######## design 1 ########
Design 1, pin map:
(1.5 px per um) Pins as bars across the die edge, other pins in gray.
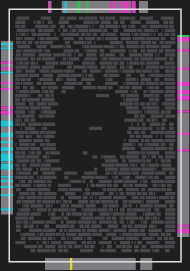

===== config.mk =====
export PLATFORM = sky130hd
export DESIGN_NAME = id_exe_register
export DESIGN_NICKNAME = d
export VERILOG_FILES = /design/src/rtl/id_exe_register_pkg.sv /design/src/rtl/id_exe_register_pipe_reg.sv /design/src/rtl/id_exe_register.sv
export SDC_FILE = /design/constraint.sdc
export NUM_CORES = 1
export LEC_CHECK = 0
export ABC_CLOCK_PERIOD_IN_PS = 800
export CORE_ASPECT_RATIO = 1.5
export CORE_MARGIN = 3
export CORE_UTILIZATION = 37
export DETAILED_ROUTE_END_ITERATION = 6
export PLACE_DENSITY = 0.77
export SYNTH_ARGS = -nofsm -noshare
export SYNTH_HDL_FRONTEND = slang
export SYNTH_HIERARCHICAL = 1
export SYNTH_SLANG_ARGS = --single-unit
export TNS_END_PERCENT = 1

===== constraint.sdc =====
create_clock -name clk -period 0.8 [get_ports clk]
set_clock_uncertainty 0.05 [all_clocks]
set_input_delay 0.08 -clock clk [delete_from_list [all_inputs] [get_ports clk]]
set_output_delay 0.08 -clock clk [all_outputs]
set_load 0.05 [all_outputs]

===== src/rtl/id_exe_register_pkg.sv =====
// Shared definitions for the ID/EXE pipeline register: ALU command encodings,
// default widths and the layout of the stored control bits.
package id_exe_register_pkg;

    localparam int DATA_W_DEFAULT = 32;
    localparam int REG_W_DEFAULT  = 4;

    localparam logic [3:0] EXE_CMD_MOV = 4'b0001;
    localparam logic [3:0] EXE_CMD_MVN = 4'b1001;
    localparam logic [3:0] EXE_CMD_ADD = 4'b0010;
    localparam logic [3:0] EXE_CMD_ADC = 4'b0011;
    localparam logic [3:0] EXE_CMD_SUB = 4'b0100;
    localparam logic [3:0] EXE_CMD_SBC = 4'b0101;
    localparam logic [3:0] EXE_CMD_AND = 4'b0110;
    localparam logic [3:0] EXE_CMD_ORR = 4'b0111;
    localparam logic [3:0] EXE_CMD_EOR = 4'b1000;
    localparam logic [3:0] EXE_CMD_CMP = 4'b0100;
    localparam logic [3:0] EXE_CMD_TST = 4'b0110;
    localparam logic [3:0] EXE_CMD_LDR = 4'b0010;
    localparam logic [3:0] EXE_CMD_STR = 4'b0010;

    // Control bits that must read as zero whenever the slot holds a bubble.
    typedef struct packed {
        logic valid;
        logic wbEn;
        logic memREn;
        logic memWEn;
        logic memInst;
        logic b;
        logic s;
    } ctrl_t;

endpackage


===== src/rtl/id_exe_register_pipe_reg.sv =====
// Generic pipeline register: async active-low clear, flush clears to zero,
// freeze holds; flush takes priority over freeze.
module pipe_reg #(
    parameter int WIDTH = 8
) (
    input  logic             clk,
    input  logic             rst,
    input  logic             freeze,
    input  logic             flush,
    input  logic [WIDTH-1:0] d,
    output logic [WIDTH-1:0] q
);

    // Storage with clear / hold / load priority.
    always_ff @(posedge clk or negedge rst) begin
        if (!rst) begin
            q <= '0;
        end else if (flush) begin
            q <= '0;
        end else if (!freeze) begin
            q <= d;
        end
    end

endmodule


===== src/rtl/id_exe_register.sv =====
// ID/EXE pipeline register. Control bits are masked to zero for bubbles
// before capture, so a stored bubble never enables writeback, memory access,
// branching or flag updates. memInst is registered alongside the other
// control bits so it always agrees with memREn | memWEn.
module id_exe_register
    import id_exe_register_pkg::*;
#(
    parameter int DATA_W = DATA_W_DEFAULT,
    parameter int REG_W  = REG_W_DEFAULT
) (
    input  logic              clk,
    input  logic              rst,
    input  logic              freeze,
    input  logic              flush,
    input  logic              validIn,
    input  logic [DATA_W-1:0] pcIn,
    input  logic              wbEnIn,
    input  logic              memREnIn,
    input  logic              memWEnIn,
    input  logic              bIn,
    input  logic              sIn,
    input  logic              immIn,
    input  logic [3:0]        exeCmdIn,
    input  logic [DATA_W-1:0] valRnIn,
    input  logic [DATA_W-1:0] valRmIn,
    input  logic [11:0]       shifterOperandIn,
    input  logic [23:0]       signedImm24In,
    input  logic [REG_W-1:0]  destIn,
    input  logic [REG_W-1:0]  src1In,
    input  logic [REG_W-1:0]  src2In,
    input  logic              carryIn,
    output logic              validOut,
    output logic [DATA_W-1:0] pcOut,
    output logic              wbEnOut,
    output logic              memREnOut,
    output logic              memWEnOut,
    output logic              memInstOut,
    output logic              bOut,
    output logic              sOut,
    output logic              immOut,
    output logic [3:0]        exeCmdOut,
    output logic [DATA_W-1:0] valRnOut,
    output logic [DATA_W-1:0] valRmOut,
    output logic [11:0]       shifterOperandOut,
    output logic [23:0]       signedImm24Out,
    output logic [REG_W-1:0]  destOut,
    output logic [REG_W-1:0]  src1Out,
    output logic [REG_W-1:0]  src2Out,
    output logic              carryOut
);

    localparam int CTRL_W = $bits(ctrl_t);
    localparam int DATA_BITS = 3 * DATA_W + 4 + 1 + 12 + 24 + 3 * REG_W + 1;

    ctrl_t                ctrlD;
    ctrl_t                ctrlQ;
    logic [DATA_BITS-1:0] dataD;
    logic [DATA_BITS-1:0] dataQ;

    // Bubble masking: an invalid slot carries no side-effecting control.
    always_comb begin
        ctrlD         = '0;
        ctrlD.valid   = validIn;
        ctrlD.wbEn    = validIn & wbEnIn;
        ctrlD.memREn  = validIn & memREnIn;
        ctrlD.memWEn  = validIn & memWEnIn;
        ctrlD.memInst = validIn & (memREnIn | memWEnIn);
        ctrlD.b       = validIn & bIn;
        ctrlD.s       = validIn & sIn;
    end

    // Data fields are captured even for bubbles; signedImm24 stays unextended.
    assign dataD = {pcIn, exeCmdIn, immIn, valRnIn, valRmIn, shifterOperandIn,
                    signedImm24In, destIn, src1In, src2In, carryIn};

    pipe_reg #(.WIDTH(CTRL_W)) ctrlReg (
        .clk    (clk),
        .rst    (rst),
        .freeze (freeze),
        .flush  (flush),
        .d      (ctrlD),
        .q      (ctrlQ)
    );

    pipe_reg #(.WIDTH(DATA_BITS)) dataReg (
        .clk    (clk),
        .rst    (rst),
        .freeze (freeze),
        .flush  (flush),
        .d      (dataD),
        .q      (dataQ)
    );

    assign validOut   = ctrlQ.valid;
    assign wbEnOut    = ctrlQ.wbEn;
    assign memREnOut  = ctrlQ.memREn;
    assign memWEnOut  = ctrlQ.memWEn;
    assign memInstOut = ctrlQ.memInst;
    assign bOut       = ctrlQ.b;
    assign sOut       = ctrlQ.s;

    assign {pcOut, exeCmdOut, immOut, valRnOut, valRmOut, shifterOperandOut,
            signedImm24Out, destOut, src1Out, src2Out, carryOut} = dataQ;

endmodule


######## design 2 ########
==> src/rtl/pq_buffer_ctrl_if.sv <==
// Handshake and buffer-port bundle between the producer/scheduler side and pq_buffer_ctrl.
// slave: the controller's view; master: the driving environment's view.
interface pq_buffer_ctrl_if #(
  parameter int unsigned DATA_WIDTH = 8,
  parameter int unsigned ADDR_WIDTH = 4,
  parameter int unsigned TS_WIDTH   = 16
);
  logic                  clear_req;
  logic                  swap_req;
  logic                  rd_idle;
  logic                  wr_en;
  logic [ADDR_WIDTH-1:0] wr_addr;
  logic [DATA_WIDTH-1:0] din;
  logic                  wr_rdy;
  logic                  swap_ack;
  logic                  busy;
  logic [TS_WIDTH-1:0]   ts_cnt;
  logic                  buf_ctrl;
  logic                  buf_clear;
  logic                  buf_wr_en1;
  logic [ADDR_WIDTH-1:0] buf_wr_addr1;
  logic [DATA_WIDTH-1:0] buf_din1;

  modport master (
    output clear_req, swap_req, rd_idle, wr_en, wr_addr, din,
    input  wr_rdy, swap_ack, busy, ts_cnt, buf_ctrl, buf_clear, buf_wr_en1, buf_wr_addr1,
           buf_din1
  );

  modport slave (
    input  clear_req, swap_req, rd_idle, wr_en, wr_addr, din,
    output wr_rdy, swap_ack, busy, ts_cnt, buf_ctrl, buf_clear, buf_wr_en1, buf_wr_addr1,
           buf_din1
  );
endinterface

==> src/rtl/pq_buffer_ctrl.sv <==
// Ping-pong spike buffer sequencer: bank select, clear sweep, 4-phase swap handshake.
// Define PQ_INIT_CLEAR_EN to sweep both banks to zero right after reset.
module pq_buffer_ctrl #(
  parameter int unsigned DATA_WIDTH = 8,
  parameter int unsigned ADDR_WIDTH = 4,
  parameter int unsigned TS_WIDTH   = 16
) (
  input logic              clk,
  input logic              rst,
  pq_buffer_ctrl_if.slave  bus
);

  typedef enum logic [1:0] {StInit, StClear, StRun, StSwap} state_e;

  localparam logic [ADDR_WIDTH-1:0] LastAddr = '1;

  state_e                state_q, state_d;
  logic [ADDR_WIDTH-1:0] clr_addr_q, clr_addr_d;
  logic                  buf_ctrl_q, buf_ctrl_d;
  logic [TS_WIDTH-1:0]   ts_cnt_q, ts_cnt_d;
  logic                  swap_ack_q, swap_ack_d;

  always_ff @(posedge clk) begin
    if (rst) begin
      state_q    <= StInit;
      clr_addr_q <= '0;
      buf_ctrl_q <= 1'b1;
      ts_cnt_q   <= '0;
      swap_ack_q <= 1'b0;
    end else begin
      state_q    <= state_d;
      clr_addr_q <= clr_addr_d;
      buf_ctrl_q <= buf_ctrl_d;
      ts_cnt_q   <= ts_cnt_d;
      swap_ack_q <= swap_ack_d;
    end
  end

  always_comb begin
    state_d    = state_q;
    clr_addr_d = clr_addr_q;
    buf_ctrl_d = buf_ctrl_q;
    ts_cnt_d   = ts_cnt_q;
    swap_ack_d = swap_ack_q;
    case (state_q)
      StInit: begin
`ifdef PQ_INIT_CLEAR_EN
        state_d = StClear;
`else
        state_d = StRun;
`endif
      end
      StClear: begin
        if (clr_addr_q == LastAddr) begin
          state_d    = StRun;
          clr_addr_d = '0;
        end else begin
          clr_addr_d = clr_addr_q + 1'b1;
        end
      end
      StRun: begin
        // Clear has priority; a still-held swap request is taken once the sweep ends.
        if (bus.clear_req) begin
          state_d    = StClear;
          clr_addr_d = '0;
        end else if (bus.swap_req && bus.rd_idle && !bus.wr_en) begin
          state_d    = StSwap;
          buf_ctrl_d = ~buf_ctrl_q;
          ts_cnt_d   = ts_cnt_q + 1'b1;
          swap_ack_d = 1'b1;
        end
      end
      StSwap: begin
        // Stay here until the request drops so a held request swaps only once.
        if (!bus.swap_req) begin
          state_d    = StRun;
          swap_ack_d = 1'b0;
        end
      end
      default: state_d = StInit;
    endcase
  end

  always_comb begin
    bus.wr_rdy       = 1'b0;
    bus.busy         = 1'b0;
    bus.buf_clear    = 1'b0;
    bus.buf_wr_en1   = 1'b0;
    bus.buf_wr_addr1 = '0;
    bus.buf_din1     = '0;
    case (state_q)
      StClear: begin
        bus.busy         = 1'b1;
        bus.buf_clear    = 1'b1;
        bus.buf_wr_en1   = 1'b1;
        bus.buf_wr_addr1 = clr_addr_q;
      end
      StRun, StSwap: begin
        bus.wr_rdy       = 1'b1;
        bus.buf_wr_en1   = bus.wr_en;
        bus.buf_wr_addr1 = bus.wr_addr;
        bus.buf_din1     = bus.din;
      end
      default: ;
    endcase
  end

  assign bus.swap_ack = swap_ack_q;
  assign bus.buf_ctrl = buf_ctrl_q;
  assign bus.ts_cnt   = ts_cnt_q;

endmodule

==> src/flat_wrapper.sv <==
// flat-port wrapper written by rule: the top's interface ports become plain ports
module pq_buffer_ctrl_flat 
#(
  parameter int unsigned DATA_WIDTH = 8,
  parameter int unsigned ADDR_WIDTH = 4,
  parameter int unsigned TS_WIDTH   = 16
)
  (clk, rst, bus_clear_req, bus_swap_req, bus_rd_idle, bus_wr_en, bus_wr_addr, bus_din, bus_wr_rdy, bus_swap_ack, bus_busy, bus_ts_cnt, bus_buf_ctrl, bus_buf_clear, bus_buf_wr_en1, bus_buf_wr_addr1, bus_buf_din1);
  pq_buffer_ctrl_if #(.DATA_WIDTH(DATA_WIDTH), .ADDR_WIDTH(ADDR_WIDTH), .TS_WIDTH(TS_WIDTH)) bus_i ();
  input logic clk;
  input logic rst;
  input wire logic [$bits(bus_i.clear_req)-1:0] bus_clear_req;
  input wire logic [$bits(bus_i.swap_req)-1:0] bus_swap_req;
  input wire logic [$bits(bus_i.rd_idle)-1:0] bus_rd_idle;
  input wire logic [$bits(bus_i.wr_en)-1:0] bus_wr_en;
  input wire logic [$bits(bus_i.wr_addr)-1:0] bus_wr_addr;
  input wire logic [$bits(bus_i.din)-1:0] bus_din;
  output wire logic [$bits(bus_i.wr_rdy)-1:0] bus_wr_rdy;
  output wire logic [$bits(bus_i.swap_ack)-1:0] bus_swap_ack;
  output wire logic [$bits(bus_i.busy)-1:0] bus_busy;
  output wire logic [$bits(bus_i.ts_cnt)-1:0] bus_ts_cnt;
  output wire logic [$bits(bus_i.buf_ctrl)-1:0] bus_buf_ctrl;
  output wire logic [$bits(bus_i.buf_clear)-1:0] bus_buf_clear;
  output wire logic [$bits(bus_i.buf_wr_en1)-1:0] bus_buf_wr_en1;
  output wire logic [$bits(bus_i.buf_wr_addr1)-1:0] bus_buf_wr_addr1;
  output wire logic [$bits(bus_i.buf_din1)-1:0] bus_buf_din1;
  assign bus_i.clear_req = bus_clear_req;
  assign bus_i.swap_req = bus_swap_req;
  assign bus_i.rd_idle = bus_rd_idle;
  assign bus_i.wr_en = bus_wr_en;
  assign bus_i.wr_addr = bus_wr_addr;
  assign bus_i.din = bus_din;
  assign bus_wr_rdy = bus_i.wr_rdy;
  assign bus_swap_ack = bus_i.swap_ack;
  assign bus_busy = bus_i.busy;
  assign bus_ts_cnt = bus_i.ts_cnt;
  assign bus_buf_ctrl = bus_i.buf_ctrl;
  assign bus_buf_clear = bus_i.buf_clear;
  assign bus_buf_wr_en1 = bus_i.buf_wr_en1;
  assign bus_buf_wr_addr1 = bus_i.buf_wr_addr1;
  assign bus_buf_din1 = bus_i.buf_din1;
  pq_buffer_ctrl #(.DATA_WIDTH(DATA_WIDTH), .ADDR_WIDTH(ADDR_WIDTH), .TS_WIDTH(TS_WIDTH)) u_core (.clk(clk), .rst(rst), .bus(bus_i));
endmodule
==> config.mk <==
export PLATFORM = sky130hd
export DESIGN_NAME = pq_buffer_ctrl_flat
export DESIGN_NICKNAME = d
export VERILOG_FILES = /design/src/rtl/pq_buffer_ctrl_if.sv /design/src/rtl/pq_buffer_ctrl.sv /design/src/flat_wrapper.sv
export SDC_FILE = /design/constraint.sdc
export NUM_CORES = 1
export LEC_CHECK = 0
export CAP_MARGIN = 30
export CORE_MARGIN = 3
export CORE_UTILIZATION = 30
export DETAILED_ROUTE_END_ITERATION = 10
export PLACE_DENSITY = 0.59
export SYNTH_ARGS = -nofsm -noshare
export SYNTH_HDL_FRONTEND = slang
export SYNTH_SLANG_ARGS = --single-unit
==> constraint.sdc <==
create_clock -name clk -period 2 [get_ports clk]
set_input_delay 0.4 -clock clk [delete_from_list [all_inputs] [get_ports clk]]
set_output_delay 0.4 -clock clk [all_outputs]
set_load 0.01 [all_outputs]
######## design 3 ########
`config.mk`:
```
export PLATFORM = sky130hd
export DESIGN_NAME = cm0_core_mul_seq
export DESIGN_NICKNAME = d
export VERILOG_FILES = /design/src/rtl/cm0_core_mul_seq.sv
export SDC_FILE = /design/constraint.sdc
export NUM_CORES = 1
export LEC_CHECK = 0
export ABC_CLOCK_PERIOD_IN_PS = 4290
export CAP_MARGIN = 30
export CORE_ASPECT_RATIO = 0.6
export CORE_UTILIZATION = 35
export DETAILED_ROUTE_END_ITERATION = 16
export SLEW_MARGIN = 10
export SYNTH_ARGS = -nofsm -noshare
export SYNTH_HDL_FRONTEND = slang
export SYNTH_SLANG_ARGS = --single-unit
export TNS_END_PERCENT = 30
```
`constraint.sdc`:
```
create_clock -name clk_i -period 4.29 [get_ports clk_i]
set_input_delay 0.858 -clock clk_i [delete_from_list [all_inputs] [get_ports clk_i]]
set_output_delay 0.858 -clock clk_i [all_outputs]
set_load 0.005 [all_outputs]
```
`src/rtl/cm0_core_mul_seq.sv`:
```
// cm0_core_mul_seq: MSB-first shift-add MULS sequencer for the small multiplier; optional CM0_MUL_SEQ_EARLY_TERM_EN
module cm0_core_mul_seq #(
  parameter int CBAW = 0
) (
  input  logic        clk_i,
  input  logic        rst_i,
  input  logic        mul_start_i,
  input  logic        mul_kill_i,
  input  logic [31:0] gpr_rb_data_i,
  input  logic [31:0] gpr_ra_data_i,
  input  logic        mul_sel_i,
  output logic [4:0]  mul_imm_o,
  output logic        mul_en_o,
  output logic        mul_busy_o,
  output logic        mul_done_o,
  output logic [31:0] mul_res_o
);
  typedef enum logic [1:0] {IDLE, RUN, DONE} state_t;
  state_t      state;
  logic [31:0] acc;
  logic [31:0] opb;
  logic [4:0]  imm;
  logic [4:0]  start_imm;
`ifdef CM0_MUL_SEQ_EARLY_TERM_EN
  logic [4:0]  k;
  // start at the select for Ra's top set bit; Ra<=1 leaves k=0 so imm starts at 0
  always_comb begin
    k = 5'd0;
    for (int i = 1; i < 32; i++) if (gpr_ra_data_i[i]) k = 5'(i);
    start_imm = 5'd0 - k;
  end
`else
  logic unused_ra;
  assign unused_ra = ^gpr_ra_data_i;
  assign start_imm = 5'd1;
`endif
  // sequencer: accept, accumulate one multiplier bit per cycle, pulse done
  always_ff @(posedge clk_i) begin
    if (rst_i) begin
      state <= IDLE;
      acc   <= '0;
      opb   <= '0;
      imm   <= '0;
    end else if (mul_kill_i) begin
      state <= IDLE;
    end else begin
      case (state)
        IDLE: if (mul_start_i) begin
          state <= RUN;
          opb   <= gpr_rb_data_i;
          acc   <= '0;
          imm   <= start_imm;
        end
        RUN: begin
          acc   <= (acc << 1) + (mul_sel_i ? opb : 32'd0);
          imm   <= imm + 5'd1;
          state <= (imm == 5'd0) ? DONE : RUN;
        end
        default: state <= IDLE;
      endcase
    end
  end
  assign mul_en_o   = state == RUN;
  assign mul_imm_o  = mul_en_o ? imm : 5'd0;
  assign mul_busy_o = state != IDLE;
  assign mul_done_o = state == DONE;
  assign mul_res_o  = acc;
endmodule

```
Design 1, clock nets:
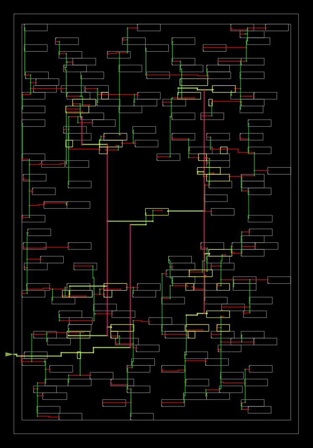
Clk. pwr: 0.00771 W
Latency at later pin: 410 ps
sequential cells: 157

Notes on 'pin map' of design 1 above:
legend:
  wbEnOut:
    color: yellow
    pins: 1
    direction: output
    edge: south
  signedImm24In:
    color: cyan
    pins: 24
    direction: input
    edge: 23 west, 1 north
  exeCmdIn:
    color: green
    pins: 4
    direction: input
    edge: 3 north, 1 east
  pcOut:
    color: magenta
    pins: 32
    direction: output
    edge: 16 east, 9 north, 7 west
all pins by edge: 99 east, 85 west, 73 south, 60 north
DIE WIDTH: 113.5 um
Die Span Y: 167.3 um

==> impl_metrics.json, design 1 <==
{
  "cp_slowest_stage_delay_ps": 380,
  "grt_pass1_vias": 5670,
  "grt_use_met3": 0.06435,
  "postSynth.asyncResetShare": 1.000,
  "routabilityCongestion": 0.7820,
  "topCellsByArea": "dfrtp_1, mux2i_1, nor2_1",
  "ys_cells": 512,
  "whs_endpoint": "dataReg/q[64]",
  "violations": "negative setup slack",
  "finalSetupViolations": 187,
  "worst_slew_pin_slew_ps": 340.2,
  "grtUsageMet1": 0.2300,
  "synth_area_um2": 6416,
  "fin_ws_ps": -385.7,
  "relSlewSlack": 0.7732,
  "crit_path_start": "dataReg/q[78]",
  "fin_setup_tns_ps": -50060,
  "synth_flops": 157,
  "grt-ovfl-total": 0,
  "num_vias": 5140,
  "ant_nets": 0,
  "ys_sh_simple": 0.09672,
  "ys_warn_count": 6,
  "status": "finished with violations",
  "startpoint_type": "register",
  "hold_slack_ps": 41.85,
  "path_cells": "buf_6 -> buf_12",
  "ff2ff_setup_slack_ps": -50,
  "timing.final.hold_violations": 0
}
design 1: worst reg2reg max path, delay by kind of cell (launching register included):
kind	cells	cell delay, ps
AND/OR/NAND/NOR	1	80
flip-flops	1	410
multiplexers	1	200
design 1: per-stage QoR:
stage          utilization  power (W)
2_1_floorplan            -    0.01136
3_3_place_gp        0.6831    0.01474
3_5_place_dp        0.6831    0.01485
4_1_cts             0.7177    0.02269
5_1_grt             0.7178    0.02328
6_report            0.7178    0.02237
design 1: cells by family after synthesis:
family / Yosys count
flip-flops: 157
buffers and inverters: 35
multiplexers: 157
AND-OR/OR-AND: 1
AND/OR/NAND/NOR: 162
design 1: state kept, by name, indices dropped and copies added, names as in the netlist:
signal     cells
ctrlReg/q      7
dataReg/q    150
design 1: power by group:
group	total [W]	internal, W	switching, W	leakage (nW)
Sequential	0.00889	0.00839	0.000505	2.08
Combinational	0.00577	0.00299	0.00277	3.43
Clock	0.00771	0.00448	0.00323	0.259
Total	0.0224	0.0159	0.00651	5.77
design 1: layout make-up:
type                    instances  area [um^2]
clock buffers                  21        460.4
clock inverters                11        110.1
fillers                      1103         4771
multi-input cells             320         2200
flip-flops and latches        157         3934
well taps                     210        262.8
repair buffers                353         5171
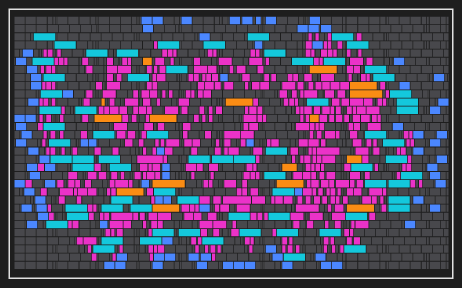
Design 3: cell classes on the final placement
(3 px per um) Fill, decap, tap and diode cells in gray.
legend:
  flops:
    color: cyan
    cells: 71
  other buffers and delay cells:
    color: blue
    cells: 89
  clock drivers and dummy loads:
    color: orange
    cells: 16
  combinational and other logic:
    color: magenta
    cells: 465

Design 3, the metal 2 layer:
(3 px per um)
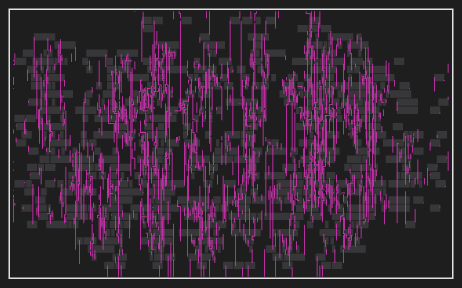
longest straight run: 36.2 um
nets with wire on the layer: 571

==> impl_metrics.json, design 3 <==
{
  "status": "complete, no violations",
  "use_met2": 0.3002,
  "pre_cts_ws_ps": 336.8,
  "wl_per_cell_um": 15.71,
  "fin_crit_ps": 3651,
  "fin_setup_tns_ps": 0,
  "grtUsageMet1": 0.2995,
  "slowest_stage": "or4_1",
  "dp_hpwl_um": 9497,
  "netSwitchingFraction": 0.2279,
  "finalSetupViolations": 0,
  "drive_gt1_frac": 0.07020,
  "endpoint": "mul_res_o[24]",
  "area_growth_syn_to_layout_pct": 28.70,
  "first_pass_iters": 5,
  "cts_hold_buf": 0,
  "ys_chip_area_um2": 4434,
  "cp_max_fo": 30
}
==> design 3: metal layers <==
metal,wire [um],part of all wire
met1,6912,0.55
met4,103,0.0081
met5,0,0
met2,4925,0.39
met3,720,0.057
==> design 3: stage by stage <==
stage	hold WS [ps]	utilization	area [um^2]
after CTS	449.8	0.4671	5707
final	447.4	0.4671	5707
after floorplan	431.7	-	4434
after detailed placement	441.8	0.4397	5373
after global routing	470.3	0.4671	5707
after global placement	441.8	0.4397	5373
==> design 3: state kept, by name (all words and copies together), names as in the netlist <==
name,count
mul_res_o,32
opb,32
imm,5
state,2
==> design 3: area by class of cell <==
type | count | area share
clock inverter | 4 | 0.01359
multi-input combinational | 455 | 0.5001
timing repair buffer | 89 | 0.1495
clock buffer | 12 | 0.04495
sequential | 71 | 0.2491
tap | 165 | 0.03618
inverter | 10 | 0.006578
==> design 3: worst min-delay path by stage <==
stage / end / start / cells past startpoint
3_3_place_gp: opb[29] / opb[29] / 2
4_1_cts: opb[2] / opb[2] / 2
2_1_floorplan: opb[10] / opb[10] / 2
6_report: opb[3] / opb[3] / 2
3_5_place_dp: opb[2] / opb[2] / 2
5_1_grt: opb[18] / opb[18] / 2
Design 2, pin map:
(4 px per um) Pins as bars across the die edge, other pins in gray.
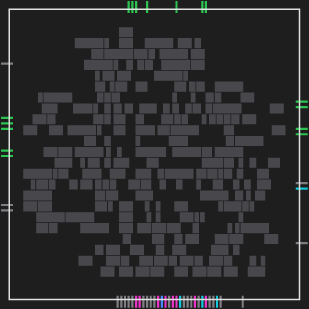
legend:
  bus_ts_cnt:
    color: green
    pins: 16
    direction: output
    edge: 7 north, 5 west, 4 east
  bus_din:
    color: magenta
    pins: 8
    direction: input
    edge: south
  bus_buf_wr_en1:
    color: blue
    pins: 1
    direction: output
    edge: south
  bus_wr_addr:
    color: cyan
    pins: 4
    direction: input
    edge: 3 south, 1 east
buffers added on ports: 51
Die Span Y: 72.21 um
DIE WIDTH: 72.21 um

==> impl_metrics.json, design 2 <==
{
  "status": "complete, no violations",
  "ys_warn_count": 0,
  "largest_reg_flops": 16,
  "synth_area_um2": 1315,
  "p_sw_w": 0.0002429,
  "ir_worst_vdd_v": 0.0003790,
  "pg_comb_w": 0.000205,
  "required_ps": 1600,
  "wl_per_cell_um": 13.64,
  "cp-end-kind": "primary output",
  "clkTransAtPathRegs_ps": 80,
  "ff2ff_setup_slack_ps": 310,
  "postSynth.asyncResetShare": 0,
  "lay_top_count": "clkdlybuf4s50_1",
  "final_max_slew_viol_count": 0,
  "stdcell_area_um2": 1961,
  "ctsResizeCount": 3,
  "clk_latency_ps": 260,
  "num_vias": 1318,
  "antenna_cells": 0,
  "power_frac_seq": 0.483,
  "syn_area_per_cell_um2": 8.219,
  "slowest_stage": "clkdlybuf4s50_1",
  "yosysSeqAreaShare": 0.3654
}
design 2: worst max-delay path, delay by kind of cell:
family | cells | cell delay [ps]
buffers and inverters | 2 | 1020
AND-OR/OR-AND | 1 | 70
AND/OR/NAND/NOR | 1 | 40
design 2: per-layer routing:
metal / vias to the layer above / GRT usage / part of all wire
met3: 2 / 0.03463 / 0.035
met5: - / 0 / 0
li1: 674 / - / -
met4: 0 / 0.02923 / 0.0036
met2: 21 / 0.2497 / 0.51
met1: 621 / 0.1769 / 0.45
design 2: per-stage QoR:
| step | util | setup TNS [ps] |
|---|---|---|
| 2_1_floorplan | - | 0 |
| 3_3_place_gp | 0.4588 | 0 |
| 3_5_place_dp | 0.4588 | -12.29 |
| 4_1_cts | 0.4734 | 0 |
| 5_1_grt | 0.4764 | 0 |
| 6_report | 0.4764 | 0 |
design 2: area by class of cell:
| type | count | area share |
|---|---|---|
| Clock buffer | 4 | 0.02808 |
| Timing Repair Buffer | 59 | 0.2961 |
| Multi-Input combinational cell | 122 | 0.3893 |
| Sequential cell | 24 | 0.2451 |
| Inverter | 5 | 0.009572 |
| Tap cell | 50 | 0.03191 |

######## design 4 ########
Design 4, cell classes on the final placement:
(8 px per um) Fill, decap, tap and diode cells in gray.
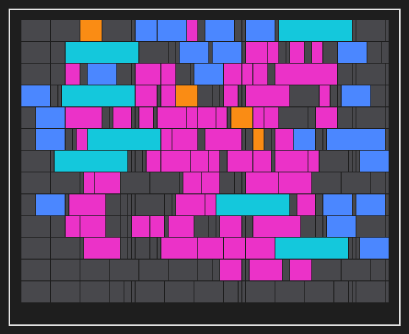

### src/rtl/modn_cascade_counter_if.sv
// Bus bundle for one modulo-N counter stage; the counter takes the slave side.
// BCD outputs are present only when MODN_BCD_OUT_EN is defined.
interface modn_cascade_counter_if #(
    parameter int WIDTH = 6
);
    logic             tick_in;
    logic             up_down;
    logic             load;
    logic [WIDTH-1:0] load_value;
    logic             freeze;
    logic [WIDTH-1:0] count;
    logic             tick_out;
    logic             load_err;
`ifdef MODN_BCD_OUT_EN
    logic [3:0]       bcd_tens;
    logic [3:0]       bcd_units;

    modport master (output tick_in, up_down, load, load_value, freeze,
                    input  count, tick_out, load_err, bcd_tens, bcd_units);
    modport slave  (input  tick_in, up_down, load, load_value, freeze,
                    output count, tick_out, load_err, bcd_tens, bcd_units);
`else
    modport master (output tick_in, up_down, load, load_value, freeze,
                    input  count, tick_out, load_err);
    modport slave  (input  tick_in, up_down, load, load_value, freeze,
                    output count, tick_out, load_err);
`endif
endinterface

### src/rtl/modn_cascade_counter.sv
// Up/down modulo-MODULUS counter stage with combinational carry/borrow for chaining.
// Define MODN_BCD_OUT_EN to add registered BCD tens/units of the count.
module modn_cascade_counter #(
    parameter int MODULUS     = 60,
    parameter int WIDTH       = 6,
    parameter int RESET_VALUE = 0
) (
    input  logic                    clk,
    input  logic                    reset,
    modn_cascade_counter_if.slave   bus
);
    localparam logic [WIDTH:0]   MOD_C = (WIDTH+1)'(MODULUS);
    localparam logic [WIDTH-1:0] MAX_C = WIDTH'(MODULUS - 1);
    localparam logic [WIDTH-1:0] RST_C = WIDTH'(RESET_VALUE);

    logic [WIDTH-1:0] count_q, count_d;
    logic             err_q, err_d;
    logic             at_term;
    logic             cnt_in_range;
    logic             ld_in_range;

    // Out-of-range count never matches a terminal value, so it never carries.
    assign at_term      = bus.up_down ? (count_q == MAX_C) : (count_q == '0);
    assign cnt_in_range = {1'b0, count_q} < MOD_C;
    assign ld_in_range  = {1'b0, bus.load_value} < MOD_C;

    assign bus.tick_out = bus.tick_in & ~bus.load & ~bus.freeze & ~reset & at_term;
    assign bus.count    = count_q;
    assign bus.load_err = err_q;

    always_comb begin
        count_d = count_q;
        err_d   = err_q;
        if (bus.load) begin
            if (ld_in_range) begin
                count_d = bus.load_value;
                err_d   = 1'b0;
            end else begin
                err_d   = 1'b1;
            end
        end else if (!bus.freeze && bus.tick_in) begin
            // Wrap by explicit compare so non-power-of-two moduli work.
            if (!cnt_in_range)
                count_d = '0;
            else if (bus.up_down)
                count_d = (count_q == MAX_C) ? '0 : count_q + 1'b1;
            else
                count_d = (count_q == '0) ? MAX_C : count_q - 1'b1;
        end
    end

    always_ff @(posedge clk or posedge reset) begin
        if (reset) begin
            count_q <= RST_C;
            err_q   <= 1'b0;
        end else begin
            count_q <= count_d;
            err_q   <= err_d;
        end
    end

`ifdef MODN_BCD_OUT_EN
    localparam logic [3:0] RST_TENS  = 4'(RESET_VALUE / 10);
    localparam logic [3:0] RST_UNITS = 4'(RESET_VALUE % 10);

    logic [WIDTH+3:0] count_w;
    logic [3:0]       tens_q, units_q;

    // Widened so the divisor 10 is representable for any WIDTH.
    assign count_w = (WIDTH+4)'(count_q);

    always_ff @(posedge clk or posedge reset) begin
        if (reset) begin
            tens_q  <= RST_TENS;
            units_q <= RST_UNITS;
        end else begin
            tens_q  <= 4'(count_w / (WIDTH+4)'(10));
            units_q <= 4'(count_w % (WIDTH+4)'(10));
        end
    end

    assign bus.bcd_tens  = tens_q;
    assign bus.bcd_units = units_q;
`endif
endmodule
### src/flat_wrapper.sv
// flat-port wrapper written by rule: the top's interface ports become plain ports
module modn_cascade_counter_flat 
#(
    parameter int MODULUS     = 60,
    parameter int WIDTH       = 6,
    parameter int RESET_VALUE = 0
)
  (clk, reset, bus_tick_in, bus_up_down, bus_load, bus_load_value, bus_freeze, bus_count, bus_tick_out, bus_load_err);
  modn_cascade_counter_if #(.WIDTH(WIDTH)) bus_i ();
  input  logic clk;
  input  logic reset;
  input wire logic [$bits(bus_i.tick_in)-1:0] bus_tick_in;
  input wire logic [$bits(bus_i.up_down)-1:0] bus_up_down;
  input wire logic [$bits(bus_i.load)-1:0] bus_load;
  input wire logic [$bits(bus_i.load_value)-1:0] bus_load_value;
  input wire logic [$bits(bus_i.freeze)-1:0] bus_freeze;
  output wire logic [$bits(bus_i.count)-1:0] bus_count;
  output wire logic [$bits(bus_i.tick_out)-1:0] bus_tick_out;
  output wire logic [$bits(bus_i.load_err)-1:0] bus_load_err;
  assign bus_i.tick_in = bus_tick_in;
  assign bus_i.up_down = bus_up_down;
  assign bus_i.load = bus_load;
  assign bus_i.load_value = bus_load_value;
  assign bus_i.freeze = bus_freeze;
  assign bus_count = bus_i.count;
  assign bus_tick_out = bus_i.tick_out;
  assign bus_load_err = bus_i.load_err;
  modn_cascade_counter #(.MODULUS(MODULUS), .WIDTH(WIDTH), .RESET_VALUE(RESET_VALUE)) u_core (.clk(clk), .reset(reset), .bus(bus_i));
endmodule
### config.mk
export PLATFORM = sky130hd
export DESIGN_NAME = modn_cascade_counter_flat
export DESIGN_NICKNAME = d
export VERILOG_FILES = /design/src/rtl/modn_cascade_counter_if.sv /design/src/rtl/modn_cascade_counter.sv /design/src/flat_wrapper.sv
export SDC_FILE = /design/constraint.sdc
export NUM_CORES = 1
export LEC_CHECK = 0
export ABC_CLOCK_PERIOD_IN_PS = 4700
export CAP_MARGIN = 20
export CORE_ASPECT_RATIO = 0.8
export CORE_MARGIN = 1
export CORE_UTILIZATION = 40
export CTS_CLUSTER_SIZE = 24
export DETAILED_ROUTE_END_ITERATION = 8
export PLACE_DENSITY = 0.69
export REMOVE_ABC_BUFFERS = 1
export SETUP_SLACK_MARGIN = 0.1
export SLEW_MARGIN = 20
export SYNTH_ARGS = -nofsm -noshare
export SYNTH_HDL_FRONTEND = slang
export SYNTH_SLANG_ARGS = --single-unit
### constraint.sdc
create_clock -name clk -period 4.7 [get_ports clk]
set_input_delay 1.41 -clock clk [delete_from_list [all_inputs] [get_ports clk]]
set_output_delay 1.41 -clock clk [all_outputs]
set_load 0.05 [all_outputs]
######## design 5 ########
## src/rtl/mcast_pkg.sv

```systemverilog
// Shared constants and types for the multicast route-compute fork sequencer.
package mcast_pkg;

    localparam int unsigned DATASIZE = 30;
    localparam int unsigned NCOPY    = 3;
    localparam int unsigned DIRW     = 5;
    localparam int unsigned WAIT_W   = 8;

    localparam int unsigned DST_HI = 24;
    localparam int unsigned DST_LO = 9;
    localparam int unsigned DST_W  = DST_HI - DST_LO + 1;

    localparam logic [DIRW-1:0] DIR_N = 5'b00001;
    localparam logic [DIRW-1:0] DIR_E = 5'b00010;
    localparam logic [DIRW-1:0] DIR_S = 5'b00100;
    localparam logic [DIRW-1:0] DIR_W = 5'b01000;
    localparam logic [DIRW-1:0] DIR_L = 5'b10000;

    typedef enum logic {
        IDLE  = 1'b0,
        ISSUE = 1'b1
    } fork_state_e;

endpackage

```

## src/rtl/rc_mcast_fork_ctrl_if.sv

```systemverilog
// Input-buffer / RC / switch-allocator signal bundle of one router input port.
interface rc_mcast_fork_ctrl_if #(
    parameter int unsigned DATASIZE = 30,
    parameter int unsigned NCOPY    = 3,
    parameter int unsigned DIRW     = 5,
    parameter int unsigned WAIT_W   = 8
);
    logic                      in_valid;
    logic                      in_pop;
    logic                      rc_ready;
    logic                      rc_valid;
    logic [NCOPY*DATASIZE-1:0] br_data;
    logic [NCOPY*DIRW-1:0]     br_dir;
    logic [NCOPY-1:0]          req_valid;
    logic [NCOPY*DIRW-1:0]     req_dir;
    logic [NCOPY*DATASIZE-1:0] req_data;
    logic [NCOPY-1:0]          grant;
    logic                      busy;
    logic                      stall;
    logic [WAIT_W-1:0]         drop_cnt;

    modport master (
        output in_valid, br_data, br_dir, grant,
        input  in_pop, rc_ready, rc_valid, req_valid, req_dir, req_data,
               busy, stall, drop_cnt
    );

    modport slave (
        input  in_valid, br_data, br_dir, grant,
        output in_pop, rc_ready, rc_valid, req_valid, req_dir, req_data,
               busy, stall, drop_cnt
    );
endinterface

```

## src/rtl/mcast_copy_tracker.sv

```systemverilog
// Pending-copy mask with live-copy detection and the "last grant" predicate.
module mcast_copy_tracker #(
    parameter int unsigned NCOPY = 3,
    parameter int unsigned DIRW  = 5,
    parameter int unsigned DST_W = 16
) (
    input  logic                        rc_clk,
    input  logic                        rst_n,
    input  logic                        load_i,
    input  logic [NCOPY-1:0]            grant_i,
    input  logic [NCOPY-1:0][DST_W-1:0] dst_i,
    input  logic [NCOPY-1:0][DIRW-1:0]  dir_i,
    output logic [NCOPY-1:0]            pending_o,
    output logic [NCOPY-1:0]            live_o,
    output logic                        last_o
);
    logic [NCOPY-1:0] pending_q, pending_d;

    always_comb begin
        live_o = '0;
        for (int i = 0; i < int'(NCOPY); i++) begin
            live_o[i] = (|dir_i[i]) && (|dst_i[i]);
        end
    end

    // On the load cycle the fresh live mask decides whether the flit is already done.
    always_comb begin
        pending_d = load_i ? live_o : (pending_q & ~grant_i);
        last_o    = load_i ? (live_o == '0) : ((pending_q & ~grant_i) == '0);
    end

    always_ff @(posedge rc_clk or negedge rst_n) begin
        if (!rst_n) begin
            pending_q <= '0;
        end else begin
            pending_q <= pending_d;
        end
    end

    assign pending_o = pending_q;
endmodule

```

## src/rtl/rc_mcast_fork_ctrl.sv

```systemverilog
// Multicast fork sequencer: pops a flit, loads RC, issues live copies until all granted.
module rc_mcast_fork_ctrl
    import mcast_pkg::*;
#(
    parameter int unsigned P_DATASIZE = DATASIZE,
    parameter int unsigned P_NCOPY    = NCOPY,
    parameter int unsigned P_DIRW     = DIRW,
    parameter int unsigned P_WAIT_W   = WAIT_W
) (
    input logic                  rc_clk,
    input logic                  rst_n,
    rc_mcast_fork_ctrl_if.slave  bus
);
    fork_state_e state_q, state_d;
    logic                  load_pend_q, load_pend_d;
    logic [P_WAIT_W-1:0]   wait_cnt_q, wait_cnt_d;
    logic [P_WAIT_W-1:0]   drop_cnt_q, drop_cnt_d;
    logic [P_NCOPY-1:0]    pending, live, req_valid_c;
    logic                  last;
    logic                  rc_ready_c;
    logic [P_NCOPY-1:0][DST_W-1:0]  dst_list;
    logic [P_NCOPY-1:0][P_DIRW-1:0] dir_list;

    for (genvar g = 0; g < int'(P_NCOPY); g++) begin : g_copy
        assign dst_list[g] = bus.br_data[g*P_DATASIZE + DST_LO +: DST_W];
        assign dir_list[g] = bus.br_dir[g*P_DIRW +: P_DIRW];
        assign bus.req_dir[g*P_DIRW +: P_DIRW] = req_valid_c[g] ? dir_list[g] : '0;
    end

    mcast_copy_tracker #(
        .NCOPY (P_NCOPY),
        .DIRW  (P_DIRW),
        .DST_W (DST_W)
    ) u_tracker (
        .rc_clk    (rc_clk),
        .rst_n     (rst_n),
        .load_i    (load_pend_q),
        .grant_i   (bus.grant),
        .dst_i     (dst_list),
        .dir_i     (dir_list),
        .pending_o (pending),
        .live_o    (live),
        .last_o    (last)
    );

    always_comb begin
        state_d     = state_q;
        load_pend_d = 1'b0;
        rc_ready_c  = 1'b0;
        wait_cnt_d  = wait_cnt_q;
        drop_cnt_d  = drop_cnt_q;
        case (state_q)
            IDLE: begin
                if (bus.in_valid) begin
                    rc_ready_c  = 1'b1;
                    load_pend_d = 1'b1;
                    state_d     = ISSUE;
                end
            end
            ISSUE: begin
                if (load_pend_q && (live == '0) && (drop_cnt_q != '1)) begin
                    drop_cnt_d = drop_cnt_q + P_WAIT_W'(1);
                end
                if (|(pending & bus.grant)) begin
                    wait_cnt_d = '0;
                end else if ((pending != '0) && (wait_cnt_q != '1)) begin
                    wait_cnt_d = wait_cnt_q + P_WAIT_W'(1);
                end
                if (last) begin
                    if (bus.in_valid) begin
                        rc_ready_c  = 1'b1;
                        load_pend_d = 1'b1;
                    end else begin
                        state_d = IDLE;
                    end
                end
            end
            default: state_d = IDLE;
        endcase
        if (rc_ready_c) begin
            wait_cnt_d = '0;
        end
    end

    always_ff @(posedge rc_clk or negedge rst_n) begin
        if (!rst_n) begin
            state_q     <= IDLE;
            load_pend_q <= 1'b0;
            wait_cnt_q  <= '0;
            drop_cnt_q  <= '0;
        end else begin
            state_q     <= state_d;
            load_pend_q <= load_pend_d;
            wait_cnt_q  <= wait_cnt_d;
            drop_cnt_q  <= drop_cnt_d;
        end
    end

    // Pending is a register; masking only hides it during the load cycle.
    assign req_valid_c   = ((state_q == ISSUE) && !load_pend_q) ? pending : '0;

    assign bus.rc_ready  = rc_ready_c & rst_n;
    assign bus.in_pop    = rc_ready_c & rst_n;
    assign bus.rc_valid  = rc_ready_c & rst_n;
    assign bus.req_valid = req_valid_c;
    assign bus.req_data  = bus.br_data;
    assign bus.busy      = (state_q == ISSUE);
    assign bus.stall     = (wait_cnt_q == '1);
    assign bus.drop_cnt  = drop_cnt_q;
endmodule

```

## src/flat_wrapper.sv

```systemverilog
// flat-port wrapper written by rule: the top's interface ports become plain ports
module rc_mcast_fork_ctrl_flat import mcast_pkg::*;
#(
    parameter int unsigned P_DATASIZE = DATASIZE,
    parameter int unsigned P_NCOPY    = NCOPY,
    parameter int unsigned P_DIRW     = DIRW,
    parameter int unsigned P_WAIT_W   = WAIT_W
)
  (rc_clk, rst_n, bus_in_valid, bus_br_data, bus_br_dir, bus_grant, bus_in_pop, bus_rc_ready, bus_rc_valid, bus_req_valid, bus_req_dir, bus_req_data, bus_busy, bus_stall, bus_drop_cnt);
  rc_mcast_fork_ctrl_if #(.DATASIZE(DATASIZE), .NCOPY(NCOPY), .DIRW(DIRW), .WAIT_W(WAIT_W)) bus_i ();
  input logic rc_clk;
  input logic rst_n;
  input wire logic [$bits(bus_i.in_valid)-1:0] bus_in_valid;
  input wire logic [$bits(bus_i.br_data)-1:0] bus_br_data;
  input wire logic [$bits(bus_i.br_dir)-1:0] bus_br_dir;
  input wire logic [$bits(bus_i.grant)-1:0] bus_grant;
  output wire logic [$bits(bus_i.in_pop)-1:0] bus_in_pop;
  output wire logic [$bits(bus_i.rc_ready)-1:0] bus_rc_ready;
  output wire logic [$bits(bus_i.rc_valid)-1:0] bus_rc_valid;
  output wire logic [$bits(bus_i.req_valid)-1:0] bus_req_valid;
  output wire logic [$bits(bus_i.req_dir)-1:0] bus_req_dir;
  output wire logic [$bits(bus_i.req_data)-1:0] bus_req_data;
  output wire logic [$bits(bus_i.busy)-1:0] bus_busy;
  output wire logic [$bits(bus_i.stall)-1:0] bus_stall;
  output wire logic [$bits(bus_i.drop_cnt)-1:0] bus_drop_cnt;
  assign bus_i.in_valid = bus_in_valid;
  assign bus_i.br_data = bus_br_data;
  assign bus_i.br_dir = bus_br_dir;
  assign bus_i.grant = bus_grant;
  assign bus_in_pop = bus_i.in_pop;
  assign bus_rc_ready = bus_i.rc_ready;
  assign bus_rc_valid = bus_i.rc_valid;
  assign bus_req_valid = bus_i.req_valid;
  assign bus_req_dir = bus_i.req_dir;
  assign bus_req_data = bus_i.req_data;
  assign bus_busy = bus_i.busy;
  assign bus_stall = bus_i.stall;
  assign bus_drop_cnt = bus_i.drop_cnt;
  rc_mcast_fork_ctrl #(.P_DATASIZE(P_DATASIZE), .P_NCOPY(P_NCOPY), .P_DIRW(P_DIRW), .P_WAIT_W(P_WAIT_W)) u_core (.rc_clk(rc_clk), .rst_n(rst_n), .bus(bus_i));
endmodule
```

## config.mk

```make
export PLATFORM = sky130hd
export DESIGN_NAME = rc_mcast_fork_ctrl_flat
export DESIGN_NICKNAME = d
export VERILOG_FILES = /design/src/rtl/mcast_pkg.sv /design/src/rtl/rc_mcast_fork_ctrl_if.sv /design/src/rtl/mcast_copy_tracker.sv /design/src/rtl/rc_mcast_fork_ctrl.sv /design/src/flat_wrapper.sv
export SDC_FILE = /design/constraint.sdc
export NUM_CORES = 1
export LEC_CHECK = 0
export CAP_MARGIN = 20
export CORE_AREA = 2 2 89 91
export DETAILED_ROUTE_END_ITERATION = 6
export DIE_AREA = 0 0 91 93
export GPL_TIMING_DRIVEN = 1
export PLACE_DENSITY = 0.84
export SYNTH_ARGS = -nofsm -noshare
export SYNTH_HDL_FRONTEND = slang
export SYNTH_HIERARCHICAL = 1
export SYNTH_SLANG_ARGS = --single-unit
```

## constraint.sdc

```tcl
create_clock -name rc_clk -period 6.75 [get_ports rc_clk]
set_input_delay 1.35 -clock rc_clk [delete_from_list [all_inputs] [get_ports rc_clk]]
set_output_delay 1.35 -clock rc_clk [all_outputs]
set_load 0.05 [all_outputs]
```

######## design 6 ########
### src/rtl/sweep_nco_controller.sv
// sweep_nco_controller
//   Stepped-frequency sweep generator driving a phase accumulator (NCO).
//   A sweep is launched from IDLE by start. The frequency control word (fcw)
//   is stepped by step_fcw every dwell period. The sweep runs single up,
//   single down or as a continuous triangle. abort or reset ends a sweep at
//   once.
//
//   Optional build macro: SWEEP_DITHER_EN adds a 16-bit LFSR whose low nibble
//   is added to the phase output only. The accumulator itself is untouched.
//
//   Ports
//     clk, rst_n       : clock (rising edge), async active-low reset
//     start, abort     : launch sweep (sampled in IDLE) / terminate sweep
//     start_fcw        : first fcw of the sweep
//     step_fcw         : fcw increment per step
//     num_steps        : steps per sweep leg (0 treated as 1)
//     dwell_cycles     : cycles per step (0 treated as 1)
//     mode             : 00 up, 01 down, 10 triangle, 11 same as 00
//     fcw, phase       : current fcw and accumulator phase
//     phase_valid,busy : high while running
//     step_idx         : current step index
//     step_strobe      : one-cycle pulse whenever fcw changes mid-sweep
//     done             : one-cycle pulse on normal completion
//
//   state | meaning
//   ------+--------------------------------------------------------
//   IDLE  | waiting for start; fcw/step_idx/phase hold last values
//   RUN   | accumulating phase and stepping fcw every dwell period
//   DONE  | single-cycle completion pulse, then back to IDLE
module sweep_nco_controller #(
  parameter int PHASE_W = 32,
  parameter int STEPS_W = 8,
  parameter int DWELL_W = 16
) (
  input  logic               clk,
  input  logic               rst_n,
  input  logic               start,
  input  logic               abort,
  input  logic [PHASE_W-1:0] start_fcw,
  input  logic [PHASE_W-1:0] step_fcw,
  input  logic [STEPS_W-1:0] num_steps,
  input  logic [DWELL_W-1:0] dwell_cycles,
  input  logic [1:0]         mode,
  output logic [PHASE_W-1:0] fcw,
  output logic [PHASE_W-1:0] phase,
  output logic               phase_valid,
  output logic [STEPS_W-1:0] step_idx,
  output logic               step_strobe,
  output logic               busy,
  output logic               done
);

  typedef enum logic [1:0] {
    S_IDLE = 2'd0,
    S_RUN  = 2'd1,
    S_DONE = 2'd2
  } state_t;

  localparam logic [1:0] MODE_UP   = 2'b00;
  localparam logic [1:0] MODE_DOWN = 2'b01;
  localparam logic [1:0] MODE_TRI  = 2'b10;

  state_t state_q, state_d;

  logic [PHASE_W-1:0] fcw_q, fcw_d;
  logic [PHASE_W-1:0] acc_q, acc_d;
  logic [STEPS_W-1:0] step_idx_q, step_idx_d;
  logic [DWELL_W-1:0] dwell_q, dwell_d;
  logic               step_strobe_q, step_strobe_d;
  logic               dir_down_q, dir_down_d;

  // Configuration captured at start; zero counts are folded into "last"
  // values here so the run logic only ever compares against them.
  logic [PHASE_W-1:0] step_fcw_q, step_fcw_d;
  logic [STEPS_W-1:0] last_idx_q, last_idx_d;
  logic [DWELL_W-1:0] dwell_last_q, dwell_last_d;
  logic [1:0]         mode_q, mode_d;

  logic launch;
  logic step_end;
  logic last_step;

  assign launch    = (state_q == S_IDLE) && start && !abort;
  assign step_end  = (state_q == S_RUN) && (dwell_q == dwell_last_q);
  assign last_step = (step_idx_q == last_idx_q);

  // State register
  always_ff @(posedge clk or negedge rst_n) begin
    if (!rst_n) state_q <= S_IDLE;
    else        state_q <= state_d;
  end

  // Next-state logic
  always_comb begin
    state_d = state_q;
    unique case (state_q)
      S_IDLE: if (launch) state_d = S_RUN;
      S_RUN: begin
        if (abort) begin
          state_d = S_IDLE;
        end else if (step_end && (mode_q != MODE_TRI) && last_step) begin
          state_d = S_DONE;
        end
      end
      S_DONE:  state_d = S_IDLE;
      default: state_d = S_IDLE;
    endcase
  end

  // Output logic
  always_comb begin
    busy        = (state_q == S_RUN);
    phase_valid = (state_q == S_RUN);
    done        = (state_q == S_DONE);
    fcw         = fcw_q;
    step_idx    = step_idx_q;
    step_strobe = step_strobe_q;
  end

  // Datapath next-value logic
  always_comb begin
    fcw_d         = fcw_q;
    acc_d         = acc_q;
    step_idx_d    = step_idx_q;
    dwell_d       = dwell_q;
    step_strobe_d = 1'b0;
    dir_down_d    = dir_down_q;
    step_fcw_d    = step_fcw_q;
    last_idx_d    = last_idx_q;
    dwell_last_d  = dwell_last_q;
    mode_d        = mode_q;

    if (launch) begin
      fcw_d        = start_fcw;
      acc_d        = '0;
      step_idx_d   = '0;
      dwell_d      = '0;
      dir_down_d   = 1'b0;
      step_fcw_d   = step_fcw;
      last_idx_d   = (num_steps == '0) ? '0 : num_steps - STEPS_W'(1);
      dwell_last_d = (dwell_cycles == '0) ? '0 : dwell_cycles - DWELL_W'(1);
      mode_d       = (mode == 2'b11) ? MODE_UP : mode;
    end else if (state_q == S_RUN) begin
      acc_d = acc_q + fcw_q;
      if (!abort) begin
        if (!step_end) begin
          dwell_d = dwell_q + DWELL_W'(1);
        end else begin
          dwell_d = '0;
          unique case (mode_q)
            MODE_TRI: begin
              // A one-step triangle has nowhere to go: fcw simply holds.
              if (last_idx_q != '0) begin
                if (!dir_down_q) begin
                  if (!last_step) begin
                    fcw_d      = fcw_q + step_fcw_q;
                    step_idx_d = step_idx_q + STEPS_W'(1);
                  end else begin
                    dir_down_d = 1'b1;
                    fcw_d      = fcw_q - step_fcw_q;
                    step_idx_d = step_idx_q - STEPS_W'(1);
                  end
                end else begin
                  if (step_idx_q != '0) begin
                    fcw_d      = fcw_q - step_fcw_q;
                    step_idx_d = step_idx_q - STEPS_W'(1);
                  end else begin
                    dir_down_d = 1'b0;
                    fcw_d      = fcw_q + step_fcw_q;
                    step_idx_d = step_idx_q + STEPS_W'(1);
                  end
                end
                step_strobe_d = 1'b1;
              end
            end
            MODE_DOWN: begin
              if (!last_step) begin
                fcw_d         = fcw_q - step_fcw_q;
                step_idx_d    = step_idx_q + STEPS_W'(1);
                step_strobe_d = 1'b1;
              end
            end
            default: begin
              if (!last_step) begin
                fcw_d         = fcw_q + step_fcw_q;
                step_idx_d    = step_idx_q + STEPS_W'(1);
                step_strobe_d = 1'b1;
              end
            end
          endcase
        end
      end
    end
  end

  always_ff @(posedge clk or negedge rst_n) begin
    if (!rst_n) begin
      fcw_q         <= '0;
      acc_q         <= '0;
      step_idx_q    <= '0;
      dwell_q       <= '0;
      step_strobe_q <= 1'b0;
      dir_down_q    <= 1'b0;
      step_fcw_q    <= '0;
      last_idx_q    <= '0;
      dwell_last_q  <= '0;
      mode_q        <= MODE_UP;
    end else begin
      fcw_q         <= fcw_d;
      acc_q         <= acc_d;
      step_idx_q    <= step_idx_d;
      dwell_q       <= dwell_d;
      step_strobe_q <= step_strobe_d;
      dir_down_q    <= dir_down_d;
      step_fcw_q    <= step_fcw_d;
      last_idx_q    <= last_idx_d;
      dwell_last_q  <= dwell_last_d;
      mode_q        <= mode_d;
    end
  end

`ifdef SWEEP_DITHER_EN
  // Fibonacci LFSR, x^16 + x^14 + x^13 + x^11 + 1, shifting toward the MSB.
  localparam logic [15:0] LFSR_SEED = 16'hACE1;

  logic [15:0] lfsr_q, lfsr_d;
  logic        lfsr_fb;

  assign lfsr_fb = lfsr_q[15] ^ lfsr_q[13] ^ lfsr_q[12] ^ lfsr_q[10];

  always_comb begin
    lfsr_d = lfsr_q;
    if (launch) lfsr_d = LFSR_SEED;
    else if (state_q == S_RUN) lfsr_d = {lfsr_q[14:0], lfsr_fb};
  end

  always_ff @(posedge clk or negedge rst_n) begin
    if (!rst_n) lfsr_q <= LFSR_SEED;
    else        lfsr_q <= lfsr_d;
  end

  assign phase = acc_q + PHASE_W'(lfsr_q[3:0]);
`else
  assign phase = acc_q;
`endif

endmodule

### config.mk
export PLATFORM = sky130hd
export DESIGN_NAME = sweep_nco_controller
export DESIGN_NICKNAME = d
export VERILOG_FILES = /design/src/rtl/sweep_nco_controller.sv
export SDC_FILE = /design/constraint.sdc
export NUM_CORES = 1
export LEC_CHECK = 0
export CORE_UTILIZATION = 31
export CTS_CLUSTER_SIZE = 28
export DETAILED_ROUTE_END_ITERATION = 8
export SLEW_MARGIN = 20
export SYNTH_ARGS = -nofsm -noshare
export SYNTH_HDL_FRONTEND = slang
export SYNTH_SLANG_ARGS = --single-unit
export TNS_END_PERCENT = 5
### constraint.sdc
create_clock -name clk -period 3 [get_ports clk]
set_input_delay 0.45 -clock clk [delete_from_list [all_inputs] [get_ports clk]]
set_output_delay 0.45 -clock clk [all_outputs]
set_load 0.02 [all_outputs]
######## design 7 ########
### src/rtl/sys_writeback_arbiter.sv
`default_nettype none
// ============================================================================
// Module      : sys_writeback_arbiter
// Description : Collects the system unit's GPR, SPR and CR result streams in
//               per-channel FIFOs and serialises them round-robin onto a single
//               common-data-bus write-back port. A granted beat that is
//               stalled keeps the bus locked until it is accepted.
// Revision    : 1.0 - initial release
// ============================================================================
module sys_writeback_arbiter #(
  parameter int RS_ID_WIDTH = 5,
  parameter int FIFO_DEPTH  = 2
) (
  input  logic                   clk,
  input  logic                   rst,

  input  logic                   gpr_valid,
  output logic                   gpr_ready,
  input  logic [RS_ID_WIDTH-1:0] gpr_rs_id,
  input  logic [4:0]             gpr_reg_addr,
  input  logic [31:0]            gpr_value,

  input  logic                   spr_valid,
  output logic                   spr_ready,
  input  logic [RS_ID_WIDTH-1:0] spr_rs_id,
  input  logic [9:0]             spr_reg_addr,
  input  logic [31:0]            spr_value,

  input  logic                   cr_valid,
  output logic                   cr_ready,
  input  logic [RS_ID_WIDTH-1:0] cr_rs_id,
  input  logic [7:0]             cr_enable,
  input  logic [31:0]            cr_value,

  output logic                   cdb_valid,
  input  logic                   cdb_ready,
  output logic [1:0]             cdb_kind,
  output logic [RS_ID_WIDTH-1:0] cdb_rs_id,
  output logic [9:0]             cdb_reg_addr,
  output logic [7:0]             cdb_cr_enable,
  output logic [31:0]            cdb_value
);

  localparam int NUM_CH  = 3;
  // Entry layout: {rs_id, reg_addr[9:0], cr_enable[7:0], value[31:0]}
  localparam int ENTRY_W = RS_ID_WIDTH + 10 + 8 + 32;
  localparam int CNT_W   = $clog2(FIFO_DEPTH + 1);
  localparam int PTR_W   = (FIFO_DEPTH > 1) ? $clog2(FIFO_DEPTH) : 1;

  localparam logic [CNT_W-1:0] FULL_CNT = CNT_W'(FIFO_DEPTH);
  localparam logic [PTR_W-1:0] LAST_PTR = PTR_W'(FIFO_DEPTH - 1);

  localparam logic [1:0] CH_GPR = 2'd0;
  localparam logic [1:0] CH_SPR = 2'd1;
  localparam logic [1:0] CH_CR  = 2'd2;

  localparam logic [0:0] ST_ARB  = 1'b0;  // free to pick a new channel
  localparam logic [0:0] ST_HOLD = 1'b1;  // stalled beat pinned on the bus

  logic [NUM_CH-1:0]  chan_valid;
  logic [NUM_CH-1:0]  chan_ready;
  logic [NUM_CH-1:0]  chan_push;
  logic [NUM_CH-1:0]  chan_pop;
  logic [NUM_CH-1:0]  chan_nonempty;
  logic [ENTRY_W-1:0] chan_entry [NUM_CH];
  logic [ENTRY_W-1:0] head_entry [NUM_CH];

  logic [0:0]         state;
  logic [0:0]         state_next;
  logic [1:0]         rr_ptr;
  logic [1:0]         hold_ch;
  logic [1:0]         grant;
  logic [ENTRY_W-1:0] sel_entry;
  logic               transfer;

  // Circular pointer increment, wrapping at FIFO_DEPTH
  function automatic logic [PTR_W-1:0] next_ptr(input logic [PTR_W-1:0] p);
    return (p == LAST_PTR) ? '0 : p + PTR_W'(1);
  endfunction

  assign chan_valid = {cr_valid, spr_valid, gpr_valid};

  // Normalise every channel to the common entry layout; unused fields are 0
  assign chan_entry[0] = {gpr_rs_id, 5'b0, gpr_reg_addr, 8'b0, gpr_value};
  assign chan_entry[1] = {spr_rs_id, spr_reg_addr, 8'b0, spr_value};
  assign chan_entry[2] = {cr_rs_id, 10'b0, cr_enable, cr_value};

  assign gpr_ready = chan_ready[0];
  assign spr_ready = chan_ready[1];
  assign cr_ready  = chan_ready[2];

  generate
    for (genvar g = 0; g < NUM_CH; g++) begin : g_chan
      logic [ENTRY_W-1:0] mem [FIFO_DEPTH];
      logic [CNT_W-1:0]   count;
      logic [PTR_W-1:0]   wr_ptr;
      logic [PTR_W-1:0]   rd_ptr;

      // Ready depends only on the registered count, so a pop never frees a
      // slot in the same cycle; it is also held low while reset is asserted.
      assign chan_ready[g]    = rst & (count != FULL_CNT);
      assign chan_push[g]     = chan_valid[g] & chan_ready[g];
      assign chan_nonempty[g] = (count != '0);
      assign head_entry[g]    = mem[rd_ptr];

      // Occupancy and pointer tracking; reset discards all buffered beats
      always_ff @(posedge clk or negedge rst) begin
        if (!rst) begin
          count  <= '0;
          wr_ptr <= '0;
          rd_ptr <= '0;
        end else begin
          if (chan_push[g]) begin
            wr_ptr <= next_ptr(wr_ptr);
          end
          if (chan_pop[g]) begin
            rd_ptr <= next_ptr(rd_ptr);
          end
          case ({chan_push[g], chan_pop[g]})
            2'b10:   count <= count + CNT_W'(1);
            2'b01:   count <= count - CNT_W'(1);
            default: count <= count;
          endcase
        end
      end

      // Entry storage; contents are meaningless while the count says empty
      always_ff @(posedge clk) begin
        if (chan_push[g]) begin
          mem[wr_ptr] <= chan_entry[g];
        end
      end
    end
  endgenerate

  assign transfer = cdb_valid & cdb_ready;

  // Lock state register
  always_ff @(posedge clk or negedge rst) begin
    if (!rst) begin
      state <= ST_ARB;
    end else begin
      state <= state_next;
    end
  end

  // Lock next-state: enter HOLD on a stalled beat, leave on acceptance
  always_comb begin
    state_next = state;
    case (state)
      ST_ARB:  if (cdb_valid && !cdb_ready) state_next = ST_HOLD;
      ST_HOLD: if (cdb_ready) state_next = ST_ARB;
      default: state_next = ST_ARB;
    endcase
  end

  // Grant selection, CDB drive and FIFO pops
  always_comb begin
    grant         = CH_GPR;
    sel_entry     = '0;
    chan_pop      = '0;
    cdb_valid     = |chan_nonempty;
    cdb_kind      = 2'b00;
    cdb_rs_id     = '0;
    cdb_reg_addr  = '0;
    cdb_cr_enable = '0;
    cdb_value     = '0;

    if (state == ST_HOLD) begin
      grant = hold_ch;
    end else begin
      case (rr_ptr)
        CH_SPR:  grant = chan_nonempty[1] ? CH_SPR :
                         chan_nonempty[2] ? CH_CR  : CH_GPR;
        CH_CR:   grant = chan_nonempty[2] ? CH_CR  :
                         chan_nonempty[0] ? CH_GPR : CH_SPR;
        default: grant = chan_nonempty[0] ? CH_GPR :
                         chan_nonempty[1] ? CH_SPR : CH_CR;
      endcase
    end

    case (grant)
      CH_SPR:  sel_entry = head_entry[1];
      CH_CR:   sel_entry = head_entry[2];
      default: sel_entry = head_entry[0];
    endcase

    if (cdb_valid) begin
      cdb_kind      = grant;
      cdb_rs_id     = sel_entry[ENTRY_W-1 -: RS_ID_WIDTH];
      cdb_reg_addr  = sel_entry[49:40];
      cdb_cr_enable = sel_entry[39:32];
      cdb_value     = sel_entry[31:0];
      case (grant)
        CH_SPR:  chan_pop[1] = cdb_ready;
        CH_CR:   chan_pop[2] = cdb_ready;
        default: chan_pop[0] = cdb_ready;
      endcase
    end
  end

  // Round-robin pointer advances only on transfer; stalled grant is remembered
  always_ff @(posedge clk or negedge rst) begin
    if (!rst) begin
      rr_ptr  <= CH_GPR;
      hold_ch <= CH_GPR;
    end else begin
      if (transfer) begin
        rr_ptr <= (grant == CH_CR) ? CH_GPR : grant + 2'd1;
      end
      if (cdb_valid && !cdb_ready) begin
        hold_ch <= grant;
      end
    end
  end

endmodule
`default_nettype wire

### config.mk
export PLATFORM = sky130hd
export DESIGN_NAME = sys_writeback_arbiter
export DESIGN_NICKNAME = d
export VERILOG_FILES = /design/src/rtl/sys_writeback_arbiter.sv
export SDC_FILE = /design/constraint.sdc
export NUM_CORES = 1
export LEC_CHECK = 0
export CAP_MARGIN = 20
export CORE_ASPECT_RATIO = 1.4
export CORE_MARGIN = 2
export CORE_UTILIZATION = 44
export DETAILED_ROUTE_END_ITERATION = 7
export PLACE_DENSITY_LB_ADDON = 0.05
export SETUP_SLACK_MARGIN = 0.4
export SYNTH_ARGS = -nofsm -noshare
export SYNTH_HDL_FRONTEND = slang
export SYNTH_SLANG_ARGS = --single-unit
### constraint.sdc
create_clock -name clk -period 7.2 [get_ports clk]
set_input_delay 2.16 -clock clk [delete_from_list [all_inputs] [get_ports clk]]
set_output_delay 2.16 -clock clk [all_outputs]
set_load 0.02 [all_outputs]
Design 4, clock nets:
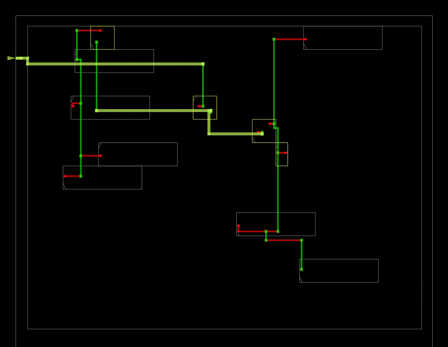
Latency at later pin: 260 ps
sequential cells: 7

About 'cell classes on the final placement' of design 4:
legend:
  combinational and other logic:
    color: magenta
    cells: 65
  other buffers and delay cells:
    color: blue
    cells: 21
  clock drivers and dummy loads:
    color: orange
    cells: 4
  flops:
    color: cyan
    cells: 7
design area: 928.4 um^2
flop share of the area: 0.1887
Cell Rows: 13
Core Region: 1627 um^2

==> impl_metrics.json, design 4 <==
{
  "final_max_slew_viol_count": 0,
  "path_depth": 5,
  "fin_crit_ps": 4257,
  "arrival_ps": 2850,
  "required_ps": 3290,
  "total_leakage_power_nw": 0.3757,
  "regArea_um2": 175.2,
  "synth.logic.top_family": "AND-OR/OR-AND gates",
  "antenna_found_initial": 0,
  "status": "complete, no violations",
  "timing.rr.start": "u_core.bus.count[0]",
  "top_area_frac": 0.2518,
  "yosysSeqAreaShare": 0.2518,
  "grt_pass1_vias": 602,
  "p_per_area_nw_per_um2": 357.6,
  "fin_crit_sh": 0.9057,
  "max_freq_mhz": 234.9,
  "lay_top_count": "clkdlybuf4s50_1"
}
[design 4: per-stage QoR]
step           hold WS [ps]  instances  setup slack (ps)    util
3_5_place_dp          471.4        115             428.9  0.5546
3_3_place_gp          461.2        115             455.5  0.5546
4_1_cts               482.2        119             423.6  0.5708
6_report              479.0        119             443.3  0.5708
5_1_grt               537.3        119             376.5  0.5708
2_1_floorplan         753.6         72             375.9       -
[design 4: cell usage after synthesis, types with 3 or more instances]
cell and instances:
nand2_1 5, inv_1 5, dfrtp_1 7, nor2_1 3, ha_1 3, o21ai_0 3, a21oi_1 5
[design 4: registers in the layout, summed over array words and instances (netlist names)]
name / cells
u_core.bus.count: 6
u_core.bus.load_err: 1
[design 4: report_power, final]
part           internal (W)  switching [W]  leakage (nW)
clock network     0.0000325      0.0000243        0.0150
registers         0.0000719      0.0000366        0.0846
logic             0.0000732      0.0000935         0.276
[design 4: tightest hold or removal path: stages, from the launching register on]
cell and delay, ps:
dfrtp_1 340, nand2_1 50, o21ai_0 60
[design 4: metal layers]
layer,vias to the layer above,share of wire
li1,335,-
met1,340,0.47
met2,20,0.48
met3,0,0.054
met4,0,0
met5,-,0
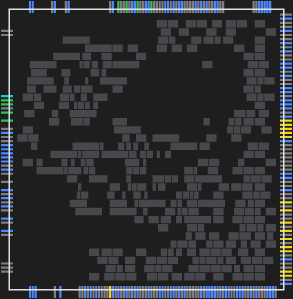
Design 5: pin map
(3 px per um) Pins as bars across the die edge, other pins in gray.
legend:
  bus_drop_cnt:
    color: green
    pins: 8
    direction: output
    edge: 4 west, 4 north
  rst_n:
    color: cyan
    pins: 1
    direction: input
    edge: west
  bus_br_dir:
    color: yellow
    pins: 15
    direction: input
    edge: 14 east, 1 south
  bus_req_data:
    color: blue
    pins: 90
    direction: output
    edge: 35 south, 24 north, 19 east, 12 west
all pins by edge: 77 south, 67 east, 54 north, 34 west
DIE WIDTH: 91 um
Die Span Y: 93 um
buffers added on ports: 147

Design 5, the metal 2 layer:
(4 px per um)
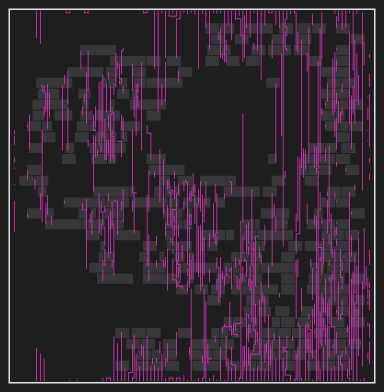
main direction: vertical
wire length on this layer: 3310 um
longest straight run: 59.0 um

==> impl_metrics.json, design 5 <==
{
  "status": "complete, no violations",
  "drive_gt1_frac": 0.06271,
  "ys.flop_type": "dfrtp_1",
  "synth.area.mux_share": 0.02658,
  "cp-end-kind": "primary output",
  "finClkSkew_ps": 13.58,
  "netSwitchingFraction": 0.4819,
  "drt-total-wl_um": 7204,
  "routabilityCongestion": 0.8378,
  "nWellTaps": 102,
  "ys_warn_count": 6,
  "avgViaCountPerCell": 4.679,
  "comb_share": 0.2810,
  "cp_num_buf_inv": 2,
  "dp_hpwl_um": 5975,
  "grt_setup_unrepaired": "false",
  "wl_per_cell_um": 17.79,
  "area_growth_syn_to_layout_pct": 45.25,
  "n_all_buffers": 148,
  "ys_chip_area_um2": 2118,
  "top_power_group": "combinational cells",
  "final_max_slew_viol_count": 0,
  "total_leakage_power_nw": 1.198,
  "timing.rr.start": "u_core/u_tracker/pending_o[1]",
  "startpoint_type": "input pin",
  "clk_latency_ps": 270,
  "synth_top_cell_by_area": "buf_4",
  "final-clk-cell-share": 0.01505
}
design 5: through the flow:
stage | instances | total power, W | util | hold WS [ps]
6_report | 405 | 0.0006126 | 0.4087 | 494.8
5_1_grt | 405 | 0.0006444 | 0.4087 | 544.5
4_1_cts | 405 | 0.0006173 | 0.4087 | 501.7
3_5_place_dp | 401 | 0.0005297 | 0.4026 | 491.2
3_3_place_gp | 401 | 0.0005265 | 0.4026 | 488.1
2_1_floorplan | 244 | 0.0004658 | - | 492.0
design 5: worst min path at each step:
stage / start / end / slack [ps] / cells past startpoint
final: u_core/bus.drop_cnt[7] / u_core/bus.drop_cnt[7] / 490 / 1
after global routing: u_core/bus.drop_cnt[7] / u_core/bus.drop_cnt[7] / 540 / 1
after CTS: u_core/bus.drop_cnt[7] / u_core/bus.drop_cnt[7] / 500 / 1
after detailed placement: u_core/bus.drop_cnt[7] / u_core/bus.drop_cnt[7] / 490 / 1
after global placement: u_core/bus.drop_cnt[7] / u_core/bus.drop_cnt[7] / 490 / 1
after floorplan: u_core/wait_cnt_q[0] / u_core/wait_cnt_q[0] / 490 / 1
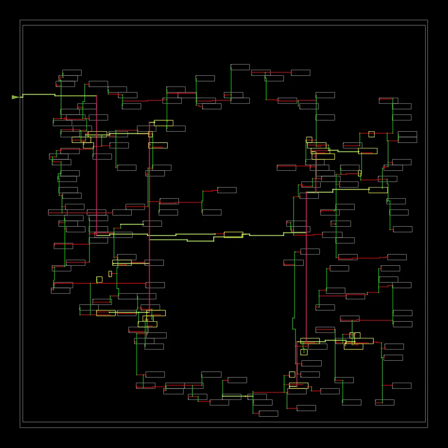
Design 6: clock nets
Clk. pwr: 0.00209 W
sequential cells: 150
CTS Buf Count: 17

==> impl_metrics.json, design 6 <==
{
  "violations": "negative hold slack, negative setup slack",
  "arrival_ps": 3350,
  "status": "finished with violations",
  "slowest_stage": "dfrtp_2",
  "antenna_cells": 0,
  "chipArea_um2": 39370,
  "timing.final.hold_violations": 3,
  "fin_ws_ps": -45.81,
  "root_buffer": "clkbuf_16",
  "ys_cells": 1476,
  "cts_tree": "built",
  "n_all_buffers": 335,
  "yosysSeqAreaShare": 0.3139,
  "ff2ff_setup_slack_ps": -50,
  "hold_slack_ps": -10.03,
  "num-nets-final": 1958,
  "finalSetupViolations": 7
}
-- design 6: layer usage --
layer  wire (um)  global-route usage
met1       18550              0.2753
met2       18360              0.3348
met3        2236             0.03611
met4         751             0.05926
met5          12                   0
-- design 6: report_power, final --
group / internal [W] / switching (W)
registers: 0.00252 / 0.000469
clock network: 0.00116 / 0.000935
logic: 0.00432 / 0.00495
-- design 6: worst reg2reg max path, stage by stage, from the launching register on --
cell and delay (ps):
dfrtp_2 440, ha_1 330, nor2b_2 200, o21a_1 190, o21a_1 180, o21a_1 210
o41a_1 400, a311oi_2 260, buf_4 180, nor2_1 70, a31oi_1 230, xnor2_1 140
o21ai_1 70
-- design 6: logic make-up (layout without fill, tap and decap cells) --
group	after synthesis	in the layout	share of synthesized area
AND/OR/NAND/NOR	499	499	0.1984
AND-OR/OR-AND	479	479	0.2584
adder cells (fa/ha/maj)	105	105	0.1117
flip-flops	150	150	0.3139
XOR/XNOR	91	91	0.06665
buffers and inverters	149	444	0.04844
multiplexers	3	3	0.002511
-- design 6: what timing repair did --
action | 4_1_cts | 5_1_grt
resized | 32 | 23
endpoints found under the setup margin | 23 | 38
endpoints found under the hold margin | 0 | 0
setup buffers | 2 | 3
pin swaps | 21 | 13
Design 7, routed clock nets over the placement:
(3 px per um)
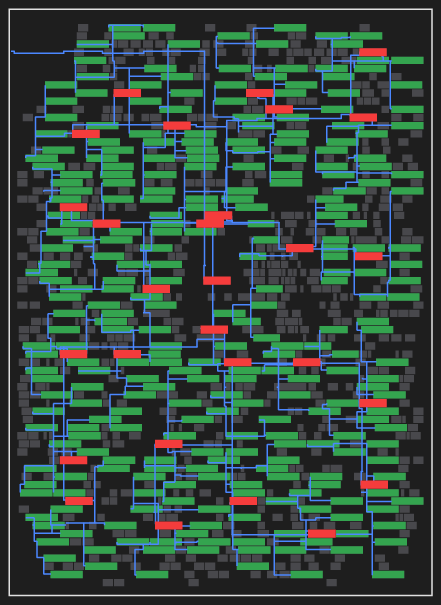
legend:
  flip-flops:
    color: green
    count: 285
  clock drivers:
    color: red
    count: 28
  clock wires:
    color: blue
    length: 3200 um
routed clock nets: 29
flops lie: spread over the die
Latency at later pin: 530 ps
clock network fraction of design power: 0.213

Design 7, the metal 2 layer:
(2 px per um)
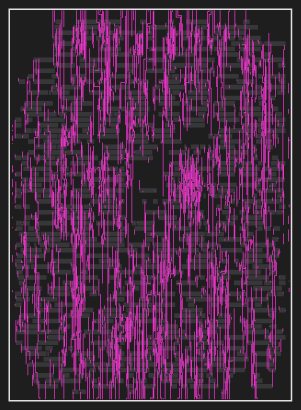
main direction: vertical
share of all routed wire: 52%
nets with wire on the layer: 904
longest straight run: 72.2 um
wire length on this layer: 14400 um
DRT Wirelength: 27420 um
Via Count: 6593
met2 Track Usage GR: 0.3524

==> impl_metrics.json, design 7 <==
{
  "startpoint_type": "register",
  "logic_gate_count": 339,
  "dominant_cells": "sequential cells",
  "yosysSeqAreaShare": 0.7394,
  "cts_tree": "built",
  "inv_count": 9,
  "clock_sinks": 285,
  "wl_per_cell_um": 22.49,
  "drc": 0,
  "status": "complete, no violations",
  "netSwitchingFraction": 0.3620,
  "rr_worst_depth": 10,
  "ant_nets": 0,
  "clkbuf_count": 38,
  "topCellsByArea": "edfxtp_1, mux2_2, a211oi_1",
  "fin_ws_ps": 830.3,
  "edf_count": 268,
  "antenna_cells": 0,
  "area_growth_syn_to_layout_pct": 28.82,
  "pg_comb_w": 0.00295,
  "ir_worst_vdd_v": 0.0003544,
  "cap_viol_max_count": 0,
  "cts_made_buffers": 28
}
design 7: critical path, cell delays in order, from the launching register on:
cell	delay (ps)
dfrtp_1	370
inv_1	50
ha_1	340
o311ai_1	510
o21ai_0	320
ha_4	610
buf_4	410
a211oi_1	80
a211oi_1	290
clkdlybuf4s50_1	660
design 7: layer usage:
layer | vias up | wire, um | track usage
met2 | 191 | 14370 | 0.3524
met5 | - | 0 | 0
li1 | 3067 | - | -
met4 | 0 | 502 | 0.04863
met3 | 32 | 1506 | 0.03055
met1 | 3303 | 11050 | 0.2484
design 7: timing repair:
action                     4_1_cts  5_1_grt
setup buffers                    0        1
setup endpoints to repair        0       29
gates resized                    0        1
design 7: cells by family after synthesis:
logic type,synth area share
multiplexers,0.09379
AND-OR/OR-AND,0.08702
adder cells (fa/ha/maj),0.008735
flip-flops,0.7394
AND/OR/NAND/NOR,0.04007
buffers and inverters,0.01954
XOR/XNOR,0.01146
design 7: sequential cells by signal (all words and copies together) (netlist names):
| name | flops |
|---|---|
| g_chan.count | 6 |
| g_chan.wr_ptr | 3 |
| hold_ch | 2 |
| g_chan.mem | 268 |
| state | 1 |
| g_chan.rd_ptr | 3 |
| rr_ptr | 2 |

==> layout pictures side by side <==
Cell classes on the final placement.
(a)
(2 px per um) Fill, decap, tap and diode cells in gray.
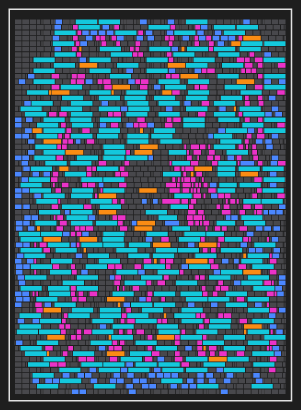
(b)
(4 px per um) Fill, decap, tap and diode cells in gray.
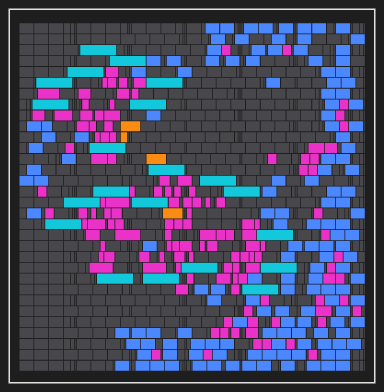
(c)
(2 px per um) Fill, decap, tap and diode cells in gray.
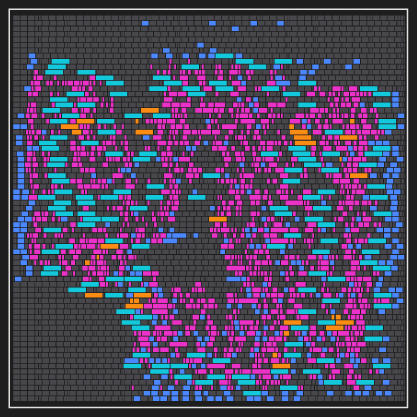
| picture | from |
|---|---|
| (a) | design 7 |
| (b) | design 5 |
| (c) | design 6 |
Of these, largest die: (c)
Of these, highest utilization: (a)



==> gallery <==
The metal 2 layer.
shot_01.png
(4 px per um)
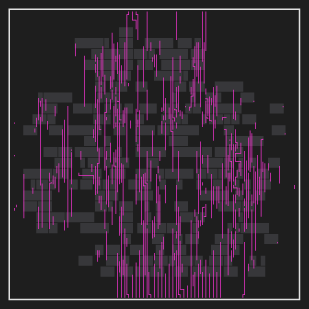
shot_02.png
(8 px per um)
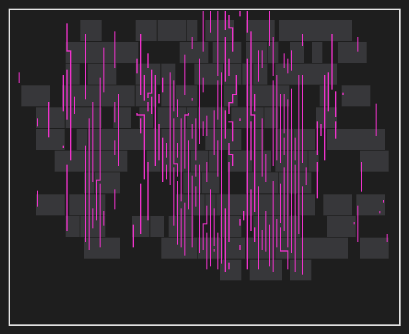
shot_03.png
(2 px per um)
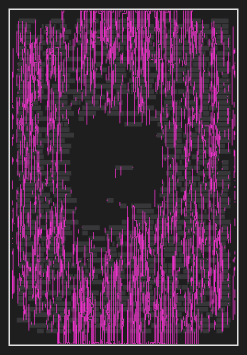
shot_04.png
(2 px per um)
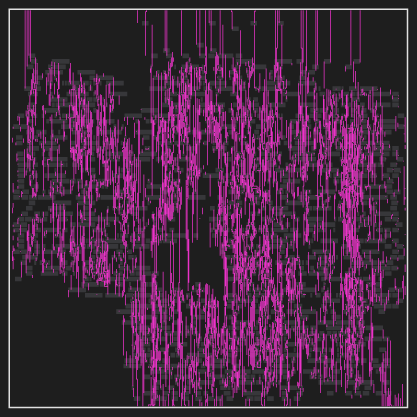
For design 1, see shot_03.png.
For design 2, see shot_01.png.
For design 4, see shot_02.png.
For design 6, see shot_04.png.

Key to shot_01.png:
share of all routed wire: 51%
nets with wire on the layer: 200
longest straight run: 30.3 um


==> notes/layouts.md <==
Pictures saved along the way, in no particular order.

Clock nets.
image #1
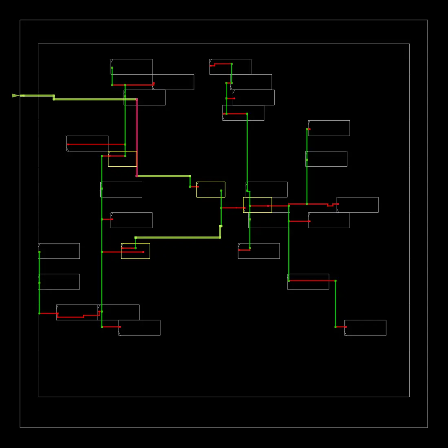
image #2
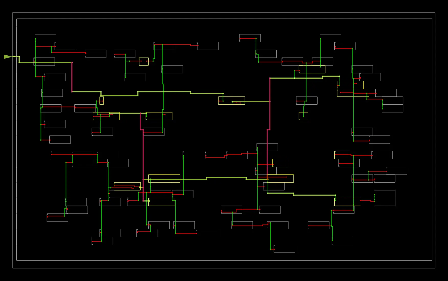
image #3
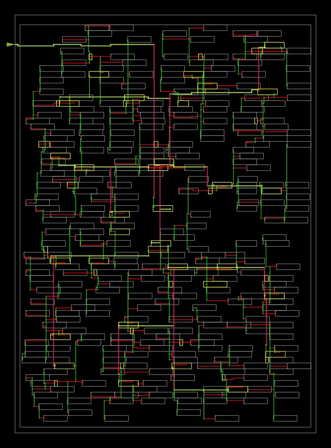
image #4
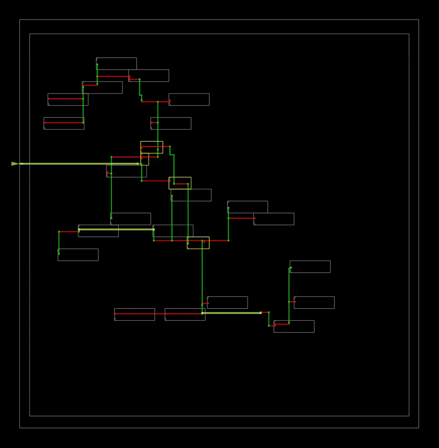
- most sequential cells: image #3
- most clock buffers: image #3
image #1 -> design 2
image #2 -> design 3
image #4 -> design 5
image #3 -> design 7

Power and IR drop assume default switching activity.
